==================== irq_sched_flat
**irq_sched_flat: the metal 2 layer**

(6 px per um)
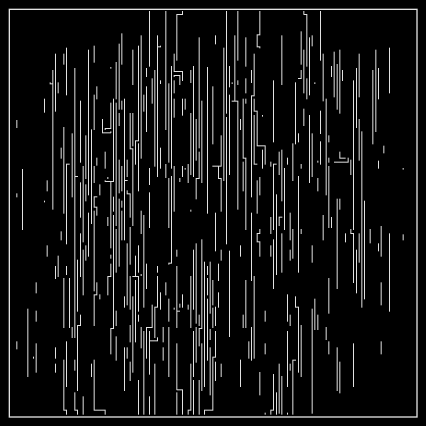

`src/rtl/irq_sched_if.sv`:
```
// CPU-side handshake bundle of the interrupt scheduler: ISR redirect request,
// acceptance with the return PC, ERET, and the current top-of-stack EPC.
interface irq_sched_if #(
    parameter int NBIT_IRQ     = 2,
    parameter int IM_ADDR_NBIT = 10
);
    logic                    irq_req;
    logic [NBIT_IRQ-1:0]     irq_num;
    logic                    irq_ack;
    logic [IM_ADDR_NBIT-1:0] ret_pc;
    logic                    eret;
    logic [IM_ADDR_NBIT-1:0] epc;

    // CPU pipeline side
    modport master (
        input  irq_req,
        input  irq_num,
        input  epc,
        output irq_ack,
        output ret_pc,
        output eret
    );

    // Scheduler side
    modport slave (
        output irq_req,
        output irq_num,
        output epc,
        input  irq_ack,
        input  ret_pc,
        input  eret
    );
endinterface

```
`src/rtl/irq_sched.sv`:
```
// Interrupt scheduler: captures request edges into a pending register, applies
// the global enable and per-line mask, selects the highest-priority line that
// may preempt the current service level, and keeps a stack of return PCs for
// nested ERETs. Line 0 has the highest priority.
module irq_sched #(
    parameter int NIRQ         = 3,
    parameter int NBIT_IRQ     = 2,
    parameter int IM_ADDR_NBIT = 10
) (
    input  logic              clk,
    input  logic              rst_n,
    input  logic [NIRQ-1:0]   irq_src,
    input  logic              ie_set,
    input  logic              ie_clr,
    input  logic              mask_we,
    input  logic [NIRQ-1:0]   mask_wdata,
    irq_sched_if.slave        cpu,
    output logic              ie,
    output logic [NIRQ-1:0]   pending,
    output logic [NIRQ-1:0]   in_svc
);

    // Index width able to hold 0..NIRQ, where NIRQ means "no line".
    localparam int IDX_W = $clog2(NIRQ + 1);
    // Stack pointer width able to hold 0..NIRQ entries.
    localparam int SP_W  = $clog2(NIRQ + 1);

    // Lowest set index of a line vector, or NIRQ when the vector is empty.
    function automatic logic [IDX_W-1:0] first_set(input logic [NIRQ-1:0] v);
        logic [IDX_W-1:0] idx;
        idx = IDX_W'(NIRQ);
        for (int i = NIRQ - 1; i >= 0; i--) begin
            if (v[i]) begin
                idx = IDX_W'(i);
            end else begin
                idx = idx;
            end
        end
        return idx;
    endfunction

    // One-hot decode of a line index; an out-of-range index gives all zeros.
    function automatic logic [NIRQ-1:0] onehot(input logic [IDX_W-1:0] idx);
        logic [NIRQ-1:0] oh;
        oh = {NIRQ{1'b0}};
        for (int i = 0; i < NIRQ; i++) begin
            if (idx == IDX_W'(i)) begin
                oh[i] = 1'b1;
            end else begin
                oh[i] = 1'b0;
            end
        end
        return oh;
    endfunction

    // Architectural state
    logic                    ie_r;
    logic [NIRQ-1:0]         mask_r;
    logic [NIRQ-1:0]         pending_r;
    logic [NIRQ-1:0]         in_svc_r;
    logic [NIRQ-1:0]         src_q_r;
    logic [SP_W-1:0]         sp_r;
    logic [IM_ADDR_NBIT-1:0] stack_r [NIRQ];

    // Combinational decisions
    logic [NIRQ-1:0]         rise_s;
    logic [NIRQ-1:0]         elig_s;
    logic [IDX_W-1:0]        cur_s;
    logic [NIRQ-1:0]         above_cur_s;
    logic [IDX_W-1:0]        cand_s;
    logic                    cand_vld_s;
    logic                    stack_room_s;
    logic                    irq_req_s;
    logic                    accept_s;
    logic                    pop_s;
    logic [NIRQ-1:0]         cand_oh_s;
    logic [IM_ADDR_NBIT-1:0] epc_s;

    // Next-state values
    logic                    ie_nxt_s;
    logic [NIRQ-1:0]         pending_nxt_s;
    logic [NIRQ-1:0]         in_svc_nxt_s;
    logic [SP_W-1:0]         sp_nxt_s;

    // Edge detect and eligibility: only lines of strictly higher priority than
    // the line currently in service may be selected.
    always_comb begin
        rise_s = irq_src & ~src_q_r;
        elig_s = pending_r & mask_r & ~in_svc_r;
        cur_s  = first_set(in_svc_r);
        above_cur_s = {NIRQ{1'b0}};
        for (int i = 0; i < NIRQ; i++) begin
            if (IDX_W'(i) < cur_s) begin
                above_cur_s[i] = 1'b1;
            end else begin
                above_cur_s[i] = 1'b0;
            end
        end
        cand_s     = first_set(elig_s & above_cur_s);
        cand_vld_s = (cand_s != IDX_W'(NIRQ));
        cand_oh_s  = onehot(cand_s);
    end

    // Redirect request and the two stack-changing events; ERET masks the
    // request so a same-cycle ack can never be accepted alongside a pop.
    always_comb begin
        stack_room_s = (sp_r < SP_W'(NIRQ));
        irq_req_s    = ie_r & cand_vld_s & ~cpu.eret & stack_room_s;
        accept_s     = cpu.irq_ack & irq_req_s;
        pop_s        = cpu.eret & (sp_r != {SP_W{1'b0}});
    end

    // Top-of-stack read; zero while the stack is empty.
    always_comb begin
        epc_s = {IM_ADDR_NBIT{1'b0}};
        for (int i = 0; i < NIRQ; i++) begin
            if (sp_r == SP_W'(i + 1)) begin
                epc_s = stack_r[i];
            end else begin
                epc_s = epc_s;
            end
        end
    end

    // Next-state computation for enable, pending, in-service and stack pointer.
    // Enable priority: accept (0) > eret (1) > ie_clr (0) > ie_set (1).
    always_comb begin
        ie_nxt_s      = ie_r;
        pending_nxt_s = (pending_r & ~(accept_s ? cand_oh_s : {NIRQ{1'b0}})) | rise_s;
        in_svc_nxt_s  = in_svc_r;
        sp_nxt_s      = sp_r;
        if (accept_s) begin
            ie_nxt_s     = 1'b0;
            in_svc_nxt_s = in_svc_r | cand_oh_s;
            sp_nxt_s     = sp_r + SP_W'(1);
        end else if (pop_s) begin
            ie_nxt_s     = 1'b1;
            // Clearing the lowest set bit retires the innermost (highest
            // priority) nesting level.
            in_svc_nxt_s = in_svc_r & (in_svc_r - {{(NIRQ-1){1'b0}}, 1'b1});
            sp_nxt_s     = sp_r - SP_W'(1);
        end else if (ie_clr) begin
            ie_nxt_s = 1'b0;
        end else if (ie_set) begin
            ie_nxt_s = 1'b1;
        end else begin
            ie_nxt_s = ie_r;
        end
    end

    // Control and status registers.
    always_ff @(posedge clk or negedge rst_n) begin
        if (!rst_n) begin
            ie_r      <= 1'b0;
            mask_r    <= {NIRQ{1'b1}};
            pending_r <= {NIRQ{1'b0}};
            in_svc_r  <= {NIRQ{1'b0}};
            src_q_r   <= {NIRQ{1'b0}};
            sp_r      <= {SP_W{1'b0}};
        end else begin
            ie_r      <= ie_nxt_s;
            pending_r <= pending_nxt_s;
            in_svc_r  <= in_svc_nxt_s;
            src_q_r   <= irq_src;
            sp_r      <= sp_nxt_s;
            if (mask_we) begin
                mask_r <= mask_wdata;
            end else begin
                mask_r <= mask_r;
            end
        end
    end

    // Return-PC stack: push at the current stack pointer on an accepted ack.
    always_ff @(posedge clk or negedge rst_n) begin
        if (!rst_n) begin
            for (int i = 0; i < NIRQ; i++) begin
                stack_r[i] <= {IM_ADDR_NBIT{1'b0}};
            end
        end else begin
            for (int i = 0; i < NIRQ; i++) begin
                if (accept_s && (sp_r == SP_W'(i))) begin
                    stack_r[i] <= cpu.ret_pc;
                end else begin
                    stack_r[i] <= stack_r[i];
                end
            end
        end
    end

    assign cpu.irq_req = irq_req_s;
    assign cpu.irq_num = irq_req_s ? NBIT_IRQ'(cand_s) : {NBIT_IRQ{1'b0}};
    assign cpu.epc     = epc_s;
    assign ie          = ie_r;
    assign pending     = pending_r;
    assign in_svc      = in_svc_r;

endmodule

```
`src/flat_wrapper.sv`:
```
// flat-port wrapper written by rule: the top's interface ports become plain ports
module irq_sched_flat 
#(
    parameter int NIRQ         = 3,
    parameter int NBIT_IRQ     = 2,
    parameter int IM_ADDR_NBIT = 10
)
  (clk, rst_n, irq_src, ie_set, ie_clr, mask_we, mask_wdata, ie, pending, in_svc, cpu_irq_req, cpu_irq_num, cpu_epc, cpu_irq_ack, cpu_ret_pc, cpu_eret);
  irq_sched_if #(.NBIT_IRQ(NBIT_IRQ), .IM_ADDR_NBIT(IM_ADDR_NBIT)) cpu_i ();
  input  logic clk;
  input  logic rst_n;
  input  logic [NIRQ-1:0] irq_src;
  input  logic ie_set;
  input  logic ie_clr;
  input  logic mask_we;
  input  logic [NIRQ-1:0] mask_wdata;
  output logic ie;
  output logic [NIRQ-1:0] pending;
  output logic [NIRQ-1:0] in_svc;
  output wire logic [$bits(cpu_i.irq_req)-1:0] cpu_irq_req;
  output wire logic [$bits(cpu_i.irq_num)-1:0] cpu_irq_num;
  output wire logic [$bits(cpu_i.epc)-1:0] cpu_epc;
  input wire logic [$bits(cpu_i.irq_ack)-1:0] cpu_irq_ack;
  input wire logic [$bits(cpu_i.ret_pc)-1:0] cpu_ret_pc;
  input wire logic [$bits(cpu_i.eret)-1:0] cpu_eret;
  assign cpu_irq_req = cpu_i.irq_req;
  assign cpu_irq_num = cpu_i.irq_num;
  assign cpu_epc = cpu_i.epc;
  assign cpu_i.irq_ack = cpu_irq_ack;
  assign cpu_i.ret_pc = cpu_ret_pc;
  assign cpu_i.eret = cpu_eret;
  irq_sched #(.NIRQ(NIRQ), .NBIT_IRQ(NBIT_IRQ), .IM_ADDR_NBIT(IM_ADDR_NBIT)) u_core (.clk(clk), .rst_n(rst_n), .irq_src(irq_src), .ie_set(ie_set), .ie_clr(ie_clr), .mask_we(mask_we), .mask_wdata(mask_wdata), .cpu(cpu_i), .ie(ie), .pending(pending), .in_svc(in_svc));
endmodule
```
`config.mk`:
```
export PLATFORM = sky130hd
export DESIGN_NAME = irq_sched_flat
export DESIGN_NICKNAME = d
export VERILOG_FILES = /design/src/rtl/irq_sched_if.sv /design/src/rtl/irq_sched.sv /design/src/flat_wrapper.sv
export SDC_FILE = /design/constraint.sdc
export NUM_CORES = 1
export LEC_CHECK = 0
export CAP_MARGIN = 20
export CORE_MARGIN = 1.5
export CORE_UTILIZATION = 50
export CTS_CLUSTER_SIZE = 30
export DETAILED_ROUTE_END_ITERATION = 8
export GPL_TIMING_DRIVEN = 0
export PLACE_DENSITY_LB_ADDON = 0.2
export RECOVER_POWER = 100
export SLEW_MARGIN = 5
export SYNTH_ARGS = -nofsm -noshare
export SYNTH_HDL_FRONTEND = slang
export SYNTH_SLANG_ARGS = --single-unit
```
`constraint.sdc`:
```
create_clock -name clk -period 3 [get_ports clk]
set_input_delay 0.45 -clock clk [delete_from_list [all_inputs] [get_ports clk]]
set_output_delay 0.45 -clock clk [all_outputs]
set_load 0.005 [all_outputs]
```
==================== vram_dma
File: config.mk
export PLATFORM = sky130hd
export DESIGN_NAME = vram_dma
export DESIGN_NICKNAME = d
export VERILOG_FILES = /design/src/rtl/gpu_pkg.sv /design/src/rtl/vram_dma_skid.sv /design/src/rtl/vram_dma.sv
export SDC_FILE = /design/constraint.sdc
export NUM_CORES = 1
export LEC_CHECK = 0
export ABC_CLOCK_PERIOD_IN_PS = 1500
export CORE_MARGIN = 3
export CORE_UTILIZATION = 46
export DETAILED_ROUTE_END_ITERATION = 10
export PLACE_DENSITY = 0.75
export SLEW_MARGIN = 20
export SYNTH_ARGS = -nofsm -noshare
export SYNTH_HDL_FRONTEND = slang
export SYNTH_SLANG_ARGS = --single-unit
File: constraint.sdc
create_clock -name clk -period 1.5 [get_ports clk]
set_input_delay 0.3 -clock clk [delete_from_list [all_inputs] [get_ports clk]]
set_output_delay 0.3 -clock clk [all_outputs]
set_load 0.01 [all_outputs]
File: src/rtl/gpu_pkg.sv
// -----------------------------------------------------------------------------
// gpu_pkg
// Shared GPU-side definitions used by the VRAM DMA engine:
//   - VRAM_ADDR_WIDTH : width of a VRAM byte address (4 KiB VRAM)
//   - *_BASE          : start addresses of the VRAM regions
//   - dma_state_t     : DMA controller states
// -----------------------------------------------------------------------------
package gpu_pkg;

    localparam int VRAM_ADDR_WIDTH = 12;

    // VRAM memory map: pattern memory (background / foreground), nametables,
    // object memory.
    localparam logic [VRAM_ADDR_WIDTH-1:0] PMB_BASE  = 12'h000;
    localparam logic [VRAM_ADDR_WIDTH-1:0] PMF_BASE  = 12'h200;
    localparam logic [VRAM_ADDR_WIDTH-1:0] NTBL_BASE = 12'h400;
    localparam logic [VRAM_ADDR_WIDTH-1:0] OBM_BASE  = 12'h800;

    typedef enum logic [1:0] {
        IDLE   = 2'd0,
        FETCH  = 2'd1,
        WRITE  = 2'd2,
        FINISH = 2'd3
    } dma_state_t;

endpackage

File: src/rtl/vram_dma_skid.sv
// -----------------------------------------------------------------------------
// vram_dma_skid
// One-entry hold register for a fetched byte and its VRAM address. Used when
// the VRAM write window closes after a byte has been read from work RAM but
// before it could be written, so the byte is retried instead of re-fetched.
// Ports:
//   clk, rst   : clock, asynchronous active-low reset
//   load       : capture load_data / load_addr and set valid
//   clear      : drop the held entry (clear wins over load)
//   load_data  : byte to hold
//   load_addr  : VRAM address of that byte
//   valid      : an entry is held
//   data, addr : held byte and address
// -----------------------------------------------------------------------------
module vram_dma_skid #(
    parameter int DATA_WIDTH = 8,
    parameter int ADDR_WIDTH = 12
) (
    input  logic                  clk,
    input  logic                  rst,
    input  logic                  load,
    input  logic                  clear,
    input  logic [DATA_WIDTH-1:0] load_data,
    input  logic [ADDR_WIDTH-1:0] load_addr,
    output logic                  valid,
    output logic [DATA_WIDTH-1:0] data,
    output logic [ADDR_WIDTH-1:0] addr
);

    logic                  valid_q, valid_d;
    logic [DATA_WIDTH-1:0] data_q,  data_d;
    logic [ADDR_WIDTH-1:0] addr_q,  addr_d;

    always_comb begin
        valid_d = valid_q;
        data_d  = data_q;
        addr_d  = addr_q;
        if (clear) begin
            valid_d = 1'b0;
        end else if (load) begin
            valid_d = 1'b1;
            data_d  = load_data;
            addr_d  = load_addr;
        end
    end

    // NOTE: this is a single flop entry, not a RAM array, so resetting it is
    // cheap and keeps its outputs defined from reset.
    always_ff @(posedge clk or negedge rst) begin
        if (!rst) begin
            valid_q <= 1'b0;
            data_q  <= '0;
            addr_q  <= '0;
        end else begin
            // NOTE: non-blocking assignments so every flop samples pre-edge values.
            valid_q <= valid_d;
            data_q  <= data_d;
            addr_q  <= addr_d;
        end
    end

    assign valid = valid_q;
    assign data  = data_q;
    assign addr  = addr_q;

endmodule

File: src/rtl/vram_dma.sv
// -----------------------------------------------------------------------------
// vram_dma
// Bulk copy engine: streams bytes from CPU work RAM into GPU VRAM, writing only
// while the video timing block opens the VRAM write window (writable=1).
// One byte per two cycles (FETCH, WRITE) while the window stays open.
// Ports:
//   clk, rst            : clock, asynchronous active-low reset
//   start               : one-cycle pulse, latches src_base/dst_base/length
//   src_base, dst_base  : first source / destination byte address
//   length              : byte count, 0..256
//   abort               : cancel the running transfer
//   writable            : VRAM write window
//   src_addr, src_re    : work-RAM read port (data returns one cycle later)
//   src_data            : work-RAM read data
//   vram_data, vram_address, vram_write_enable : GPU VRAM write port
//   busy                : transfer in progress
//   done                : one-cycle pulse on completion or abort
// -----------------------------------------------------------------------------
module vram_dma
    import gpu_pkg::*;
#(
    parameter int SRC_ADDR_WIDTH  = 16,
    parameter int LEN_WIDTH       = 9,
    parameter int VRAM_ADDR_WIDTH = gpu_pkg::VRAM_ADDR_WIDTH
) (
    input  logic                       clk,
    input  logic                       rst,
    input  logic                       start,
    input  logic [SRC_ADDR_WIDTH-1:0]  src_base,
    input  logic [VRAM_ADDR_WIDTH-1:0] dst_base,
    input  logic [LEN_WIDTH-1:0]       length,
    input  logic                       abort,
    input  logic                       writable,
    output logic [SRC_ADDR_WIDTH-1:0]  src_addr,
    output logic                       src_re,
    input  logic [7:0]                 src_data,
    output logic [7:0]                 vram_data,
    output logic [VRAM_ADDR_WIDTH-1:0] vram_address,
    output logic                       vram_write_enable,
    output logic                       busy,
    output logic                       done
);

    dma_state_t                 state_q,        state_d;
    logic [SRC_ADDR_WIDTH-1:0]  src_ptr_q,      src_ptr_d;
    logic [VRAM_ADDR_WIDTH-1:0] dst_ptr_q,      dst_ptr_d;
    logic [LEN_WIDTH-1:0]       remaining_q,    remaining_d;
    logic [7:0]                 vram_data_q,    vram_data_d;
    logic [VRAM_ADDR_WIDTH-1:0] vram_address_q, vram_address_d;
    logic                       vram_we_q,      vram_we_d;
    logic                       busy_q,         busy_d;
    logic                       done_q,         done_d;

    logic                       fetch_now;
    logic                       skid_load, skid_clear, skid_valid;
    logic [7:0]                 skid_data;
    logic [VRAM_ADDR_WIDTH-1:0] skid_addr;

    vram_dma_skid #(
        .DATA_WIDTH (8),
        .ADDR_WIDTH (VRAM_ADDR_WIDTH)
    ) u_skid (
        .clk       (clk),
        .rst       (rst),
        .load      (skid_load),
        .clear     (skid_clear),
        .load_data (src_data),
        .load_addr (dst_ptr_q),
        .valid     (skid_valid),
        .data      (skid_data),
        .addr      (skid_addr)
    );

    always_comb begin
        // NOTE: every signal gets a default first, so no path through the case
        // leaves one unassigned and no latch is inferred.
        state_d        = state_q;
        src_ptr_d      = src_ptr_q;
        dst_ptr_d      = dst_ptr_q;
        remaining_d    = remaining_q;
        vram_data_d    = vram_data_q;
        vram_address_d = vram_address_q;
        vram_we_d      = 1'b0;
        fetch_now      = 1'b0;
        skid_load      = 1'b0;
        skid_clear     = 1'b0;

        unique case (state_q)
            IDLE: begin
                // abort is ignored here, so start always wins.
                if (start) begin
                    src_ptr_d   = src_base;
                    dst_ptr_d   = dst_base;
                    remaining_d = length;
                    state_d     = (length == '0) ? FINISH : FETCH;
                end
            end
            FETCH: begin
                // abort also suppresses the read, so nothing is left in flight.
                if (abort) begin
                    state_d = FINISH;
                end else if (writable) begin
                    fetch_now = 1'b1;
                    state_d   = WRITE;
                end
            end
            WRITE: begin
                if (abort) begin
                    skid_clear = 1'b1;
                    state_d    = FINISH;
                end else if (writable) begin
                    // A held byte takes precedence: src_data is stale by then.
                    vram_data_d    = skid_valid ? skid_data : src_data;
                    vram_address_d = skid_valid ? skid_addr : dst_ptr_q;
                    vram_we_d      = 1'b1;
                    skid_clear     = 1'b1;
                    src_ptr_d      = src_ptr_q + 1'b1;
                    dst_ptr_d      = dst_ptr_q + 1'b1;
                    remaining_d    = remaining_q - 1'b1;
                    state_d        = (remaining_q == LEN_WIDTH'(1)) ? FINISH : FETCH;
                end else if (!skid_valid) begin
                    // Window closed with the read data on src_data: park it.
                    skid_load = 1'b1;
                end
            end
            FINISH: begin
                state_d = IDLE;
            end
            default: begin
                state_d = IDLE;
            end
        endcase

        done_d = (state_d == FINISH);
        busy_d = (state_d != IDLE);
    end

    always_ff @(posedge clk or negedge rst) begin
        if (!rst) begin
            state_q        <= IDLE;
            src_ptr_q      <= '0;
            dst_ptr_q      <= '0;
            remaining_q    <= '0;
            vram_data_q    <= '0;
            vram_address_q <= '0;
            vram_we_q      <= 1'b0;
            busy_q         <= 1'b0;
            done_q         <= 1'b0;
        end else begin
            state_q        <= state_d;
            src_ptr_q      <= src_ptr_d;
            dst_ptr_q      <= dst_ptr_d;
            remaining_q    <= remaining_d;
            vram_data_q    <= vram_data_d;
            vram_address_q <= vram_address_d;
            vram_we_q      <= vram_we_d;
            busy_q         <= busy_d;
            done_q         <= done_d;
        end
    end

    assign src_addr          = src_ptr_q;
    assign src_re            = fetch_now;
    assign vram_data         = vram_data_q;
    assign vram_address      = vram_address_q;
    assign vram_write_enable = vram_we_q;
    assign busy              = busy_q;
    assign done              = done_q;

endmodule
==================== instruction_fetch_unit_flat
<file path="config.mk">
export PLATFORM = sky130hd
export DESIGN_NAME = instruction_fetch_unit_flat
export DESIGN_NICKNAME = d
export VERILOG_FILES = /design/src/rtl/instruction_fetch_unit_if.sv /design/src/rtl/instruction_fetch_unit.sv /design/src/flat_wrapper.sv
export SDC_FILE = /design/constraint.sdc
export NUM_CORES = 1
export LEC_CHECK = 0
export CORE_AREA = 2 2 141 143
export DETAILED_ROUTE_END_ITERATION = 6
export DIE_AREA = 0 0 143 145
export PLACE_DENSITY = 0.75
export SYNTH_ARGS = -nofsm -noshare
export SYNTH_HDL_FRONTEND = slang
export SYNTH_SLANG_ARGS = --single-unit
</file>
<file path="constraint.sdc">
create_clock -name clock -period 2.1 [get_ports clock]
set_clock_uncertainty 0.15 [all_clocks]
set_input_delay 0.63 -clock clock [delete_from_list [all_inputs] [get_ports clock]]
set_output_delay 0.63 -clock clock [all_outputs]
set_load 0.01 [all_outputs]
</file>
<file path="src/rtl/instruction_fetch_unit_if.sv">
`timescale 1ns/1ps
`default_nettype none
// ============================================================================
// Module   : instruction_fetch_unit_if
// Purpose  : Bundles the fetch unit's memory read port, the decode-side
//            valid/ready delivery channel and the execute-side control inputs.
// Ports    : AddressBus/InstructionReg  - instruction memory read port
//            instr_out/instr_pc/instr_valid/instr_ready - delivery to decode
//            redirect_valid/redirect_target/halt_request/halted - execute ctrl
// Modports : master - the fetch unit; slave - memory/decode/execute side
// Revision : 1.0 - initial release
// ============================================================================
interface instruction_fetch_unit_if #(
  parameter int ADDR_WIDTH = 32,
  parameter int DATA_WIDTH = 32
);
  logic [ADDR_WIDTH-1:0] AddressBus;
  logic [DATA_WIDTH-1:0] InstructionReg;
  logic [DATA_WIDTH-1:0] instr_out;
  logic [ADDR_WIDTH-1:0] instr_pc;
  logic                  instr_valid;
  logic                  instr_ready;
  logic                  redirect_valid;
  logic [ADDR_WIDTH-1:0] redirect_target;
  logic                  halt_request;
  logic                  halted;

  modport master (
    output AddressBus,
    input  InstructionReg,
    output instr_out,
    output instr_pc,
    output instr_valid,
    input  instr_ready,
    input  redirect_valid,
    input  redirect_target,
    input  halt_request,
    output halted
  );

  modport slave (
    input  AddressBus,
    output InstructionReg,
    input  instr_out,
    input  instr_pc,
    input  instr_valid,
    output instr_ready,
    output redirect_valid,
    output redirect_target,
    output halt_request,
    input  halted
  );
endinterface
`default_nettype wire

</file>
<file path="src/rtl/instruction_fetch_unit.sv">
`timescale 1ns/1ps
`default_nettype none
// ============================================================================
// Module   : instruction_fetch_unit
// Purpose  : Initiator of the instruction memory read port. Owns the fetch
//            address, keeps at most one read in flight, buffers returned words
//            with their address in a small FIFO and delivers {instr, pc} to
//            decode over valid/ready. Honors redirects and halt requests.
// Ports    : clock    - system clock, all state on posedge
//            reset_n  - asynchronous active-low reset
//            bus      - instruction_fetch_unit_if.master (memory port,
//                       decode channel, redirect/halt control, halted status)
// Revision : 1.0 - initial release
// ============================================================================
module instruction_fetch_unit #(
  parameter int                    ADDR_WIDTH = 32,
  parameter int                    DATA_WIDTH = 32,
  parameter logic [ADDR_WIDTH-1:0] RESET_PC   = '0,
  parameter int                    FIFO_DEPTH = 2
) (
  input  wire logic                  clock,
  input  wire logic                  reset_n,
  instruction_fetch_unit_if.master   bus
);

  localparam int                 c_PTR_W = $clog2(FIFO_DEPTH);
  localparam int                 c_CNT_W = c_PTR_W + 1;
  localparam logic [c_CNT_W-1:0] c_DEPTH = c_CNT_W'(FIFO_DEPTH);

  localparam logic [1:0] c_IDLE   = 2'd0;
  localparam logic [1:0] c_RUN    = 2'd1;
  localparam logic [1:0] c_FLUSH  = 2'd2;
  localparam logic [1:0] c_HALTED = 2'd3;

  logic [1:0]            r_state;
  logic [1:0]            w_state_next;
  logic                  w_run_en;
  logic                  w_halted;

  // r_addr is the address currently on the bus; the memory samples it at the
  // next posedge, so "issuing" commits that value as the in-flight read.
  logic [ADDR_WIDTH-1:0] r_addr;
  logic                  r_inflight;
  logic [ADDR_WIDTH-1:0] r_inflight_pc;

  logic [DATA_WIDTH-1:0] r_fifo_instr [FIFO_DEPTH];
  logic [ADDR_WIDTH-1:0] r_fifo_pc    [FIFO_DEPTH];
  logic [c_PTR_W-1:0]    r_rd_ptr;
  logic [c_PTR_W-1:0]    r_wr_ptr;
  logic [c_CNT_W-1:0]    r_count;

  logic                  w_redirect;
  logic                  w_valid;
  logic                  w_pop;
  logic                  w_push;
  logic [c_CNT_W-1:0]    w_occupancy;
  logic                  w_issue;

  // Redirects are ignored during the single start-up cycle.
  assign w_redirect  = bus.redirect_valid && (r_state != c_IDLE);
  assign w_valid     = (r_count != '0);
  assign w_pop       = w_valid && bus.instr_ready;
  // A redirect kills the word returning this cycle.
  assign w_push      = r_inflight && !w_redirect;
  // Entries still owed space after this cycle: survivors plus the word being
  // captured now. Issuing only below depth means a full FIFO is never written.
  assign w_occupancy = r_count - c_CNT_W'(w_pop) + c_CNT_W'(r_inflight);
  assign w_issue     = w_run_en && !w_redirect && (w_occupancy < c_DEPTH);

  // ---------------------------------------------------------------- FSM state
  always_ff @(posedge clock or negedge reset_n) begin
    if (!reset_n) begin
      r_state <= c_IDLE;
    end else begin
      r_state <= w_state_next;
    end
  end

  // ----------------------------------------------------------- FSM next state
  always_comb begin
    w_state_next = r_state;
    if (r_state == c_IDLE) begin
      w_state_next = c_RUN;
    end else if (w_redirect) begin
      w_state_next = bus.halt_request ? c_HALTED : c_FLUSH;
    end else begin
      case (r_state)
        c_RUN:    if (bus.halt_request) w_state_next = c_HALTED;
        c_FLUSH:  w_state_next = bus.halt_request ? c_HALTED : c_RUN;
        c_HALTED: if (!bus.halt_request) w_state_next = c_RUN;
        default:  w_state_next = c_IDLE;
      endcase
    end
  end

  // -------------------------------------------------------------- FSM outputs
  always_comb begin
    w_run_en = (r_state == c_RUN);
    w_halted = (r_state == c_HALTED) && !r_inflight;
  end

  // ------------------------------------------------------ fetch address path
  always_ff @(posedge clock or negedge reset_n) begin
    if (!reset_n) begin
      r_addr        <= RESET_PC;
      r_inflight    <= 1'b0;
      r_inflight_pc <= '0;
    end else begin
      r_inflight <= w_issue;
      if (w_redirect) begin
        r_addr <= bus.redirect_target;
      end else if (w_issue) begin
        r_inflight_pc <= r_addr;
        r_addr        <= r_addr + ADDR_WIDTH'(1);
      end
    end
  end

  // -------------------------------------------------------- fetch FIFO
  always_ff @(posedge clock or negedge reset_n) begin
    if (!reset_n) begin
      for (int i = 0; i < FIFO_DEPTH; i++) begin
        r_fifo_instr[i] <= '0;
        r_fifo_pc[i]    <= '0;
      end
      r_rd_ptr <= '0;
      r_wr_ptr <= '0;
      r_count  <= '0;
    end else if (w_redirect) begin
      r_rd_ptr <= '0;
      r_wr_ptr <= '0;
      r_count  <= '0;
    end else begin
      if (w_push) begin
        r_fifo_instr[r_wr_ptr] <= bus.InstructionReg;
        r_fifo_pc[r_wr_ptr]    <= r_inflight_pc;
        r_wr_ptr               <= r_wr_ptr + c_PTR_W'(1);
      end
      if (w_pop) begin
        r_rd_ptr <= r_rd_ptr + c_PTR_W'(1);
      end
      r_count <= r_count + c_CNT_W'(w_push) - c_CNT_W'(w_pop);
    end
  end

  assign bus.AddressBus  = r_addr;
  assign bus.instr_out   = r_fifo_instr[r_rd_ptr];
  assign bus.instr_pc    = r_fifo_pc[r_rd_ptr];
  assign bus.instr_valid = w_valid;
  assign bus.halted      = w_halted;

endmodule
`default_nettype wire

</file>
<file path="src/flat_wrapper.sv">
// flat-port wrapper written by rule: the top's interface ports become plain ports
module instruction_fetch_unit_flat 
#(
  parameter int                    ADDR_WIDTH = 32,
  parameter int                    DATA_WIDTH = 32,
  parameter logic [ADDR_WIDTH-1:0] RESET_PC   = '0,
  parameter int                    FIFO_DEPTH = 2
)
  (clock, reset_n, bus_AddressBus, bus_InstructionReg, bus_instr_out, bus_instr_pc, bus_instr_valid, bus_instr_ready, bus_redirect_valid, bus_redirect_target, bus_halt_request, bus_halted);
  instruction_fetch_unit_if #(.ADDR_WIDTH(ADDR_WIDTH), .DATA_WIDTH(DATA_WIDTH)) bus_i ();
  input  wire logic clock;
  input  wire logic reset_n;
  output wire logic [$bits(bus_i.AddressBus)-1:0] bus_AddressBus;
  input wire logic [$bits(bus_i.InstructionReg)-1:0] bus_InstructionReg;
  output wire logic [$bits(bus_i.instr_out)-1:0] bus_instr_out;
  output wire logic [$bits(bus_i.instr_pc)-1:0] bus_instr_pc;
  output wire logic [$bits(bus_i.instr_valid)-1:0] bus_instr_valid;
  input wire logic [$bits(bus_i.instr_ready)-1:0] bus_instr_ready;
  input wire logic [$bits(bus_i.redirect_valid)-1:0] bus_redirect_valid;
  input wire logic [$bits(bus_i.redirect_target)-1:0] bus_redirect_target;
  input wire logic [$bits(bus_i.halt_request)-1:0] bus_halt_request;
  output wire logic [$bits(bus_i.halted)-1:0] bus_halted;
  assign bus_AddressBus = bus_i.AddressBus;
  assign bus_i.InstructionReg = bus_InstructionReg;
  assign bus_instr_out = bus_i.instr_out;
  assign bus_instr_pc = bus_i.instr_pc;
  assign bus_instr_valid = bus_i.instr_valid;
  assign bus_i.instr_ready = bus_instr_ready;
  assign bus_i.redirect_valid = bus_redirect_valid;
  assign bus_i.redirect_target = bus_redirect_target;
  assign bus_i.halt_request = bus_halt_request;
  assign bus_halted = bus_i.halted;
  instruction_fetch_unit #(.ADDR_WIDTH(ADDR_WIDTH), .DATA_WIDTH(DATA_WIDTH), .RESET_PC(RESET_PC), .FIFO_DEPTH(FIFO_DEPTH)) u_core (.clock(clock), .reset_n(reset_n), .bus(bus_i));
endmodule
</file>
**irq_sched_flat: track usage over the die**

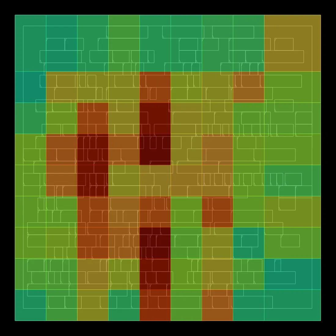
GRT Util Overall: 0.237
grt met1 use: 0.314
wire per inst: 16.1 um

## Picture notes: 'the metal 2 layer' of irq_sched_flat
share of all routed wire: 50%
wire length on this layer: 2,310 um
longest straight run: 44.9 um
nets with wire on the layer: 229
main direction: vertical

==> flow_summary.yaml, irq_sched_flat <==
# flow metrics
job:
  drv_cap: 1
logic_synthesis:
  logic_family: "multiplexers"
  syn_area_mm2: 0.00209
  netlist_top_cells_count: "dfrtp_1, mux2_2, nand2_1, nor2_1, o21ai_0"
  yosysTopAreaCellShare: 0.502
global_routing:
  grt_max_degree: 36
  antenna_found_initial: 0
  grt_util_met2: 0.371
  grt_pass1_vias: 1643
status:
  failed_checks: "max-capacitance violations, max-slew violations"
  status: "complete, but fails checks"
setup_path:
  worst-path-stages: 5
floorplan:
  ios: 43
  core_area_mm2: 0.00400
routing:
  drc: 0
  drt_first_pass_iters: 4
  ant_nets: 0
cts:
  post_cts_resized: 0
timing:
  max_freq_mhz: 348
  slew_viol_final: 36
final_layout:
  n_clock_buffer: 6
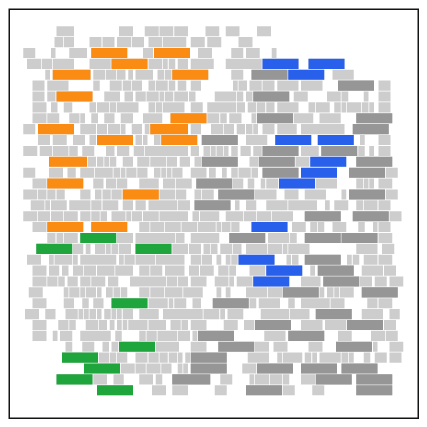
**Above:** vram_dma (sequential cells colored by netlist name).
(4 px per um)
[orange] src_addr | placed flops: 16
[green] remaining_q | placed flops: 9 | where: bottom left
[blue] u_skid.addr | placed flops: 12

==> flow_summary.yaml, vram_dma <==
# flow metrics
timing:
  hold_slack_ns: 0.404
  setup_ws_ns: -0.172
  finClkSkew_ns: 0.00952
  setup_violations: 44
logic_synthesis:
  enable_flop_cells: 0
  synthCells: 435
final_layout:
  syn_to_final_growth_pct: 55.8
  instances_no_fill: 704
  clock_area_frac: 0.0344
power:
  power_density_mw_per_mm2: 2030
  ir_worst_vdd_v: 0.00104
floorplan:
  die_h_um: 102
  nWellTaps: 108
status:
  failed_checks: "negative setup slack"
  status: "complete, but fails checks"
placed_design:
  pre_cts_slack_ns: -0.429
  place_area_mm2: 0.00564
setup_path:
  slowest_delay_ns: 0.52
  critPathCaptureType: "flip-flop"
routing:
  wl_met1_mm: 5.12
**instruction_fetch_unit_flat: sizing map**

(3 px per um)
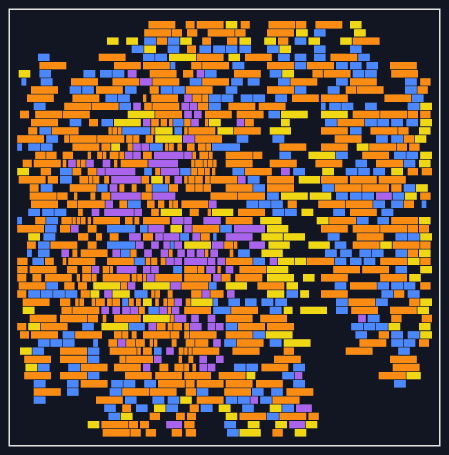
[orange] _0 and _1 cells | cells: 456 | share: 49%
[yellow] _6 and larger | cells: 110 | share: 12%
[blue] _2 cells | cells: 253 | share: 27%
[purple] _3 and _4 cells | cells: 113 | share: 12%

==> flow_summary.yaml, instruction_fetch_unit_flat <==
# flow metrics
cts:
  post_cts_resized: 369
  cts_tree: "done"
  holdBufCountCts: 0
  insertion_delay_ns: 0.43
power:
  pwr-share-comb: 0.396
  power_leader: "combinational cells"
  power_frac_seq: 0.390
status:
  status: "complete, but fails checks"
  failed_checks: "negative hold slack, negative setup slack"
logic_synthesis:
  simple_gate_area_frac: 0.0766
  enable_flop_cells: 0
  most_common_cell: "mux2_2"
  synth_flops: 199
timing:
  setup_violations: 65
  hold_viol: 3
  setup_ws_ns: -0.354
  hold_slack_ns: -0.00468
job:
  tool_warnings: 29
  drv_cap: 0
final_layout:
  insertedDiodeCount: 0
  ff_count: 199
  syn_to_final_growth_pct: 40.3
  instances_no_fill: 1197
placed_design:
  dp.cells: 1141
routing:
  num_vias: 6434
  drt_wl_total_mm: 22.8
setup_path:
  crit_end: "bus_instr_out[13]"
  cp-start-kind: "flip-flop"
  crit_start: "u_core.r_rd_ptr$_DFFE_PN0P_"

==================== reg_bus_master
**reg_bus_master: track usage over the die**

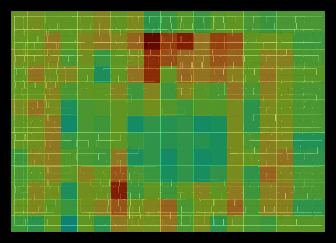

--- config.mk ---
export PLATFORM = sky130hd
export DESIGN_NAME = reg_bus_master
export DESIGN_NICKNAME = d
export VERILOG_FILES = /design/src/rtl/reg_bus_master.sv
export SDC_FILE = /design/constraint.sdc
export NUM_CORES = 1
export LEC_CHECK = 0
export CAP_MARGIN = 20
export CORE_ASPECT_RATIO = 0.7
export CORE_UTILIZATION = 35
export DETAILED_ROUTE_END_ITERATION = 12
export PLACE_DENSITY = 0.87
export SLEW_MARGIN = 20
export SYNTH_ARGS = -nofsm -noshare
export SYNTH_HDL_FRONTEND = slang
export SYNTH_SLANG_ARGS = --single-unit
--- constraint.sdc ---
create_clock -name i_clk -period 3.27 [get_ports i_clk]
set_input_delay 0.4905 -clock i_clk [delete_from_list [all_inputs] [get_ports i_clk]]
set_output_delay 0.4905 -clock i_clk [all_outputs]
set_load 0.02 [all_outputs]
--- src/rtl/reg_bus_master.sv ---
// reg_bus_master
//   Initiator for the simple register bus. Accepts one command at a time on a
//   valid/ready port, issues exactly one bus access (write or read strobe),
//   captures read data RD_LATENCY cycles after the read strobe, and returns a
//   response on a valid/ready port. No command overlap: o_cmd_ready stays low
//   from accept until the response handshake completes.
//
//   Optional feature (macro REG_BUS_MASTER_RDCHK_EN): every write is followed
//   by a read-back of the same address; the read-back data is returned in
//   o_rsp_rdata and o_rsp_err flags bits that differ from the written data
//   under the command's vmask. With the macro undefined i_cmd_vmask is
//   ignored, o_rsp_err is 0 and writes respond with o_rsp_rdata = 0.
//
// Ports
//   i_clk, i_rst_n          clock, asynchronous active-low reset
//   i_cmd_valid/o_cmd_ready command handshake
//   i_cmd_write/addr/wdata  command type, address, write data
//   i_cmd_vmask             read-back compare mask (feature only)
//   o_rsp_valid/i_rsp_ready response handshake
//   o_rsp_write/rdata/err   response type echo, read data, read-back mismatch
//   o_write/o_read          bus strobes (registered, one cycle each)
//   o_addr/o_wdata          bus address / write data (held between commands)
//   i_rdata                 bus read data from the responder
//   o_busy                  high whenever not idle
module reg_bus_master #(
  parameter int ADDR_W     = 32,
  parameter int DATA_W     = 32,
  parameter int RD_LATENCY = 1
) (
  input  logic              i_clk,
  input  logic              i_rst_n,
  input  logic              i_cmd_valid,
  output logic              o_cmd_ready,
  input  logic              i_cmd_write,
  input  logic [ADDR_W-1:0] i_cmd_addr,
  input  logic [DATA_W-1:0] i_cmd_wdata,
  input  logic [DATA_W-1:0] i_cmd_vmask,
  output logic              o_rsp_valid,
  input  logic              i_rsp_ready,
  output logic              o_rsp_write,
  output logic [DATA_W-1:0] o_rsp_rdata,
  output logic              o_rsp_err,
  output logic              o_write,
  output logic              o_read,
  output logic [ADDR_W-1:0] o_addr,
  output logic [DATA_W-1:0] o_wdata,
  input  logic [DATA_W-1:0] i_rdata,
  output logic              o_busy
);

  localparam int              CNT_W    = $clog2(RD_LATENCY + 1);
  localparam logic [CNT_W-1:0] CNT_LOAD = CNT_W'(RD_LATENCY);
  localparam logic [CNT_W-1:0] CNT_LAST = CNT_W'(1);

  localparam logic [2:0] IDLE   = 3'd0;
  localparam logic [2:0] ISSUE  = 3'd1;
  localparam logic [2:0] WAIT   = 3'd2;
  localparam logic [2:0] RSP    = 3'd3;
`ifdef REG_BUS_MASTER_RDCHK_EN
  localparam logic [2:0] VISSUE = 3'd4;
  localparam logic [2:0] VWAIT  = 3'd5;
`endif

  logic [2:0]       state;
  logic [CNT_W-1:0] cnt;

`ifdef REG_BUS_MASTER_RDCHK_EN
  logic [DATA_W-1:0] vmask_q;
  logic              err_q;

  assign o_rsp_err = err_q;
`else
  logic unused_vmask;

  assign unused_vmask = ^i_cmd_vmask;
  assign o_rsp_err    = 1'b0;
`endif

  assign o_cmd_ready = (state == IDLE);
  assign o_rsp_valid = (state == RSP);
  assign o_busy      = (state != IDLE);

  // Strobes are flops loaded together with the state transition into the
  // issue states, so they are glitch-free and clear asynchronously on reset.
  // o_rsp_write doubles as the latched command type.
  always_ff @(posedge i_clk or negedge i_rst_n) begin
    if (!i_rst_n) begin
      state       <= IDLE;
      cnt         <= '0;
      o_write     <= 1'b0;
      o_read      <= 1'b0;
      o_addr      <= '0;
      o_wdata     <= '0;
      o_rsp_rdata <= '0;
      o_rsp_write <= 1'b0;
`ifdef REG_BUS_MASTER_RDCHK_EN
      vmask_q     <= '0;
      err_q       <= 1'b0;
`endif
    end else begin
      case (state)
        // accept one command; clear the response fields for the new access
        IDLE: begin
          if (i_cmd_valid) begin
            state       <= ISSUE;
            o_rsp_write <= i_cmd_write;
            o_addr      <= i_cmd_addr;
            o_wdata     <= i_cmd_wdata;
            o_rsp_rdata <= '0;
            o_write     <= i_cmd_write;
            o_read      <= ~i_cmd_write;
`ifdef REG_BUS_MASTER_RDCHK_EN
            vmask_q     <= i_cmd_vmask;
            err_q       <= 1'b0;
`endif
          end
        end
        // single strobe cycle
        ISSUE: begin
          o_write <= 1'b0;
          o_read  <= 1'b0;
          if (o_rsp_write) begin
`ifdef REG_BUS_MASTER_RDCHK_EN
            o_read <= 1'b1;
            state  <= VISSUE;
`else
            state  <= RSP;
`endif
          end else begin
            cnt   <= CNT_LOAD;
            state <= WAIT;
          end
        end
        // count down the responder latency; sample on the last count
        WAIT: begin
          if (cnt == CNT_LAST) begin
            o_rsp_rdata <= i_rdata;
            state       <= RSP;
          end else begin
            cnt <= cnt - CNT_LAST;
          end
        end
`ifdef REG_BUS_MASTER_RDCHK_EN
        // read-back strobe of the address just written
        VISSUE: begin
          o_read <= 1'b0;
          cnt    <= CNT_LOAD;
          state  <= VWAIT;
        end
        // read-back capture and masked compare against the written data
        VWAIT: begin
          if (cnt == CNT_LAST) begin
            o_rsp_rdata <= i_rdata;
            err_q       <= |((i_rdata ^ o_wdata) & vmask_q);
            state       <= RSP;
          end else begin
            cnt <= cnt - CNT_LAST;
          end
        end
`endif
        // response held until consumed
        RSP: begin
          if (i_rsp_ready) begin
            state <= IDLE;
          end
        end
        default: state <= IDLE;
      endcase
    end
  end

endmodule

==================== ha_accumulator
### src/rtl/ha_acc_pkg.sv
`default_nettype none
// ============================================================================
// Module : ha_acc_pkg
// Brief  : Shared state encoding and WIDTH legality helper for ha_accumulator.
// Rev    : 1.0
// ============================================================================
package ha_acc_pkg;

    typedef enum logic [1:0] {
        IDLE  = 2'd0,
        ACCUM = 2'd1,
        DONE  = 2'd2
    } ha_acc_state_t;

    localparam int c_ha_width_num = 4;
    localparam int c_ha_legal_widths [c_ha_width_num] = '{8, 16, 32, 64};

    function automatic bit ha_width_legal(input int w);
        bit ok;
        ok = 1'b0;
        for (int i = 0; i < c_ha_width_num; i++) begin
            if (c_ha_legal_widths[i] == w) ok = 1'b1;
        end
        return ok;
    endfunction

endpackage
`default_nettype wire

### src/rtl/HA16.sv
`default_nettype none
// ============================================================================
// Module : HA16
// Brief  : 16-bit hybrid adder, ripple low byte with carry-selected high byte.
// Rev    : 1.0
// ============================================================================
module HA16 (
    output logic [15:0] sum,
    output logic        cout,
    input  logic [15:0] a,
    input  logic [15:0] b
);
    logic [8:0] w_lo;
    logic [8:0] w_hi0;
    logic [8:0] w_hi1;

    assign w_lo  = {1'b0, a[7:0]} + {1'b0, b[7:0]};
    assign w_hi0 = {1'b0, a[15:8]} + {1'b0, b[15:8]};
    assign w_hi1 = w_hi0 + 9'd1;
    assign sum   = {(w_lo[8] ? w_hi1[7:0] : w_hi0[7:0]), w_lo[7:0]};
    assign cout  = w_lo[8] ? w_hi1[8] : w_hi0[8];
endmodule
`default_nettype wire

### src/rtl/HA32.sv
`default_nettype none
// ============================================================================
// Module : HA32
// Brief  : 32-bit hybrid adder, ripple low half with carry-selected high half.
// Rev    : 1.0
// ============================================================================
module HA32 (
    output logic [31:0] sum,
    output logic        cout,
    input  logic [31:0] a,
    input  logic [31:0] b
);
    logic [16:0] w_lo;
    logic [16:0] w_hi0;
    logic [16:0] w_hi1;

    assign w_lo  = {1'b0, a[15:0]} + {1'b0, b[15:0]};
    assign w_hi0 = {1'b0, a[31:16]} + {1'b0, b[31:16]};
    assign w_hi1 = w_hi0 + 17'd1;
    assign sum   = {(w_lo[16] ? w_hi1[15:0] : w_hi0[15:0]), w_lo[15:0]};
    assign cout  = w_lo[16] ? w_hi1[16] : w_hi0[16];
endmodule
`default_nettype wire

### src/rtl/HA64.sv
`default_nettype none
// ============================================================================
// Module : HA64
// Brief  : 64-bit hybrid adder, ripple low half with carry-selected high half.
// Rev    : 1.0
// ============================================================================
module HA64 (
    output logic [63:0] sum,
    output logic        cout,
    input  logic [63:0] a,
    input  logic [63:0] b
);
    logic [32:0] w_lo;
    logic [32:0] w_hi0;
    logic [32:0] w_hi1;

    assign w_lo  = {1'b0, a[31:0]} + {1'b0, b[31:0]};
    assign w_hi0 = {1'b0, a[63:32]} + {1'b0, b[63:32]};
    assign w_hi1 = w_hi0 + 33'd1;
    assign sum   = {(w_lo[32] ? w_hi1[31:0] : w_hi0[31:0]), w_lo[31:0]};
    assign cout  = w_lo[32] ? w_hi1[32] : w_hi0[32];
endmodule
`default_nettype wire

### src/rtl/HA8.sv
`default_nettype none
// ============================================================================
// Module : HA8
// Brief  : 8-bit hybrid adder, ripple low nibble with carry-selected high nibble.
// Rev    : 1.0
// ============================================================================
module HA8 (
    output logic [7:0] sum,
    output logic       cout,
    input  logic [7:0] a,
    input  logic [7:0] b
);
    logic [4:0] w_lo;
    logic [4:0] w_hi0;
    logic [4:0] w_hi1;

    assign w_lo  = {1'b0, a[3:0]} + {1'b0, b[3:0]};
    assign w_hi0 = {1'b0, a[7:4]} + {1'b0, b[7:4]};
    assign w_hi1 = w_hi0 + 5'd1;
    assign sum   = {(w_lo[4] ? w_hi1[3:0] : w_hi0[3:0]), w_lo[3:0]};
    assign cout  = w_lo[4] ? w_hi1[4] : w_hi0[4];
endmodule
`default_nettype wire

### src/rtl/ha_accumulator.sv
`default_nettype none
// ============================================================================
// Module : ha_accumulator
// Brief  : Multi-operand reduction over a valid/ready stream using one HA<WIDTH>.
//          Define HA_ACC_SAT_EN for saturating accumulation (default wraps).
// Rev    : 1.0
// ============================================================================
module ha_accumulator
    import ha_acc_pkg::*;
#(
    parameter int WIDTH   = 32,
    parameter int COUNT_W = 8
) (
    input  logic               clk,
    input  logic               rst_n,
    input  logic               start,
    input  logic [COUNT_W-1:0] len,
    input  logic               in_valid,
    output logic               in_ready,
    input  logic [WIDTH-1:0]   in_data,
    output logic               out_valid,
    input  logic               out_ready,
    output logic [WIDTH-1:0]   out_sum,
    output logic               out_carry,
    output logic               busy
);
    ha_acc_state_t      r_state;
    ha_acc_state_t      w_state_nxt;
    logic [WIDTH-1:0]   r_acc;
    logic [WIDTH-1:0]   w_acc_nxt;
    logic               r_carry;
    logic               w_carry_nxt;
    logic [COUNT_W-1:0] r_remaining;
    logic [COUNT_W-1:0] w_remaining_nxt;
    logic [WIDTH-1:0]   w_ha_sum;
    logic               w_ha_cout;

    generate
        if (!ha_width_legal(WIDTH)) begin : g_width_check
            $error("ha_accumulator: WIDTH must be 8, 16, 32 or 64");
        end

        case (WIDTH)
            8: begin : g_ha8
                HA8 u_ha (.sum(w_ha_sum), .cout(w_ha_cout), .a(r_acc), .b(in_data));
            end
            16: begin : g_ha16
                HA16 u_ha (.sum(w_ha_sum), .cout(w_ha_cout), .a(r_acc), .b(in_data));
            end
            32: begin : g_ha32
                HA32 u_ha (.sum(w_ha_sum), .cout(w_ha_cout), .a(r_acc), .b(in_data));
            end
            64: begin : g_ha64
                HA64 u_ha (.sum(w_ha_sum), .cout(w_ha_cout), .a(r_acc), .b(in_data));
            end
            default: begin : g_ha_none
                assign w_ha_sum  = '0;
                assign w_ha_cout = 1'b0;
            end
        endcase
    endgenerate

    always_ff @(posedge clk or negedge rst_n) begin
        if (!rst_n) begin
            r_state     <= IDLE;
            r_acc       <= '0;
            r_carry     <= 1'b0;
            r_remaining <= '0;
        end else begin
            r_state     <= w_state_nxt;
            r_acc       <= w_acc_nxt;
            r_carry     <= w_carry_nxt;
            r_remaining <= w_remaining_nxt;
        end
    end

    always_comb begin
        w_state_nxt     = r_state;
        w_acc_nxt       = r_acc;
        w_carry_nxt     = r_carry;
        w_remaining_nxt = r_remaining;
        case (r_state)
            IDLE: begin
                if (start) begin
                    w_acc_nxt   = '0;
                    w_carry_nxt = 1'b0;
                    if (len != '0) begin
                        w_remaining_nxt = len;
                        w_state_nxt     = ACCUM;
                    end else begin
                        w_state_nxt     = DONE;
                    end
                end
            end
            ACCUM: begin
                if (in_valid) begin
`ifdef HA_ACC_SAT_EN
                    // Once at all ones, any nonzero operand overflows again, so saturation sticks.
                    w_acc_nxt = w_ha_cout ? '1 : w_ha_sum;
`else
                    w_acc_nxt = w_ha_sum;
`endif
                    w_carry_nxt     = r_carry | w_ha_cout;
                    w_remaining_nxt = r_remaining - COUNT_W'(1);
                    if (r_remaining == COUNT_W'(1)) w_state_nxt = DONE;
                end
            end
            DONE: begin
                if (out_ready) w_state_nxt = IDLE;
            end
            default: w_state_nxt = IDLE;
        endcase
    end

    assign in_ready  = (r_state == ACCUM);
    assign out_valid = (r_state == DONE);
    assign busy      = (r_state != IDLE);
    assign out_sum   = (r_state == DONE) ? r_acc : '0;
    assign out_carry = (r_state == DONE) ? r_carry : 1'b0;

endmodule
`default_nettype wire
### config.mk
export PLATFORM = sky130hd
export DESIGN_NAME = ha_accumulator
export DESIGN_NICKNAME = d
export VERILOG_FILES = /design/src/rtl/ha_acc_pkg.sv /design/src/rtl/HA16.sv /design/src/rtl/HA32.sv /design/src/rtl/HA64.sv /design/src/rtl/HA8.sv /design/src/rtl/ha_accumulator.sv
export SDC_FILE = /design/constraint.sdc
export NUM_CORES = 1
export LEC_CHECK = 0
export CAP_MARGIN = 15
export CORE_MARGIN = 4
export CORE_UTILIZATION = 55
export CTS_BUF_LIST = sky130_fd_sc_hd__clkbuf_2 sky130_fd_sc_hd__clkbuf_4 sky130_fd_sc_hd__clkbuf_8
export CTS_CLUSTER_DIAMETER = 60
export CTS_CLUSTER_SIZE = 14
export DETAILED_ROUTE_END_ITERATION = 8
export PLACE_DENSITY = 0.85
export SETUP_SLACK_MARGIN = 0.3
export SYNTH_ARGS = -nofsm -noshare
export SYNTH_HDL_FRONTEND = slang
export SYNTH_SLANG_ARGS = --single-unit
### constraint.sdc
create_clock -name clk -period 4.8 [get_ports clk]
set_clock_uncertainty 0.2 [all_clocks]
set_input_delay 1.2 -clock clk [delete_from_list [all_inputs] [get_ports clk]]
set_output_delay 1.2 -clock clk [all_outputs]
set_load 0.01 [all_outputs]
**reg_bus_master: sequential cells colored by netlist name**

(3 px per um)
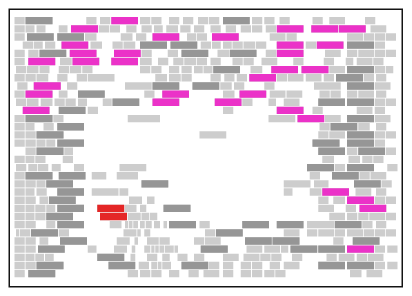
[red] state | placed flops: 2
[magenta] o_wdata | placed flops: 32
not colored: 68
sequential power: 2.21 mW
register area: 0.00255 mm^2
Final Util: 0.583

## Picture notes: 'track usage over the die' of reg_bus_master
busiest grt layer: met2
met3 usage: 0.0653
GRT Util Overall: 0.164
wire per inst: 16.2 um
grt met1 use: 0.196

==> flow_summary.yaml, reg_bus_master <==
# flow metrics
status:
  status: "finished, final reports clean"
final_layout:
  nets: 587
  multi_input_comb_cells: 125
  buffers_excl_clock: 206
  drive_gt1_frac: 0.194
  insertedDiodeCount: 0
  bufAreaShareNonClock: 0.318
logic_synthesis:
  yosys_area_mm2: 0.00405
  ys_top_cells_by_area: "dfrtp_1, mux2_4, mux2_2"
  synth_flops: 102
  syn_area_mm2: 0.00405
global_routing:
  grt_util_met2: 0.266
  grt_max_degree: 57
setup_path:
  critPathCaptureType: "output port"
  rrSetupSlack_ns: 1.02
routing:
  route.met2.wl_mm: 4.52
power:
  powerComb_mw: 3.53
  power_leader: "combinational cells"
  p_switching_mw: 2.41
placed_design:
  port_buffers: 202
timing:
  max_slew_margin: 0.489
job:
  drv_cap: 0
**ha_accumulator: sequential cells colored by netlist name**

(4 px per um)
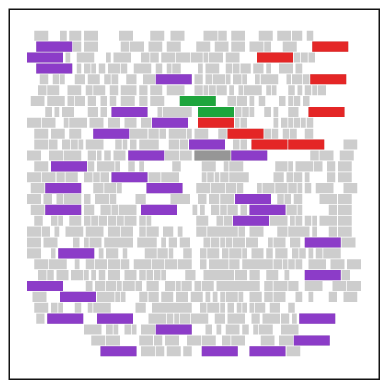
[red] r_remaining | placed flops: 8
[green] r_state | placed flops: 2
[purple] r_acc | placed flops: 32 | where: widely spread
not colored: 1

==> flow_summary.yaml, ha_accumulator <==
# flow metrics
routing:
  route.met2.wl_mm: 4.83
  routed.top_layer: "met4"
setup_path:
  worstPathArrival_ns: 4.30
  rr_startpoint: "r_acc[22]$_DFFE_PN0P_"
  crit_end: "r_acc[31]$_DFFE_PN0P_"
logic_synthesis:
  synth_flops: 43
  yosysTopAreaCellShare: 0.276
  syn_area_mm2: 0.00389
final_layout:
  top_register: "r_acc"
  buffers_excl_clock: 85
  clock_area_frac: 0.0229
status:
  status: "finished, final reports clean"
global_routing:
  grt_use_met3: 0.0369
power:
  p_switching_mw: 1.26
floorplan:
  fp-utilization: 0.570

==> layout pictures side by side <==
The metal 2 layer.
Plate I
(4 px per um)
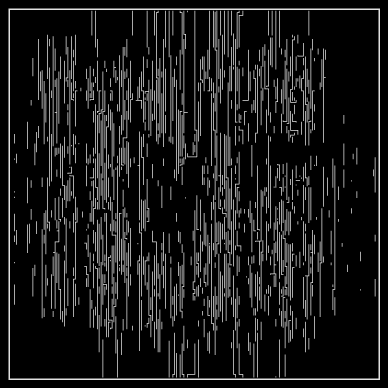
Plate II
(3 px per um)
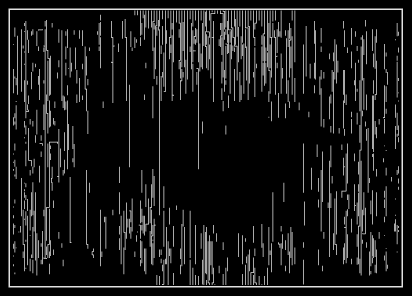
ha_accumulator -> Plate I
reg_bus_master -> Plate II


==================== serial_adder_flat
**serial_adder_flat: a small window of the routed layout**

Window x 18 to 43, y 18 to 43 um. Cells in gray, sequential cells in the stronger gray; small squares are vias.
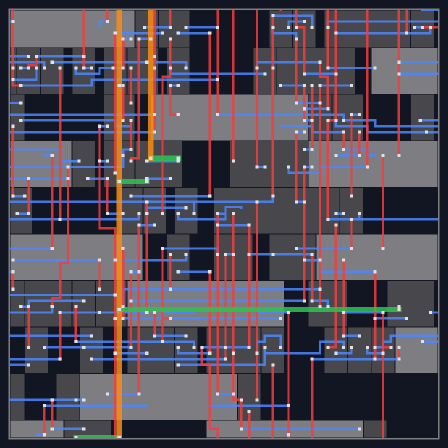

`config.mk`:
```
export PLATFORM = sky130hd
export DESIGN_NAME = serial_adder_flat
export DESIGN_NICKNAME = d
export VERILOG_FILES = /design/src/rtl/serial_adder_if.sv /design/src/rtl/serial_adder.sv /design/src/flat_wrapper.sv
export SDC_FILE = /design/constraint.sdc
export NUM_CORES = 1
export LEC_CHECK = 0
export ABC_AREA = 1
export CAP_MARGIN = 25
export CORE_UTILIZATION = 52
export DETAILED_ROUTE_END_ITERATION = 8
export GPL_ROUTABILITY_DRIVEN = 0
export HOLD_SLACK_MARGIN = 0.15
export PLACE_DENSITY = 0.79
export SKIP_CTS_REPAIR_TIMING = 1
export SYNTH_ARGS = -nofsm -noshare
export SYNTH_HDL_FRONTEND = slang
export SYNTH_SLANG_ARGS = --single-unit
```
`constraint.sdc`:
```
create_clock -name clk -period 1.6 [get_ports clk]
set_input_delay 0.32 -clock clk [delete_from_list [all_inputs] [get_ports clk]]
set_output_delay 0.32 -clock clk [all_outputs]
set_load 0.02 [all_outputs]
```
`src/rtl/serial_adder_if.sv`:
```
// serial_adder_if: start/busy/done handshake and operand/result bus for serial_adder.
// The controller side uses the master modport; the adder uses the slave modport.
interface serial_adder_if #(
    parameter int unsigned WIDTH = 8
) ();

    logic             start;
    logic [WIDTH-1:0] a;
    logic [WIDTH-1:0] b;
    logic             cin;
    logic             sub;
    logic             busy;
    logic             done;
    logic [WIDTH-1:0] sum;
    logic             cout;
    logic             ovf;

    modport master (
        output start, a, b, cin, sub,
        input  busy, done, sum, cout, ovf
    );

    modport slave (
        input  start, a, b, cin, sub,
        output busy, done, sum, cout, ovf
    );

endinterface

```
`src/rtl/serial_adder.sv`:
```
// serial_adder: multi-cycle adder that consumes BITS_PER_CYCLE operand bits per clock,
// LSB first, through a short ripple chain and a registered inter-chunk carry.
// Optional subtract mode is compiled in when SERIAL_ADDER_SUB_EN is defined.
module serial_adder #(
    parameter int unsigned WIDTH          = 8,
    parameter int unsigned BITS_PER_CYCLE = 1
) (
    input  logic           clk,
    input  logic           rst,
    serial_adder_if.slave  bus
);

    localparam int unsigned N    = WIDTH / BITS_PER_CYCLE;
    localparam int unsigned CntW = (N > 1) ? $clog2(N) : 1;
    localparam logic [CntW-1:0] LastCnt = CntW'(N - 1);

    typedef enum logic [1:0] {
        StIdle,
        StRun,
        StDone
    } state_e;

    state_e state_q, state_d;

    logic [WIDTH-1:0] a_q, a_d;
    logic [WIDTH-1:0] b_q, b_d;
    logic [WIDTH-1:0] acc_q, acc_d;
    logic             carry_q, carry_d;
    logic [CntW-1:0]  cnt_q, cnt_d;
    logic [WIDTH-1:0] sum_q, sum_d;
    logic             cout_q, cout_d;
    logic             ovf_q, ovf_d;

    logic [BITS_PER_CYCLE-1:0] chunk_sum;
    logic                      chunk_cout;
    logic                      chunk_cmsb;

`ifndef SERIAL_ADDER_SUB_EN
    // sub has no function in add-only builds
    logic unused_sub;
    assign unused_sub = bus.sub;
`endif

    // Ripple chain over the low chunk; chunk_cmsb is the carry into the chunk's top cell,
    // which on the final chunk is the carry into the result MSB.
    always_comb begin
        logic c;
        chunk_sum  = '0;
        chunk_cmsb = 1'b0;
        c          = carry_q;
        for (int i = 0; i < int'(BITS_PER_CYCLE); i++) begin
            chunk_cmsb   = c;
            chunk_sum[i] = a_q[i] ^ b_q[i] ^ c;
            c            = (a_q[i] & b_q[i]) | (c & (a_q[i] ^ b_q[i]));
        end
        chunk_cout = c;
    end

    // Next-state and datapath updates for the IDLE/RUN/DONE sequence.
    always_comb begin
        state_d = state_q;
        a_d     = a_q;
        b_d     = b_q;
        acc_d   = acc_q;
        carry_d = carry_q;
        cnt_d   = cnt_q;
        sum_d   = sum_q;
        cout_d  = cout_q;
        ovf_d   = ovf_q;

        unique case (state_q)
            StIdle: begin
                if (bus.start) begin
                    state_d = StRun;
                    a_d     = bus.a;
                    b_d     = bus.b;
                    carry_d = bus.cin;
                    acc_d   = '0;
                    cnt_d   = '0;
`ifdef SERIAL_ADDER_SUB_EN
                    // a - b computed as a + ~b + 1
                    if (bus.sub) begin
                        b_d     = ~bus.b;
                        carry_d = 1'b1;
                    end
`endif
                end
            end
            StRun: begin
                a_d     = a_q >> BITS_PER_CYCLE;
                b_d     = b_q >> BITS_PER_CYCLE;
                acc_d   = acc_q >> BITS_PER_CYCLE;
                acc_d[WIDTH-1 -: BITS_PER_CYCLE] = chunk_sum;
                carry_d = chunk_cout;
                cnt_d   = cnt_q + 1'b1;
                if (cnt_q == LastCnt) begin
                    state_d = StDone;
                    sum_d   = acc_d;
                    cout_d  = chunk_cout;
                    ovf_d   = chunk_cout ^ chunk_cmsb;
                end
            end
            StDone: begin
                state_d = StIdle;
            end
            default: begin
                state_d = StIdle;
            end
        endcase
    end

    // State register.
    always_ff @(posedge clk or posedge rst) begin
        if (rst) begin
            state_q <= StIdle;
        end else begin
            state_q <= state_d;
        end
    end

    // Operand shifters, working sum, carry, chunk counter and result registers.
    always_ff @(posedge clk or posedge rst) begin
        if (rst) begin
            a_q     <= '0;
            b_q     <= '0;
            acc_q   <= '0;
            carry_q <= 1'b0;
            cnt_q   <= '0;
            sum_q   <= '0;
            cout_q  <= 1'b0;
            ovf_q   <= 1'b0;
        end else begin
            a_q     <= a_d;
            b_q     <= b_d;
            acc_q   <= acc_d;
            carry_q <= carry_d;
            cnt_q   <= cnt_d;
            sum_q   <= sum_d;
            cout_q  <= cout_d;
            ovf_q   <= ovf_d;
        end
    end

    assign bus.busy = (state_q != StIdle);
    assign bus.done = (state_q == StDone);
    assign bus.sum  = sum_q;
    assign bus.cout = cout_q;
    assign bus.ovf  = ovf_q;

endmodule

```
`src/flat_wrapper.sv`:
```
// flat-port wrapper written by rule: the top's interface ports become plain ports
module serial_adder_flat 
#(
    parameter int unsigned WIDTH          = 8,
    parameter int unsigned BITS_PER_CYCLE = 1
)
  (clk, rst, bus_start, bus_a, bus_b, bus_cin, bus_sub, bus_busy, bus_done, bus_sum, bus_cout, bus_ovf);
  serial_adder_if #(.WIDTH(WIDTH)) bus_i ();
  input  logic clk;
  input  logic rst;
  input wire logic [$bits(bus_i.start)-1:0] bus_start;
  input wire logic [$bits(bus_i.a)-1:0] bus_a;
  input wire logic [$bits(bus_i.b)-1:0] bus_b;
  input wire logic [$bits(bus_i.cin)-1:0] bus_cin;
  input wire logic [$bits(bus_i.sub)-1:0] bus_sub;
  output wire logic [$bits(bus_i.busy)-1:0] bus_busy;
  output wire logic [$bits(bus_i.done)-1:0] bus_done;
  output wire logic [$bits(bus_i.sum)-1:0] bus_sum;
  output wire logic [$bits(bus_i.cout)-1:0] bus_cout;
  output wire logic [$bits(bus_i.ovf)-1:0] bus_ovf;
  assign bus_i.start = bus_start;
  assign bus_i.a = bus_a;
  assign bus_i.b = bus_b;
  assign bus_i.cin = bus_cin;
  assign bus_i.sub = bus_sub;
  assign bus_busy = bus_i.busy;
  assign bus_done = bus_i.done;
  assign bus_sum = bus_i.sum;
  assign bus_cout = bus_i.cout;
  assign bus_ovf = bus_i.ovf;
  serial_adder #(.WIDTH(WIDTH), .BITS_PER_CYCLE(BITS_PER_CYCLE)) u_core (.clk(clk), .rst(rst), .bus(bus_i));
endmodule
```
==================== sobel_pixel_streamer
<file path="config.mk">
export PLATFORM = sky130hd
export DESIGN_NAME = sobel_pixel_streamer
export DESIGN_NICKNAME = d
export VERILOG_FILES = /design/src/rtl/sobel_pixel_streamer.sv
export SDC_FILE = /design/constraint.sdc
export NUM_CORES = 1
export LEC_CHECK = 0
export CORE_MARGIN = 4
export CORE_UTILIZATION = 52
export DETAILED_ROUTE_END_ITERATION = 8
export MAX_ROUTING_LAYER = met4
export PLACE_DENSITY = 0.79
export SKIP_CTS_REPAIR_TIMING = 1
export SLEW_MARGIN = 20
export SYNTH_ARGS = -nofsm -noshare
export SYNTH_HDL_FRONTEND = slang
export SYNTH_SLANG_ARGS = --single-unit
export TNS_END_PERCENT = 20
</file>
<file path="constraint.sdc">
create_clock -name clk -period 5.88 [get_ports clk]
set_input_delay 1.176 -clock clk [delete_from_list [all_inputs] [get_ports clk]]
set_output_delay 1.176 -clock clk [all_outputs]
set_load 0.1 [all_outputs]
</file>
<file path="src/rtl/sobel_pixel_streamer.sv">
// sobel_pixel_streamer: reads one grayscale frame in raster order from a
// single-port block RAM and presents it as a valid/ready pixel stream with
// sof/eol/eof markers and column/row positions for the Sobel edge stage.
// The RAM read latency is hidden behind a small credit-controlled FIFO.
//
// Build option: define SOBEL_STREAMER_LOOP_EN to stream frames back-to-back
// (video mode). Without it the block returns to IDLE after each frame.
module sobel_pixel_streamer #(
  parameter int IMG_W     = 256,
  parameter int IMG_H     = 256,
  parameter int DATA_W    = 8,
  parameter int ADDR_W    = 16,
  parameter int BASE_ADDR = 0,
  parameter int RD_LAT    = 1,
  localparam int CW = (IMG_W > 1) ? $clog2(IMG_W) : 1,
  localparam int RW = (IMG_H > 1) ? $clog2(IMG_H) : 1
) (
  input  logic              clk,
  input  logic              rst,
  input  logic              start,
  output logic              busy,
  output logic              done,
  output logic              mem_en,
  output logic [ADDR_W-1:0] mem_addr,
  input  logic [DATA_W-1:0] mem_dout,
  output logic              pix_valid,
  input  logic              pix_ready,
  output logic [DATA_W-1:0] pix_data,
  output logic              pix_sof,
  output logic              pix_eol,
  output logic              pix_eof,
  output logic [CW-1:0]     pix_col,
  output logic [RW-1:0]     pix_row
);

  // FIFO depth covers every read that can be in flight plus one pixel
  // stalled at the head, which is what keeps the stream bubble-free.
  localparam int D    = RD_LAT + 2;
  localparam int NPIX = IMG_W * IMG_H;
  localparam int PW   = $clog2(D);
  localparam int NW   = $clog2(D + 1);
  localparam int SW   = NW + 1;

  localparam logic [ADDR_W-1:0] ADDR_FIRST = ADDR_W'(BASE_ADDR);
  localparam logic [ADDR_W-1:0] ADDR_LAST  = ADDR_W'(BASE_ADDR + NPIX - 1);
  localparam logic [CW-1:0]     COL_LAST   = CW'(IMG_W - 1);
  localparam logic [RW-1:0]     ROW_LAST   = RW'(IMG_H - 1);
  localparam logic [PW-1:0]     PTR_LAST   = PW'(D - 1);

  typedef enum logic [1:0] {
    ST_IDLE,
    ST_STREAM,
    ST_DRAIN,
    ST_DONE
  } state_t;

  state_t              state_q;
  logic                busy_q;
  logic                done_q;
  logic [ADDR_W-1:0]   addr_q, addr_d;
  logic [RD_LAT-1:0]   rd_vld_q, rd_vld_d;
  logic [DATA_W-1:0]   fifo_q [D];
  logic [PW-1:0]       wr_ptr_q, wr_ptr_d;
  logic [PW-1:0]       rd_ptr_q, rd_ptr_d;
  logic [NW-1:0]       cnt_q, cnt_d;
  logic [CW-1:0]       col_q, col_d;
  logic [RW-1:0]       row_q, row_d;

  logic                issue;
  logic                push;
  logic                pop;
  logic                head_eof;
  logic                fifo_nempty;
  logic [NW-1:0]       in_flight;

  // Number of reads still travelling through the RAM pipeline.
  function automatic logic [NW-1:0] ones(input logic [RD_LAT-1:0] v);
    logic [NW-1:0] n;
    n = '0;
    for (int k = 0; k < RD_LAT; k++) begin
      n = n + NW'(v[k]);
    end
    return n;
  endfunction

  // FIFO pointers wrap at D, which need not be a power of two.
  function automatic logic [PW-1:0] ptr_next(input logic [PW-1:0] p);
    return (p == PTR_LAST) ? '0 : p + PW'(1);
  endfunction

  // Credit check, handshake and head-of-FIFO decode.
  always_comb begin
    in_flight   = ones(rd_vld_q);
    issue       = (state_q == ST_STREAM) &&
                  ((SW'(cnt_q) + SW'(in_flight)) < SW'(D));
    push        = rd_vld_q[RD_LAT-1];
    fifo_nempty = (cnt_q != '0);
    pop         = fifo_nempty && pix_ready;
    head_eof    = (col_q == COL_LAST) && (row_q == ROW_LAST);
  end

  // Next-state for address, in-flight tracker, FIFO bookkeeping and position.
  always_comb begin
    addr_d = addr_q;
    if (issue) begin
      addr_d = (addr_q == ADDR_LAST) ? ADDR_FIRST : addr_q + ADDR_W'(1);
    end

    // Shift in this cycle's read; the oldest bit marks data arriving now.
    rd_vld_d = RD_LAT'({rd_vld_q, issue});

    wr_ptr_d = push ? ptr_next(wr_ptr_q) : wr_ptr_q;
    rd_ptr_d = pop  ? ptr_next(rd_ptr_q) : rd_ptr_q;

    case ({push, pop})
      2'b10:   cnt_d = cnt_q + NW'(1);
      2'b01:   cnt_d = cnt_q - NW'(1);
      default: cnt_d = cnt_q;
    endcase

    col_d = col_q;
    row_d = row_q;
    if (pop) begin
      if (col_q == COL_LAST) begin
        col_d = '0;
        row_d = (row_q == ROW_LAST) ? '0 : row_q + RW'(1);
      end else begin
        col_d = col_q + CW'(1);
      end
    end
  end

  // Control registers; reset also discards anything still in flight.
  always_ff @(posedge clk or posedge rst) begin
    if (rst) begin
      addr_q   <= ADDR_FIRST;
      rd_vld_q <= '0;
      wr_ptr_q <= '0;
      rd_ptr_q <= '0;
      cnt_q    <= '0;
      col_q    <= '0;
      row_q    <= '0;
    end else begin
      addr_q   <= addr_d;
      rd_vld_q <= rd_vld_d;
      wr_ptr_q <= wr_ptr_d;
      rd_ptr_q <= rd_ptr_d;
      cnt_q    <= cnt_d;
      col_q    <= col_d;
      row_q    <= row_d;
    end
  end

  // FIFO storage: captures RAM data when the matching read completes.
  always_ff @(posedge clk) begin
    if (push) begin
      fifo_q[wr_ptr_q] <= mem_dout;
    end
  end

  // Frame sequencer with registered busy/done.
  always_ff @(posedge clk or posedge rst) begin
    if (rst) begin
      state_q <= ST_IDLE;
      busy_q  <= 1'b0;
      done_q  <= 1'b0;
    end else begin
      done_q <= 1'b0;
      case (state_q)
        ST_IDLE: begin
          if (start) begin
            state_q <= ST_STREAM;
            busy_q  <= 1'b1;
          end
        end
        ST_STREAM: begin
`ifdef SOBEL_STREAMER_LOOP_EN
          // The address wraps to BASE_ADDR on its own, so reads for the next
          // frame follow straight on and the frame boundary has no bubble.
          if (pop && head_eof) begin
            done_q <= 1'b1;
          end
`else
          if (issue && (addr_q == ADDR_LAST)) begin
            state_q <= ST_DRAIN;
          end
`endif
        end
        ST_DRAIN: begin
          if (pop && head_eof) begin
            state_q <= ST_DONE;
            done_q  <= 1'b1;
            busy_q  <= 1'b0;
          end
        end
        ST_DONE: begin
          state_q <= ST_IDLE;
        end
        default: begin
          state_q <= ST_IDLE;
        end
      endcase
    end
  end

  // Output decode; data and markers read as zero while the FIFO is empty.
  always_comb begin
    busy      = busy_q;
    done      = done_q;
    mem_en    = issue;
    mem_addr  = addr_q;
    pix_valid = fifo_nempty;
    pix_data  = fifo_nempty ? fifo_q[rd_ptr_q] : '0;
    pix_sof   = fifo_nempty && (col_q == '0) && (row_q == '0);
    pix_eol   = fifo_nempty && (col_q == COL_LAST);
    pix_eof   = fifo_nempty && head_eof;
    pix_col   = col_q;
    pix_row   = row_q;
  end

endmodule

</file>
**serial_adder_flat: sequential cells colored by netlist name**

(6 px per um)
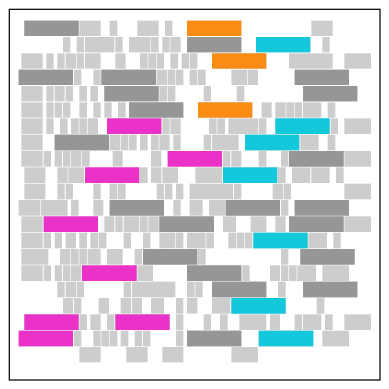
[magenta] u_core.a_q | placed flops: 8
[cyan] u_core.acc_q | placed flops: 7
[orange] u_core.cnt_q | placed flops: 3
not colored: 21

Notes on 'a small window of the routed layout' of serial_adder_flat above:
[blue] metal 1
[green] metal 3
[orange] metal 4
[red] metal 2
sequential cells in the window: 7
most frequent: nand2_1 (20), dfrtp_1 (7), inv_1 (5)
netlist names of flops here include: u_core.a_q (2), u_core.state_q (2)
cells with their middle in the window: 55

==> flow_summary.yaml, serial_adder_flat <==
# flow metrics
status:
  status: "finished, final reports clean"
timing:
  setup_violations: 0
  fin_crit_ns: 1.48
  hold_slack_ns: 0.326
  hold_viol: 0
setup_path:
  critical_path_required_ns: 1.28
  critPathMaxFanout: 3
  worst-path-stages: 3
  path_cells: "inv_2, nor2_1, dlymetal6s2s_1"
job:
  tool_warnings: 27
final_layout:
  bufAreaShareNonClock: 0.179
  drive_gt1_frac: 0.106
hold_path:
  hold_path.class: "in2async"
logic_synthesis:
  xor_area_frac: 0.00475
  ys_seq_share: 0.530
placed_design:
  place_area_mm2: 0.00223
  pre_cts_slack_ns: 0.130
global_routing:
  antenna_found_initial: 0
  grtUsageMet1: 0.246
cts:
  cts-buffers-inserted: 5
power:
  pwr-share-comb: 0.467
**sobel_pixel_streamer: track usage over the die**

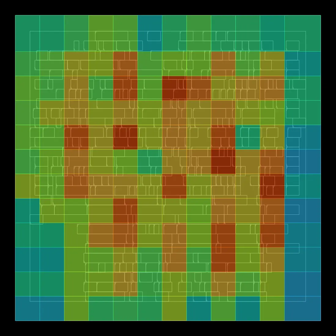
wire per inst: 15.1 um
Final Util: 0.679
GRT Util Overall: 0.195

==> flow_summary.yaml, sobel_pixel_streamer <==
# flow metrics
power:
  power_leader: "combinational cells"
  ir_worst_vdd_v: 0.000437
  clk-power_uw: 400
routing:
  drt_iter0_drc: 118
  routed.top_layer: "met4"
  drt_wl_total_mm: 6.48
setup_path:
  critPathCaptureType: "output port"
  crit_end: "mem_en"
  slowest_stage: "clkdlybuf4s50_1"
  path_cells: "ha_1, ha_1, nand2b_1, a21oi_1, clkdlybuf4s50_1"
  r2r_cells: 7
timing:
  slew_viol_final: 0
  setup_violations: 0
final_layout:
  clock_area_frac: 0.0516
  drive_gt1_frac: 0.0620
  n_fill_cell: 459
cts:
  clk_transition_reported_paths_ns: 0.07
  clockRootBuffer: "clkbuf_8"
logic_synthesis:
  mux_share: 0.0351
  simple_gate_area_frac: 0.175
  ff_type: "dfrtp_1"
  synthCells: 288
  xor_area_frac: 0.0580
  avgSynthCellArea_um2: 11.0
job:
  tool_warnings: 31
global_routing:
  grt_util_met2: 0.310
  antenna_found_initial: 0
  grtUsageMet1: 0.242
placed_design:
  dp_hpwl_mm: 4.48
status:
  status: "finished, final reports clean"

==================== fir_mac_sched_flat
`src/rtl/fir_mac_sched_if.sv`:
```
// Bundles the sample, coefficient, multiplier and output signals of fir_mac_sched.
// The slave modport is the block's view; the master modport is its environment's view.
interface fir_mac_sched_if #(
  parameter int NTAPS = 8,
  parameter int ACC_W = 16 + $clog2(NTAPS)
);
  localparam int AW = $clog2(NTAPS);

  logic                    i_coef_we;
  logic [AW-1:0]           i_coef_addr;
  logic signed [7:0]       i_coef;
  logic                    i_sample_valid;
  logic                    o_sample_ready;
  logic [7:0]              i_sample;
  logic [7:0]              o_mult_a;
  logic signed [7:0]       o_mult_b;
  logic signed [15:0]      i_mult;
  logic                    o_y_valid;
  logic                    i_y_ready;
  logic signed [ACC_W-1:0] o_y;
  logic                    o_busy;

  modport slave (
    input  i_coef_we, i_coef_addr, i_coef, i_sample_valid, i_sample, i_mult, i_y_ready,
    output o_sample_ready, o_mult_a, o_mult_b, o_y_valid, o_y, o_busy
  );

  modport master (
    output i_coef_we, i_coef_addr, i_coef, i_sample_valid, i_sample, i_mult, i_y_ready,
    input  o_sample_ready, o_mult_a, o_mult_b, o_y_valid, o_y, o_busy
  );
endinterface

```
`src/rtl/fir_mac_sched.sv`:
```
// Time-multiplexed FIR MAC sequencer: one sample in, NTAPS multiply-accumulate steps
// on an external shared multiplier, one signed result out over valid/ready.
module fir_mac_sched #(
  parameter int NTAPS = 8,
  parameter int ACC_W = 16 + $clog2(NTAPS)
) (
  input  logic            i_clk,
  input  logic            i_rst,
  fir_mac_sched_if.slave  bus
);
  localparam int TAP_W = $clog2(NTAPS);

  typedef enum logic [1:0] {
    S_IDLE,
    S_MAC,
    S_OUT
  } state_e;

  state_e                  state_q, state_d;
  logic [TAP_W-1:0]        tap_q, tap_d;
  logic signed [ACC_W-1:0] acc_q, acc_d;
  logic [7:0]              x_q    [NTAPS];
  logic signed [7:0]       coef_q [NTAPS];
  logic                    accept;
  logic                    coef_wr;

  // NOTE: every signal written here gets a default first, so no path leaves one
  // unassigned and no latch is inferred.
  always_comb begin
    state_d            = state_q;
    tap_d              = tap_q;
    acc_d              = acc_q;
    accept             = 1'b0;
    coef_wr            = 1'b0;
    bus.o_sample_ready = 1'b0;
    bus.o_y_valid      = 1'b0;
    bus.o_mult_a       = '0;
    bus.o_mult_b       = '0;

    unique case (state_q)
      S_IDLE: begin
        bus.o_sample_ready = 1'b1;
        coef_wr            = bus.i_coef_we && (int'(bus.i_coef_addr) < NTAPS);
        if (bus.i_sample_valid) begin
          accept  = 1'b1;
          acc_d   = '0;
          tap_d   = '0;
          state_d = S_MAC;
        end
      end
      S_MAC: begin
        // The delay line was shifted on the accept edge, so x_q[0] is already the new sample.
        bus.o_mult_a = x_q[tap_q];
        bus.o_mult_b = coef_q[tap_q];
        acc_d        = acc_q + {{(ACC_W-16){bus.i_mult[15]}}, bus.i_mult};
        tap_d        = tap_q + 1'b1;
        if (tap_q == TAP_W'(NTAPS - 1)) begin
          state_d = S_OUT;
        end
      end
      S_OUT: begin
        bus.o_y_valid = 1'b1;
        if (bus.i_y_ready) begin
          state_d = S_IDLE;
        end
      end
      default: state_d = S_IDLE;
    endcase
  end

  assign bus.o_y    = acc_q;
  assign bus.o_busy = (state_q != S_IDLE);

  // NOTE: state uses non-blocking assignments so every register samples pre-edge values.
  always_ff @(posedge i_clk) begin
    if (i_rst) begin
      state_q <= S_IDLE;
      tap_q   <= '0;
      acc_q   <= '0;
      // NOTE: the delay line and coefficient bank are small register arrays that must
      // read back as zero after reset, so they are cleared here rather than left to RAM.
      for (int i = 0; i < NTAPS; i++) begin
        x_q[i]    <= '0;
        coef_q[i] <= '0;
      end
    end else begin
      state_q <= state_d;
      tap_q   <= tap_d;
      acc_q   <= acc_d;
      if (accept) begin
        x_q[0] <= bus.i_sample;
        for (int i = 1; i < NTAPS; i++) begin
          x_q[i] <= x_q[i-1];
        end
      end
      if (coef_wr) begin
        coef_q[bus.i_coef_addr] <= bus.i_coef;
      end
    end
  end
endmodule

```
`src/flat_wrapper.sv`:
```
// flat-port wrapper written by rule: the top's interface ports become plain ports
module fir_mac_sched_flat 
#(
  parameter int NTAPS = 8,
  parameter int ACC_W = 16 + $clog2(NTAPS)
)
  (i_clk, i_rst, bus_i_coef_we, bus_i_coef_addr, bus_i_coef, bus_i_sample_valid, bus_i_sample, bus_i_mult, bus_i_y_ready, bus_o_sample_ready, bus_o_mult_a, bus_o_mult_b, bus_o_y_valid, bus_o_y, bus_o_busy);
  fir_mac_sched_if #(.NTAPS(NTAPS), .ACC_W(ACC_W)) bus_i ();
  input  logic i_clk;
  input  logic i_rst;
  input wire logic [$bits(bus_i.i_coef_we)-1:0] bus_i_coef_we;
  input wire logic [$bits(bus_i.i_coef_addr)-1:0] bus_i_coef_addr;
  input wire logic [$bits(bus_i.i_coef)-1:0] bus_i_coef;
  input wire logic [$bits(bus_i.i_sample_valid)-1:0] bus_i_sample_valid;
  input wire logic [$bits(bus_i.i_sample)-1:0] bus_i_sample;
  input wire logic [$bits(bus_i.i_mult)-1:0] bus_i_mult;
  input wire logic [$bits(bus_i.i_y_ready)-1:0] bus_i_y_ready;
  output wire logic [$bits(bus_i.o_sample_ready)-1:0] bus_o_sample_ready;
  output wire logic [$bits(bus_i.o_mult_a)-1:0] bus_o_mult_a;
  output wire logic [$bits(bus_i.o_mult_b)-1:0] bus_o_mult_b;
  output wire logic [$bits(bus_i.o_y_valid)-1:0] bus_o_y_valid;
  output wire logic [$bits(bus_i.o_y)-1:0] bus_o_y;
  output wire logic [$bits(bus_i.o_busy)-1:0] bus_o_busy;
  assign bus_i.i_coef_we = bus_i_coef_we;
  assign bus_i.i_coef_addr = bus_i_coef_addr;
  assign bus_i.i_coef = bus_i_coef;
  assign bus_i.i_sample_valid = bus_i_sample_valid;
  assign bus_i.i_sample = bus_i_sample;
  assign bus_i.i_mult = bus_i_mult;
  assign bus_i.i_y_ready = bus_i_y_ready;
  assign bus_o_sample_ready = bus_i.o_sample_ready;
  assign bus_o_mult_a = bus_i.o_mult_a;
  assign bus_o_mult_b = bus_i.o_mult_b;
  assign bus_o_y_valid = bus_i.o_y_valid;
  assign bus_o_y = bus_i.o_y;
  assign bus_o_busy = bus_i.o_busy;
  fir_mac_sched #(.NTAPS(NTAPS), .ACC_W(ACC_W)) u_core (.i_clk(i_clk), .i_rst(i_rst), .bus(bus_i));
endmodule
```
`config.mk`:
```
export PLATFORM = sky130hd
export DESIGN_NAME = fir_mac_sched_flat
export DESIGN_NICKNAME = d
export VERILOG_FILES = /design/src/rtl/fir_mac_sched_if.sv /design/src/rtl/fir_mac_sched.sv /design/src/flat_wrapper.sv
export SDC_FILE = /design/constraint.sdc
export NUM_CORES = 1
export LEC_CHECK = 0
export ABC_CLOCK_PERIOD_IN_PS = 3050
export CAP_MARGIN = 0
export CORE_ASPECT_RATIO = 1.1
export CORE_MARGIN = 4
export CORE_UTILIZATION = 45
export CTS_BUF_LIST = sky130_fd_sc_hd__clkbuf_8
export CTS_CLUSTER_SIZE = 40
export DETAILED_ROUTE_END_ITERATION = 16
export GPL_ROUTABILITY_DRIVEN = 0
export HOLD_SLACK_MARGIN = 0.06
export PLACE_DENSITY = 0.66
export SETUP_SLACK_MARGIN = 0.5
export SLEW_MARGIN = 0
export SYNTH_ARGS = -nofsm -noshare
export SYNTH_HDL_FRONTEND = slang
export SYNTH_SLANG_ARGS = --single-unit
```
`constraint.sdc`:
```
create_clock -name i_clk -period 3.05 [get_ports i_clk]
set_clock_uncertainty 0.1 [all_clocks]
set_input_delay 0.305 -clock i_clk [delete_from_list [all_inputs] [get_ports i_clk]]
set_output_delay 0.305 -clock i_clk [all_outputs]
set_load 0.005 [all_outputs]
```
==================== fetch_unit
$ cat config.mk
export PLATFORM = sky130hd
export DESIGN_NAME = fetch_unit
export DESIGN_NICKNAME = d
export VERILOG_FILES = /design/src/rtl/fetch_unit.sv
export SDC_FILE = /design/constraint.sdc
export NUM_CORES = 1
export LEC_CHECK = 0
export ABC_AREA = 1
export CAP_MARGIN = 20
export CELL_PAD_IN_SITES_DETAIL_PLACEMENT = 1
export CELL_PAD_IN_SITES_GLOBAL_PLACEMENT = 1
export CORE_ASPECT_RATIO = 1.5
export CORE_UTILIZATION = 33
export CTS_BUF_LIST = sky130_fd_sc_hd__clkbuf_8
export DETAILED_ROUTE_END_ITERATION = 8
export PLACE_DENSITY_LB_ADDON = 0.1
export SETUP_SLACK_MARGIN = 0.15
export SKIP_CTS_REPAIR_TIMING = 1
export SYNTH_ARGS = -nofsm -noshare
export SYNTH_HDL_FRONTEND = slang
export SYNTH_SLANG_ARGS = --single-unit
export TNS_END_PERCENT = 50
$ cat constraint.sdc
create_clock -name clock -period 1.6 [get_ports clock]
set_clock_uncertainty 0.05 [all_clocks]
set_input_delay 0.24 -clock clock [delete_from_list [all_inputs] [get_ports clock]]
set_output_delay 0.24 -clock clock [all_outputs]
set_load 0.02 [all_outputs]
$ cat src/rtl/fetch_unit.sv
// ---------------------------------------------------------------------------
// fetch_unit
// Instruction fetch stage for the 16-bit processor. It holds the program
// counter and reads 16-bit instruction words from instruction memory over a
// request/acknowledge handshake. Each fetched word is presented to decode
// together with its PC. Both are held until the downstream stage accepts them.
// A one-cycle redirect loads a new fetch PC for branches and jumps. A memory
// request that is already in flight runs to completion, and its data is
// discarded.
//
// Parameters
//   RESET_PC    PC loaded at reset
//   PC_STEP     PC increment per instruction (byte-addressed 16-bit words)
//
// Ports
//   clock        in   rising-edge clock
//   reset        in   asynchronous, active-low reset
//   stall        in   downstream not accepting; hold the presented instruction
//   redirect     in   one-cycle pulse: fetch next from redirect_pc
//   redirect_pc  in   [15:0] redirect target
//   mem_req      out  instruction memory read request
//   mem_addr     out  [15:0] read address (registered)
//   mem_ack      in   memory returns mem_rdata this cycle
//   mem_rdata    in   [15:0] instruction word
//   inst         out  [15:0] fetched instruction
//   inst_pc      out  [15:0] PC of inst
//   inst_valid   out  inst / inst_pc are valid
// ---------------------------------------------------------------------------
module fetch_unit #(
   parameter logic [15:0] RESET_PC = 16'h0000,
   parameter logic [15:0] PC_STEP  = 16'd2
) (
   input  logic        clock,
   input  logic        reset,
   input  logic        stall,
   input  logic        redirect,
   input  logic [15:0] redirect_pc,
   output logic        mem_req,
   output logic [15:0] mem_addr,
   input  logic        mem_ack,
   input  logic [15:0] mem_rdata,
   output logic [15:0] inst,
   output logic [15:0] inst_pc,
   output logic        inst_valid
);

   // FLUSH waits out a request whose data must be dropped. pc already holds
   // the redirect target, and addr_q still holds the old request address.
   typedef enum logic [1:0] {
      IDLE  = 2'd0,
      FETCH = 2'd1,
      FLUSH = 2'd2,
      HOLD  = 2'd3
   } state_t;

   state_t      state, state_d;
   logic [15:0] pc, pc_d;
   logic [15:0] addr_q, addr_d;
   logic [15:0] inst_d, inst_pc_d;
   logic        inst_valid_d;

   // mem_addr always comes from a register, so the request address cannot
   // glitch while a request is outstanding.
   assign mem_addr = addr_q;

   // NOTE: sequential state uses non-blocking assignments only. Every
   // register takes its value from the *_d signals, so the order of the
   // statements in this block does not matter.
   always_ff @(posedge clock or negedge reset) begin
      if (!reset) begin
         state      <= IDLE;
         pc         <= RESET_PC;
         addr_q     <= RESET_PC;
         inst       <= '0;
         inst_pc    <= '0;
         inst_valid <= 1'b0;
      end else begin
         state      <= state_d;
         pc         <= pc_d;
         addr_q     <= addr_d;
         inst       <= inst_d;
         inst_pc    <= inst_pc_d;
         inst_valid <= inst_valid_d;
      end
   end

   // NOTE: every signal written here gets a default first. Branches that do
   // not mention a signal therefore hold its value, and no latch is inferred.
   always_comb begin
      state_d      = state;
      pc_d         = pc;
      addr_d       = addr_q;
      inst_d       = inst;
      inst_pc_d    = inst_pc;
      inst_valid_d = inst_valid;
      mem_req      = 1'b0;

      case (state)
         IDLE: begin
            if (redirect) begin
               pc_d   = redirect_pc;
               addr_d = redirect_pc;
            end
            state_d = FETCH;
         end

         FETCH: begin
            mem_req = 1'b1;
            if (mem_ack && redirect) begin
               // The data has arrived but is stale. Re-issue the request at
               // the target in the next cycle.
               pc_d   = redirect_pc;
               addr_d = redirect_pc;
            end else if (mem_ack) begin
               inst_d       = mem_rdata;
               inst_pc_d    = pc;
               pc_d         = pc + PC_STEP;   // wraps modulo 2^16
               inst_valid_d = 1'b1;
               state_d      = HOLD;
            end else if (redirect) begin
               // The request must finish at its old address. Remember the
               // target in pc and drain the request in FLUSH.
               pc_d    = redirect_pc;
               state_d = FLUSH;
            end
         end

         FLUSH: begin
            mem_req = 1'b1;
            if (redirect) begin
               pc_d = redirect_pc;            // the last redirect wins
            end
            if (mem_ack) begin
               addr_d  = redirect ? redirect_pc : pc;
               state_d = FETCH;
            end
         end

         HOLD: begin
            if (redirect) begin
               inst_valid_d = 1'b0;
               pc_d         = redirect_pc;
               addr_d       = redirect_pc;
               state_d      = FETCH;
            end else if (!stall) begin
               inst_valid_d = 1'b0;
               addr_d       = pc;
               state_d      = FETCH;
            end
         end

         default: state_d = IDLE;
      endcase
   end

endmodule

==================== dma_sequencer
### config.mk
export PLATFORM = sky130hd
export DESIGN_NAME = dma_sequencer
export DESIGN_NICKNAME = d
export VERILOG_FILES = /design/src/rtl/dma_pkg.sv /design/src/rtl/dma_rr_arb.sv /design/src/rtl/dma_sequencer.sv
export SDC_FILE = /design/constraint.sdc
export NUM_CORES = 1
export LEC_CHECK = 0
export ABC_AREA = 1
export CELL_PAD_IN_SITES_DETAIL_PLACEMENT = 1
export CELL_PAD_IN_SITES_GLOBAL_PLACEMENT = 2
export CORE_UTILIZATION = 29
export CTS_BUF_LIST = sky130_fd_sc_hd__clkbuf_2 sky130_fd_sc_hd__clkbuf_4 sky130_fd_sc_hd__clkbuf_8
export CTS_CLUSTER_SIZE = 25
export DETAILED_ROUTE_END_ITERATION = 8
export PLACE_DENSITY = 0.84
export SLEW_MARGIN = 20
export SYNTH_ARGS = -nofsm -noshare
export SYNTH_HDL_FRONTEND = slang
export SYNTH_SLANG_ARGS = --single-unit
### constraint.sdc
create_clock -name clk -period 5.5 [get_ports clk]
set_input_delay 0.825 -clock clk [delete_from_list [all_inputs] [get_ports clk]]
set_output_delay 0.825 -clock clk [all_outputs]
set_load 0.01 [all_outputs]
### src/rtl/dma_pkg.sv
// Shared constants, state encoding and register write order for the DMA sequencer.
package dma_pkg;

    localparam int unsigned NUM_REGS   = 9;
    localparam int unsigned DESC_W     = 8 * NUM_REGS;
    localparam int unsigned PROG_STEPS = 8;

    // DMA port register indices (bit position in dmaport_wr, byte lane in a descriptor)
    localparam logic [3:0] REG_SADDRL = 4'd0;
    localparam logic [3:0] REG_SADDRH = 4'd1;
    localparam logic [3:0] REG_SADDRX = 4'd2;
    localparam logic [3:0] REG_DADDRL = 4'd3;
    localparam logic [3:0] REG_DADDRH = 4'd4;
    localparam logic [3:0] REG_DADDRX = 4'd5;
    localparam logic [3:0] REG_LEN    = 4'd6;
    localparam logic [3:0] REG_CTRL   = 4'd7;
    localparam logic [3:0] REG_NUM    = 4'd8;

    typedef enum logic [2:0] {
        ST_IDLE      = 3'd0,
        ST_PROG      = 3'd1,
        ST_LAUNCH    = 3'd2,
        ST_WAIT_ACT  = 3'd3,
        ST_WAIT_DONE = 3'd4
    } state_t;

    // Register written in each PROG step; CTRL is held back for the LAUNCH cycle
    function automatic logic [3:0] prog_reg(input logic [2:0] step);
        logic [3:0] r;
        case (step)
            3'd0:    r = REG_SADDRL;
            3'd1:    r = REG_SADDRH;
            3'd2:    r = REG_SADDRX;
            3'd3:    r = REG_DADDRL;
            3'd4:    r = REG_DADDRH;
            3'd5:    r = REG_DADDRX;
            3'd6:    r = REG_LEN;
            default: r = REG_NUM;
        endcase
        return r;
    endfunction

endpackage

### src/rtl/dma_rr_arb.sv
// Two-way round-robin arbiter; a tie goes to the requester not granted last.
module dma_rr_arb (
    input  logic       clk,
    input  logic       reset_n,
    input  logic       en,
    input  logic [1:0] req,
    output logic [1:0] grant_c
);

    logic last_q;

    // Grant decode: single request always wins, tie resolved against last grant
    always_comb begin
        grant_c = 2'b00;
        if (en) begin
            grant_c[0] = req[0] & (~req[1] | last_q);
            grant_c[1] = req[1] & (~req[0] | ~last_q);
        end
    end

    // Last-granted register; resets to 1 so requester 0 wins the first tie
    always_ff @(posedge clk or negedge reset_n) begin
        if (!reset_n) begin
            last_q <= 1'b1;
        end else if (|grant_c) begin
            last_q <= grant_c[1];
        end
    end

endmodule

### src/rtl/dma_sequencer.sv
// Serves two descriptor requesters by programming the DMA port registers and
// waiting for the engine to finish, with a watchdog on the completion phase.
module dma_sequencer
    import dma_pkg::*;
#(
    parameter int unsigned TOUT_W = 16
) (
    input  logic                clk,
    input  logic                reset_n,
    input  logic                req0_valid,
    input  logic                req1_valid,
    input  logic [DESC_W-1:0]   req0_desc,
    input  logic [DESC_W-1:0]   req1_desc,
    output logic                req0_ready,
    output logic                req1_ready,
    output logic                req0_done,
    output logic                req1_done,
    output logic [NUM_REGS-1:0] dmaport_wr,
    output logic [7:0]          dma_zdata,
    input  logic                dma_act,
    output logic                busy,
    output logic                owner,
    output logic                tout_err,
    input  logic                err_clr
);

    state_t              state_q, state_d;
    logic [2:0]          step_q, step_d;
    logic [DESC_W-1:0]   desc_q, desc_d;
    logic                owner_q, owner_d;
    logic                busy_q;
    logic [NUM_REGS-1:0] wr_q, wr_d;
    logic [7:0]          zdata_q, zdata_d;
    logic [TOUT_W-1:0]   cnt_q, cnt_d, cnt_inc;
    logic                tout_err_q, tout_err_d;
    logic                grant_en, set_err;
    logic [1:0]          grant;
    logic [1:0]          done_c;
    logic [3:0]          wr_reg;

    dma_rr_arb u_arb (
        .clk     (clk),
        .reset_n (reset_n),
        .en      (grant_en),
        .req     ({req1_valid, req0_valid}),
        .grant_c (grant)
    );

    // Next state, watchdog, and the strobe that belongs to the cycle being entered
    always_comb begin
        state_d  = state_q;
        step_d   = step_q;
        desc_d   = desc_q;
        owner_d  = owner_q;
        cnt_d    = '0;
        grant_en = 1'b0;
        set_err  = 1'b0;
        done_c   = 2'b00;
        wr_d     = '0;
        zdata_d  = '0;
        wr_reg   = REG_SADDRL;
        cnt_inc  = cnt_q + TOUT_W'(1);

        case (state_q)
            ST_IDLE: begin
                grant_en = ~dma_act & reset_n;
                if (|grant) begin
                    state_d = ST_PROG;
                    step_d  = 3'd0;
                    owner_d = grant[1];
                    desc_d  = grant[1] ? req1_desc : req0_desc;
                end
            end
            ST_PROG: begin
                if (step_q == 3'(PROG_STEPS - 1)) begin
                    state_d = ST_LAUNCH;
                end else begin
                    step_d = step_q + 3'd1;
                end
            end
            ST_LAUNCH: begin
                state_d = ST_WAIT_ACT;
            end
            ST_WAIT_ACT, ST_WAIT_DONE: begin
                cnt_d = cnt_inc;
                if (state_q == ST_WAIT_ACT && dma_act) begin
                    state_d = ST_WAIT_DONE;
                end
                if (state_q == ST_WAIT_DONE && !dma_act) begin
                    state_d         = ST_IDLE;
                    done_c[owner_q] = 1'b1;
                end else if (&cnt_inc) begin
                    state_d         = ST_IDLE;
                    done_c[owner_q] = 1'b1;
                    set_err         = 1'b1;
                end
            end
            default: begin
                state_d = ST_IDLE;
            end
        endcase

        if (state_d == ST_PROG || state_d == ST_LAUNCH) begin
            wr_reg  = (state_d == ST_LAUNCH) ? REG_CTRL : prog_reg(step_d);
            wr_d    = NUM_REGS'(1) << wr_reg;
            zdata_d = desc_d[{wr_reg, 3'b000} +: 8];
        end

        if (set_err) begin
            tout_err_d = 1'b1;
        end else if (err_clr) begin
            tout_err_d = 1'b0;
        end else begin
            tout_err_d = tout_err_q;
        end
    end

    // State and registered outputs
    always_ff @(posedge clk or negedge reset_n) begin
        if (!reset_n) begin
            state_q    <= ST_IDLE;
            step_q     <= 3'd0;
            desc_q     <= '0;
            owner_q    <= 1'b0;
            busy_q     <= 1'b0;
            wr_q       <= '0;
            zdata_q    <= '0;
            cnt_q      <= '0;
            tout_err_q <= 1'b0;
        end else begin
            state_q    <= state_d;
            step_q     <= step_d;
            desc_q     <= desc_d;
            owner_q    <= owner_d;
            busy_q     <= (state_d != ST_IDLE);
            wr_q       <= wr_d;
            zdata_q    <= zdata_d;
            cnt_q      <= cnt_d;
            tout_err_q <= tout_err_d;
        end
    end

    // Accept and completion pulses are decided in the cycle they occur
    assign req0_ready = grant[0];
    assign req1_ready = grant[1];
    assign req0_done  = done_c[0];
    assign req1_done  = done_c[1];
    assign dmaport_wr = wr_q;
    assign dma_zdata  = zdata_q;
    assign busy       = busy_q;
    assign owner      = owner_q;
    assign tout_err   = tout_err_q;

endmodule

==================== maze_nav_ctl_flat
===== src/rtl/maze_nav_ctl_if.sv =====
// Motor/step command bus between the maze navigator and the wheel drivers.
// master = navigator side, slave = driver side.
interface maze_nav_ctl_if;
  logic        motorL_dir;
  logic        motorR_dir;
  logic [15:0] speedL;
  logic [15:0] speedR;
  logic        speed_en;
  logic        step_en;
  logic [15:0] degreeL;
  logic [15:0] degreeR;
  logic        driver_sel;
  logic        step_done;

  modport master (
    output motorL_dir, motorR_dir,
    output speedL, speedR, speed_en,
    output step_en, degreeL, degreeR,
    output driver_sel,
    input  step_done
  );

  modport slave (
    input  motorL_dir, motorR_dir,
    input  speedL, speedR, speed_en,
    input  step_en, degreeL, degreeR,
    input  driver_sel,
    output step_done
  );
endinterface


===== src/rtl/maze_nav_ctl.sv =====
// Wall-following maze navigator FSM with optional path log.
// Define MAZE_PATH_LOG_EN to build the path log.
module maze_nav_ctl #(
  parameter int          N_SENS     = 8,
  parameter logic [15:0] FWD_SPEED  = 16'd360,
  parameter logic [15:0] ADJ_SPEED  = 16'd180,
  parameter logic [15:0] TURN_DEG_O = 16'd240,
  parameter logic [15:0] TURN_DEG_I = 16'd120,
  parameter logic [15:0] UTURN_DEG  = 16'd360,
  parameter int          PATH_DEPTH = 32,
  localparam int         HALF = N_SENS / 2,
  localparam int         AW   = $clog2(PATH_DEPTH),
  localparam int         SW   = $clog2(HALF + 1)
) (
  input  logic              WF_CLK,
  input  logic              rst_n,
  input  logic              bump_n,
  input  logic              start_n,
  input  logic              hand_sel,
  input  logic [N_SENS-1:0] ir_color,
  maze_nav_ctl_if.master    mot,
  output logic [3:0]        state,
  output logic              done,
  output logic [AW:0]       path_len,
  output logic              path_ovf,
  input  logic [AW-1:0]     path_rd_addr,
  output logic [1:0]        path_rd_data
);

  typedef enum logic [3:0] {
    IDLE      = 4'd0,
    SEARCH    = 4'd1,
    FOLLOW    = 4'd2,
    ADJUST    = 4'd3,
    TURN      = 4'd4,
    UTURN     = 4'd5,
    BACKUP    = 4'd6,
    STEP_WAIT = 4'd7,
    DONE      = 4'd8
  } state_t;

  state_t st, nxt, ret_q;
  logic   hand_q, sw_first;
  logic   lo_all, hi_all;
  logic   pref, oppo, lost, goal;
  logic   on_track, centered, mirror;
  logic   l_more;
  logic [SW-1:0] lsum, rsum;

  always_comb begin
    lsum   = '0;
    rsum   = '0;
    mirror = 1'b1;
    for (int i = 0; i < HALF; i++) begin
      lsum   = lsum + SW'(ir_color[HALF+i]);
      rsum   = rsum + SW'(ir_color[i]);
      mirror = mirror &
               (ir_color[HALF+i] == ir_color[HALF-1-i]);
    end
  end

  assign lo_all   = &ir_color[HALF-1:0];
  assign hi_all   = &ir_color[N_SENS-1:HALF];
  assign pref     = hand_q ? hi_all : lo_all;
  assign oppo     = hand_q ? lo_all : hi_all;
  assign lost     = ~|ir_color;
  assign goal     = ir_color[0] & ir_color[N_SENS-1]
                  & ~(&ir_color);
  assign on_track = ir_color[HALF-1] | ir_color[HALF];
  assign centered = on_track & mirror;
  assign l_more   = lsum > rsum;
  assign state    = st;

  always_comb begin
    nxt = st;
    unique case (st)
      IDLE:   if (!start_n) nxt = SEARCH;
      SEARCH: if (on_track) nxt = FOLLOW;
      FOLLOW: begin
        priority case (1'b1)
          goal:           nxt = DONE;
          pref:           nxt = TURN;
          centered, oppo: nxt = FOLLOW;
          !lost:          nxt = ADJUST;
          default:        nxt = UTURN;
        endcase
      end
      ADJUST: if (lsum == rsum) nxt = FOLLOW;
      TURN, UTURN: nxt = STEP_WAIT;
      STEP_WAIT:
        if (!sw_first && mot.step_done) nxt = ret_q;
      BACKUP: if (lost) nxt = SEARCH;
      DONE:   if (!start_n) nxt = SEARCH;
      default: nxt = IDLE;
    endcase
    if (!bump_n) nxt = IDLE;
  end

  // Outputs are registered from the next state so they line up with st.
  always_ff @(posedge WF_CLK or negedge rst_n) begin
    if (!rst_n) begin
      st             <= IDLE;
      ret_q          <= FOLLOW;
      hand_q         <= 1'b0;
      sw_first       <= 1'b0;
      done           <= 1'b0;
      mot.motorL_dir <= 1'b0;
      mot.motorR_dir <= 1'b0;
      mot.speedL     <= '0;
      mot.speedR     <= '0;
      mot.speed_en   <= 1'b0;
      mot.step_en    <= 1'b0;
      mot.degreeL    <= '0;
      mot.degreeR    <= '0;
      mot.driver_sel <= 1'b0;
    end else begin
      st       <= nxt;
      sw_first <= (nxt == STEP_WAIT) && (st != STEP_WAIT);
      if (st == IDLE && nxt == SEARCH) hand_q <= hand_sel;
      if (nxt == TURN)  ret_q <= FOLLOW;
      if (nxt == UTURN) ret_q <= BACKUP;
      done           <= (nxt == DONE);
      mot.step_en    <= (nxt == TURN) || (nxt == UTURN);
      mot.driver_sel <= nxt inside {TURN, UTURN, STEP_WAIT};
      mot.speed_en   <= nxt inside {SEARCH, FOLLOW,
                                    ADJUST, BACKUP};
      unique case (nxt)
        SEARCH, FOLLOW: begin
          mot.motorL_dir <= 1'b0;
          mot.motorR_dir <= 1'b0;
          mot.speedL     <= FWD_SPEED;
          mot.speedR     <= FWD_SPEED;
          mot.degreeL    <= '0;
          mot.degreeR    <= '0;
        end
        ADJUST: begin
          mot.motorL_dir <= l_more;
          mot.motorR_dir <= !l_more;
          mot.speedL     <= ADJ_SPEED;
          mot.speedR     <= ADJ_SPEED;
          mot.degreeL    <= '0;
          mot.degreeR    <= '0;
        end
        TURN: begin
          mot.motorL_dir <= hand_q;
          mot.motorR_dir <= !hand_q;
          mot.speedL     <= ADJ_SPEED;
          mot.speedR     <= ADJ_SPEED;
          mot.degreeL    <= hand_q ? TURN_DEG_I : TURN_DEG_O;
          mot.degreeR    <= hand_q ? TURN_DEG_O : TURN_DEG_I;
        end
        UTURN: begin
          mot.motorL_dir <= hand_q;
          mot.motorR_dir <= !hand_q;
          mot.speedL     <= ADJ_SPEED;
          mot.speedR     <= ADJ_SPEED;
          mot.degreeL    <= UTURN_DEG;
          mot.degreeR    <= UTURN_DEG;
        end
        STEP_WAIT: begin
        end
        BACKUP: begin
          mot.motorL_dir <= 1'b1;
          mot.motorR_dir <= 1'b1;
          mot.speedL     <= ADJ_SPEED;
          mot.speedR     <= ADJ_SPEED;
          mot.degreeL    <= '0;
          mot.degreeR    <= '0;
        end
        default: begin
          mot.motorL_dir <= 1'b0;
          mot.motorR_dir <= 1'b0;
          mot.speedL     <= '0;
          mot.speedR     <= '0;
          mot.degreeL    <= '0;
          mot.degreeR    <= '0;
        end
      endcase
    end
  end

`ifdef MAZE_PATH_LOG_EN
  logic [1:0] log_mem [PATH_DEPTH];
  logic       oppo_q, ev, clr, full;
  logic [1:0] ev_code;

  always_comb begin
    ev      = 1'b0;
    ev_code = 2'b00;
    unique case (1'b1)
      nxt == TURN: begin
        ev      = 1'b1;
        ev_code = 2'b01;
      end
      nxt == UTURN: begin
        ev      = 1'b1;
        ev_code = 2'b10;
      end
      st == FOLLOW && nxt == FOLLOW && oppo && !oppo_q: begin
        ev      = 1'b1;
        ev_code = 2'b00;
      end
      default: begin
      end
    endcase
  end

  assign clr  = (nxt == SEARCH) && (st == IDLE || st == DONE);
  assign full = path_len == (AW+1)'(PATH_DEPTH);

  always_ff @(posedge WF_CLK or negedge rst_n) begin
    if (!rst_n) begin
      oppo_q       <= 1'b0;
      path_len     <= '0;
      path_ovf     <= 1'b0;
      path_rd_data <= 2'b00;
    end else begin
      oppo_q       <= oppo;
      path_rd_data <= log_mem[path_rd_addr];
      if (clr) begin
        path_len <= '0;
        path_ovf <= 1'b0;
      end else if (ev) begin
        if (full) path_ovf <= 1'b1;
        else      path_len <= path_len + 1'b1;
      end
    end
  end

  always_ff @(posedge WF_CLK) begin
    if (ev && !clr && !full)
      log_mem[path_len[AW-1:0]] <= ev_code;
  end
`else
  logic unused_rd;
  assign unused_rd    = ^path_rd_addr;
  assign path_len     = '0;
  assign path_ovf     = 1'b0;
  assign path_rd_data = 2'b00;
`endif

endmodule


===== src/flat_wrapper.sv =====
// flat-port wrapper written by rule: the top's interface ports become plain ports
module maze_nav_ctl_flat 
#(
  parameter int          N_SENS     = 8,
  parameter logic [15:0] FWD_SPEED  = 16'd360,
  parameter logic [15:0] ADJ_SPEED  = 16'd180,
  parameter logic [15:0] TURN_DEG_O = 16'd240,
  parameter logic [15:0] TURN_DEG_I = 16'd120,
  parameter logic [15:0] UTURN_DEG  = 16'd360,
  parameter int          PATH_DEPTH = 32,
  localparam int         HALF = N_SENS / 2,
  localparam int         AW   = $clog2(PATH_DEPTH),
  localparam int         SW   = $clog2(HALF + 1)
)
  (WF_CLK, rst_n, bump_n, start_n, hand_sel, ir_color, state, done, path_len, path_ovf, path_rd_addr, path_rd_data, mot_motorL_dir, mot_motorR_dir, mot_speedL, mot_speedR, mot_speed_en, mot_step_en, mot_degreeL, mot_degreeR, mot_driver_sel, mot_step_done);
  maze_nav_ctl_if mot_i ();
  input  logic WF_CLK;
  input  logic rst_n;
  input  logic bump_n;
  input  logic start_n;
  input  logic hand_sel;
  input  logic [N_SENS-1:0] ir_color;
  output logic [3:0] state;
  output logic done;
  output logic [AW:0] path_len;
  output logic path_ovf;
  input  logic [AW-1:0] path_rd_addr;
  output logic [1:0] path_rd_data;
  output wire logic [$bits(mot_i.motorL_dir)-1:0] mot_motorL_dir;
  output wire logic [$bits(mot_i.motorR_dir)-1:0] mot_motorR_dir;
  output wire logic [$bits(mot_i.speedL)-1:0] mot_speedL;
  output wire logic [$bits(mot_i.speedR)-1:0] mot_speedR;
  output wire logic [$bits(mot_i.speed_en)-1:0] mot_speed_en;
  output wire logic [$bits(mot_i.step_en)-1:0] mot_step_en;
  output wire logic [$bits(mot_i.degreeL)-1:0] mot_degreeL;
  output wire logic [$bits(mot_i.degreeR)-1:0] mot_degreeR;
  output wire logic [$bits(mot_i.driver_sel)-1:0] mot_driver_sel;
  input wire logic [$bits(mot_i.step_done)-1:0] mot_step_done;
  assign mot_motorL_dir = mot_i.motorL_dir;
  assign mot_motorR_dir = mot_i.motorR_dir;
  assign mot_speedL = mot_i.speedL;
  assign mot_speedR = mot_i.speedR;
  assign mot_speed_en = mot_i.speed_en;
  assign mot_step_en = mot_i.step_en;
  assign mot_degreeL = mot_i.degreeL;
  assign mot_degreeR = mot_i.degreeR;
  assign mot_driver_sel = mot_i.driver_sel;
  assign mot_i.step_done = mot_step_done;
  maze_nav_ctl #(.N_SENS(N_SENS), .FWD_SPEED(FWD_SPEED), .ADJ_SPEED(ADJ_SPEED), .TURN_DEG_O(TURN_DEG_O), .TURN_DEG_I(TURN_DEG_I), .UTURN_DEG(UTURN_DEG), .PATH_DEPTH(PATH_DEPTH)) u_core (.WF_CLK(WF_CLK), .rst_n(rst_n), .bump_n(bump_n), .start_n(start_n), .hand_sel(hand_sel), .ir_color(ir_color), .mot(mot_i), .state(state), .done(done), .path_len(path_len), .path_ovf(path_ovf), .path_rd_addr(path_rd_addr), .path_rd_data(path_rd_data));
endmodule

===== config.mk =====
export PLATFORM = sky130hd
export DESIGN_NAME = maze_nav_ctl_flat
export DESIGN_NICKNAME = d
export VERILOG_FILES = /design/src/rtl/maze_nav_ctl_if.sv /design/src/rtl/maze_nav_ctl.sv /design/src/flat_wrapper.sv
export SDC_FILE = /design/constraint.sdc
export NUM_CORES = 1
export LEC_CHECK = 0
export CORE_ASPECT_RATIO = 0.5
export CORE_MARGIN = 10
export CORE_UTILIZATION = 43
export DETAILED_ROUTE_END_ITERATION = 16
export PLACE_DENSITY_LB_ADDON = 0.25
export SYNTH_ARGS = -nofsm -noshare
export SYNTH_HDL_FRONTEND = slang
export SYNTH_SLANG_ARGS = --single-unit

===== constraint.sdc =====
create_clock -name WF_CLK -period 6.4 [get_ports WF_CLK]
set_input_delay 0.96 -clock WF_CLK [delete_from_list [all_inputs] [get_ports WF_CLK]]
set_output_delay 0.96 -clock WF_CLK [all_outputs]
set_load 0.01 [all_outputs]

**fir_mac_sched_flat: sequential cells colored by netlist name**

(2 px per um)
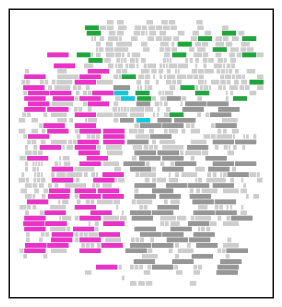
[cyan] u_core.tap_q | placed flops: 3
[magenta] u_core.coef_q | placed flops: 64
[green] u_core.bus.o_y | placed flops: 19
flop share of the area: 0.482
Final Util: 0.556
sequential power: 2.48 mW

**fir_mac_sched_flat: sizing map**

(3 px per um)
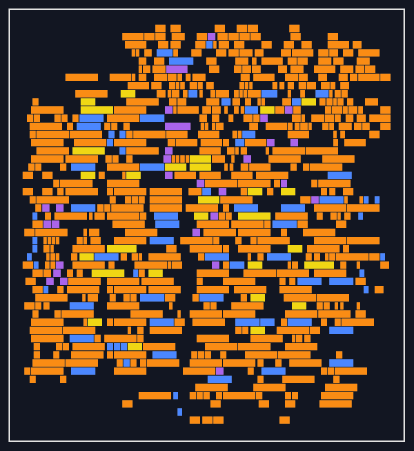
[blue] _2 cells | cells: 69 | share: 10%
[yellow] _6 and larger | cells: 28 | share: 4.2%
[orange] _0 and _1 cells | cells: 540 | share: 81%
[purple] _3 and _4 cells | cells: 28 | share: 4.2%
cell area after layout: 0.00910 mm^2
setup ws final: 0.590 ns
Non-clk bufs: 107
area delta synth->final: 21.2%

==> flow_summary.yaml, fir_mac_sched_flat <==
# flow metrics
job:
  tool_warnings: 28
  drv_cap: 0
power:
  p_int_mw: 3.64
  p_switching_mw: 1.10
  pwr-share-comb: 0.135
  p_clk_frac: 0.342
  total_leakage_power_nw: 3.63
logic_synthesis:
  ff_type: "edfxtp_1"
  yosysTopAreaCellShare: 0.512
  fp_nets: 618
  netlist_top_cells_count: "edfxtp_1, and2_1, and3_1, nor2_1, mux4_2"
  mux_share: 0.117
routing:
  route.met2.wl_mm: 8.62
  drt_first_pass_iters: 4
  ant_nets: 0
  routedWlPerCell_um: 18.5
final_layout:
  drive_gt1_frac: 0.188
  multi_input_comb_cells: 366
status:
  status: "finished, final reports clean"
hold_path:
  hold_path.class: "reg2reg"
floorplan:
  die_h_um: 144
timing:
  finalClockPeriodUsage: 0.806
  max_slew_margin: 0.360
cts:
  post_cts_buffers: 6
global_routing:
  grt_pass1_vias: 4917
  grt_pass1_wl_mm: 26.1
placed_design:
  port_buffers: 77
setup_path:
  worstPathArrival_ns: 2.05
  cp-start-kind: "flip-flop"
  r2r_end: "u_core.bus.o_y[18]$_SDFFE_PP0P_"
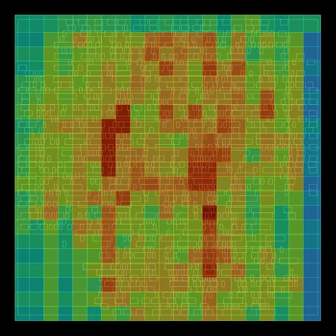
**Above:** dma_sequencer (track usage over the die).
GRT Util Overall: 0.201
grt met1 use: 0.274
Final Util: 0.415

==> flow_summary.yaml, dma_sequencer <==
# flow metrics
routing:
  num_vias: 5793
  ant_nets: 0
logic_synthesis:
  yosysTopAreaCellShare: 0.472
  aoi_share: 0.0760
  netlist_top_cells_count: "nand2_1, dfrtp_1, nor2_1, nand3_1, inv_1"
  logic_family: "simple AND/OR/NAND/NOR gates"
final_layout:
  nets: 1108
  drive_gt1_frac: 0.0692
  n_fill_cell: 2495
  clock_area_frac: 0.0596
  ff_count: 115
  top_register: "desc_q"
timing:
  hold_slack_ns: 0.487
  setup_violations: 0
  fin_crit_ns: 4.10
setup_path:
  crit_family: "buffers and inverters"
  worstPathArrival_ns: 3.28
  rrSetupSlack_ns: 2.16
  critPathCaptureType: "output port"
placed_design:
  dp_hpwl_mm: 15.4
  place_congestion: 0.789
  place_area_mm2: 0.00792
status:
  status: "finished, final reports clean"
floorplan:
  nWellTaps: 270
global_routing:
  grt_util_met2: 0.320
hold_path:
  hold_path.class: "reg2reg"
cts:
  h-tree-depth: 4
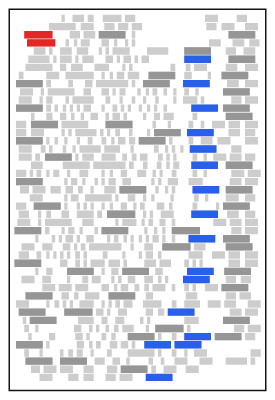
**Above:** fetch_unit (sequential cells colored by netlist name).
(3 px per um)
[red] state | placed flops: 2
[blue] inst_pc | placed flops: 16
not colored: 49
Final Util: 0.551
register area: 0.00169 mm^2
sequential power: 2.94 mW
flop share of the area: 0.303

**fetch_unit: sizing map**

(4 px per um)
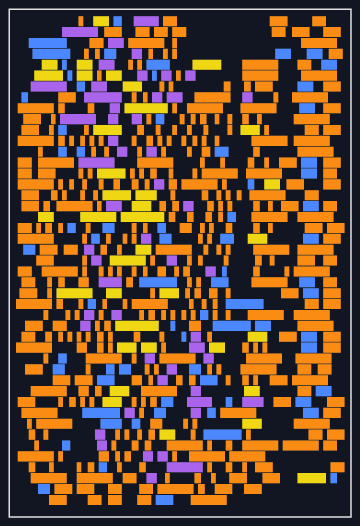
[yellow] _6 and larger | cells: 36 | share: 6.5%
[orange] _0 and _1 cells | cells: 400 | share: 72%
[blue] _2 cells | cells: 70 | share: 13%
[purple] _3 and _4 cells | cells: 51 | share: 9.2%
setup ws final: -0.0947 ns
Non-clk bufs: 143
area delta synth->final: 62.8%
cell area after layout: 0.00556 mm^2

==> flow_summary.yaml, fetch_unit <==
# flow metrics
status:
  status: "complete, but fails checks"
  failed_checks: "negative setup slack"
logic_synthesis:
  simple_gate_area_frac: 0.205
  logic_family: "simple AND/OR/NAND/NOR gates"
  yosys_area_mm2: 0.00341
  adder_share: 0.0220
setup_path:
  rr_startpoint: "state[1]$_DFFE_PN0P_"
  worstPathArrival_ns: 1.92
routing:
  num_vias: 3289
  ant_nets: 0
global_routing:
  grt_use_total: 0.184
  grt_util_met2: 0.311
timing:
  tightestPinTransition_ns: 0.376
  setup_violations: 33
  setup_ws_ns: -0.0947
placed_design:
  port_buffers: 86
cts:
  clockRootBuffer: "clkbuf_8"
power:
  p_switching_mw: 4.31
final_layout:
  bufAreaShareNonClock: 0.283
  ff_count: 67
  final_cell_mix: "nand2_1, dfrtp_1, dlymetal6s2s_1, inv_1, clkdlybuf4s50_1"
**maze_nav_ctl_flat: a small window of the routed layout**

Window x 46 to 71, y 22 to 47 um. Cells in gray, sequential cells in the stronger gray; small squares are vias.
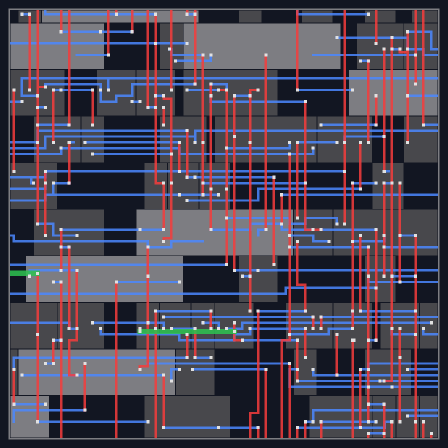
[red] metal 2
[blue] metal 1
[green] metal 3
netlist names of flops here include: u_core.state (2)
most frequent: dfrtp_1 (6), nand2_1 (5), clkdlybuf4s50_1 (3)
cells with their middle in the window: 47
sequential cells in the window: 6

==> flow_summary.yaml, maze_nav_ctl_flat <==
# flow metrics
placed_design:
  place_congestion: 0.839
timing:
  rsz0062_at_grt: "no"
  slew_viol_final: 0
  finClkSkew_ns: 0.00465
power:
  seq-power_uw: 169
  clk-power_uw: 87.7
logic_synthesis:
  xor_area_frac: 0.00884
  synthCells: 210
  mux_share: 0.0107
cts:
  clock_path_buffers: 2
  clkSinkCount: 23
setup_path:
  path_cells: "clkdlybuf4s50_1, inv_1, ha_1, fa_1, ha_1, ha_1, nand4_1, a41oi_2, o32ai_4, o221ai_2, nor2_4, a22o_1"
  path_class: "in2reg"
  critical_path_required_ns: 6.55
  r2r_cells: 6
  critPathCaptureType: "flip-flop"
routing:
  num_vias: 1380
  wl_met1_mm: 2.08
  drt_iter0_drc: 55
final_layout:
  n_clock_buffer: 4
  syn_to_final_growth_pct: 14.1
  buffers_excl_clock: 49
status:
  status: "finished, final reports clean"


==> gallery <==
The metal 2 layer.
(a)
(2 px per um)
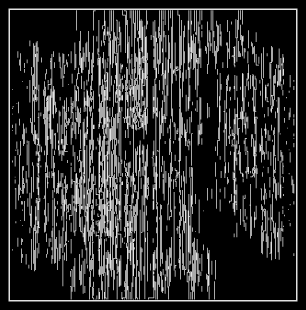
(b)
(2 px per um)
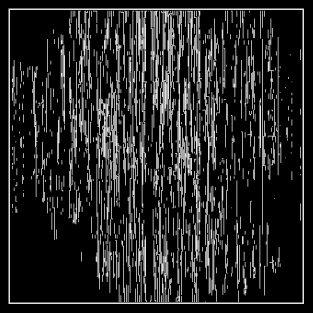
(c)
(4 px per um)
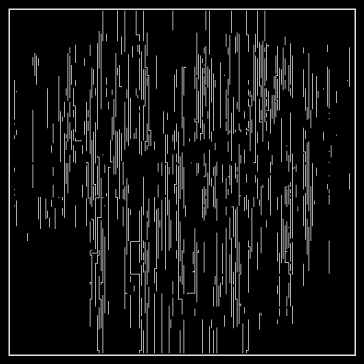
(d)
(2 px per um)
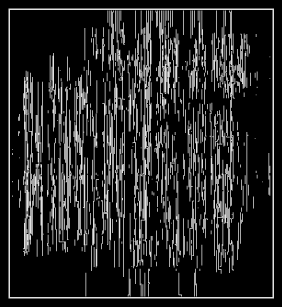
(e)
(3 px per um)
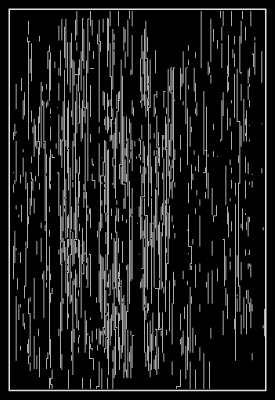
(f)
(4 px per um)
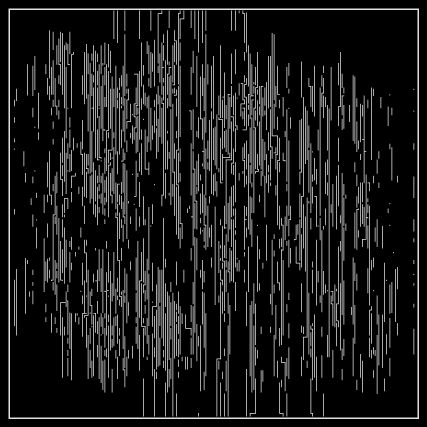
The one with the smallest die is (c).
fetch_unit is (e).
instruction_fetch_unit_flat is (a).
vram_dma is (f).
fir_mac_sched_flat is (d).
sobel_pixel_streamer is (c).
dma_sequencer is (b).


==> notes/layouts.md <==
Pictures saved along the way, in no particular order.

Sequential cells colored by netlist name.
image #1
(2 px per um)
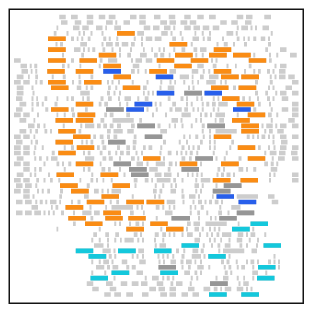
image #2
(2 px per um)
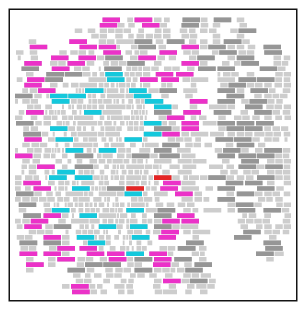
image #3
(4 px per um)
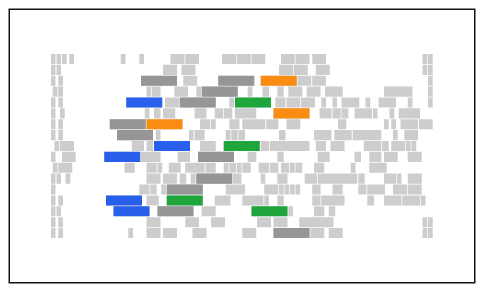
image #4
(6 px per um)
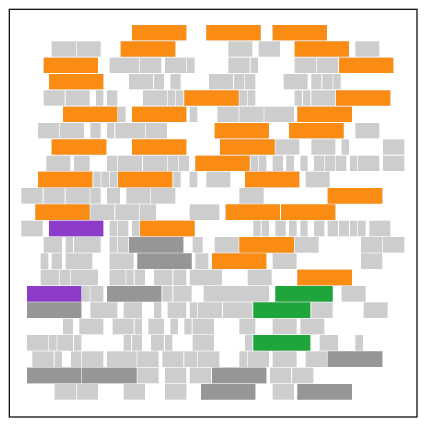
image #5
(4 px per um)
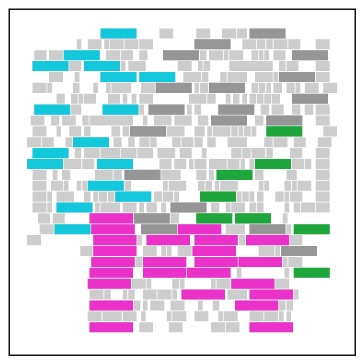
irq_sched_flat: image #4
sobel_pixel_streamer: image #5
instruction_fetch_unit_flat: image #2
dma_sequencer: image #1
maze_nav_ctl_flat: image #3
- most sequential cells: image #2
- smallest die: image #4

Power and IR drop assume default switching activity.
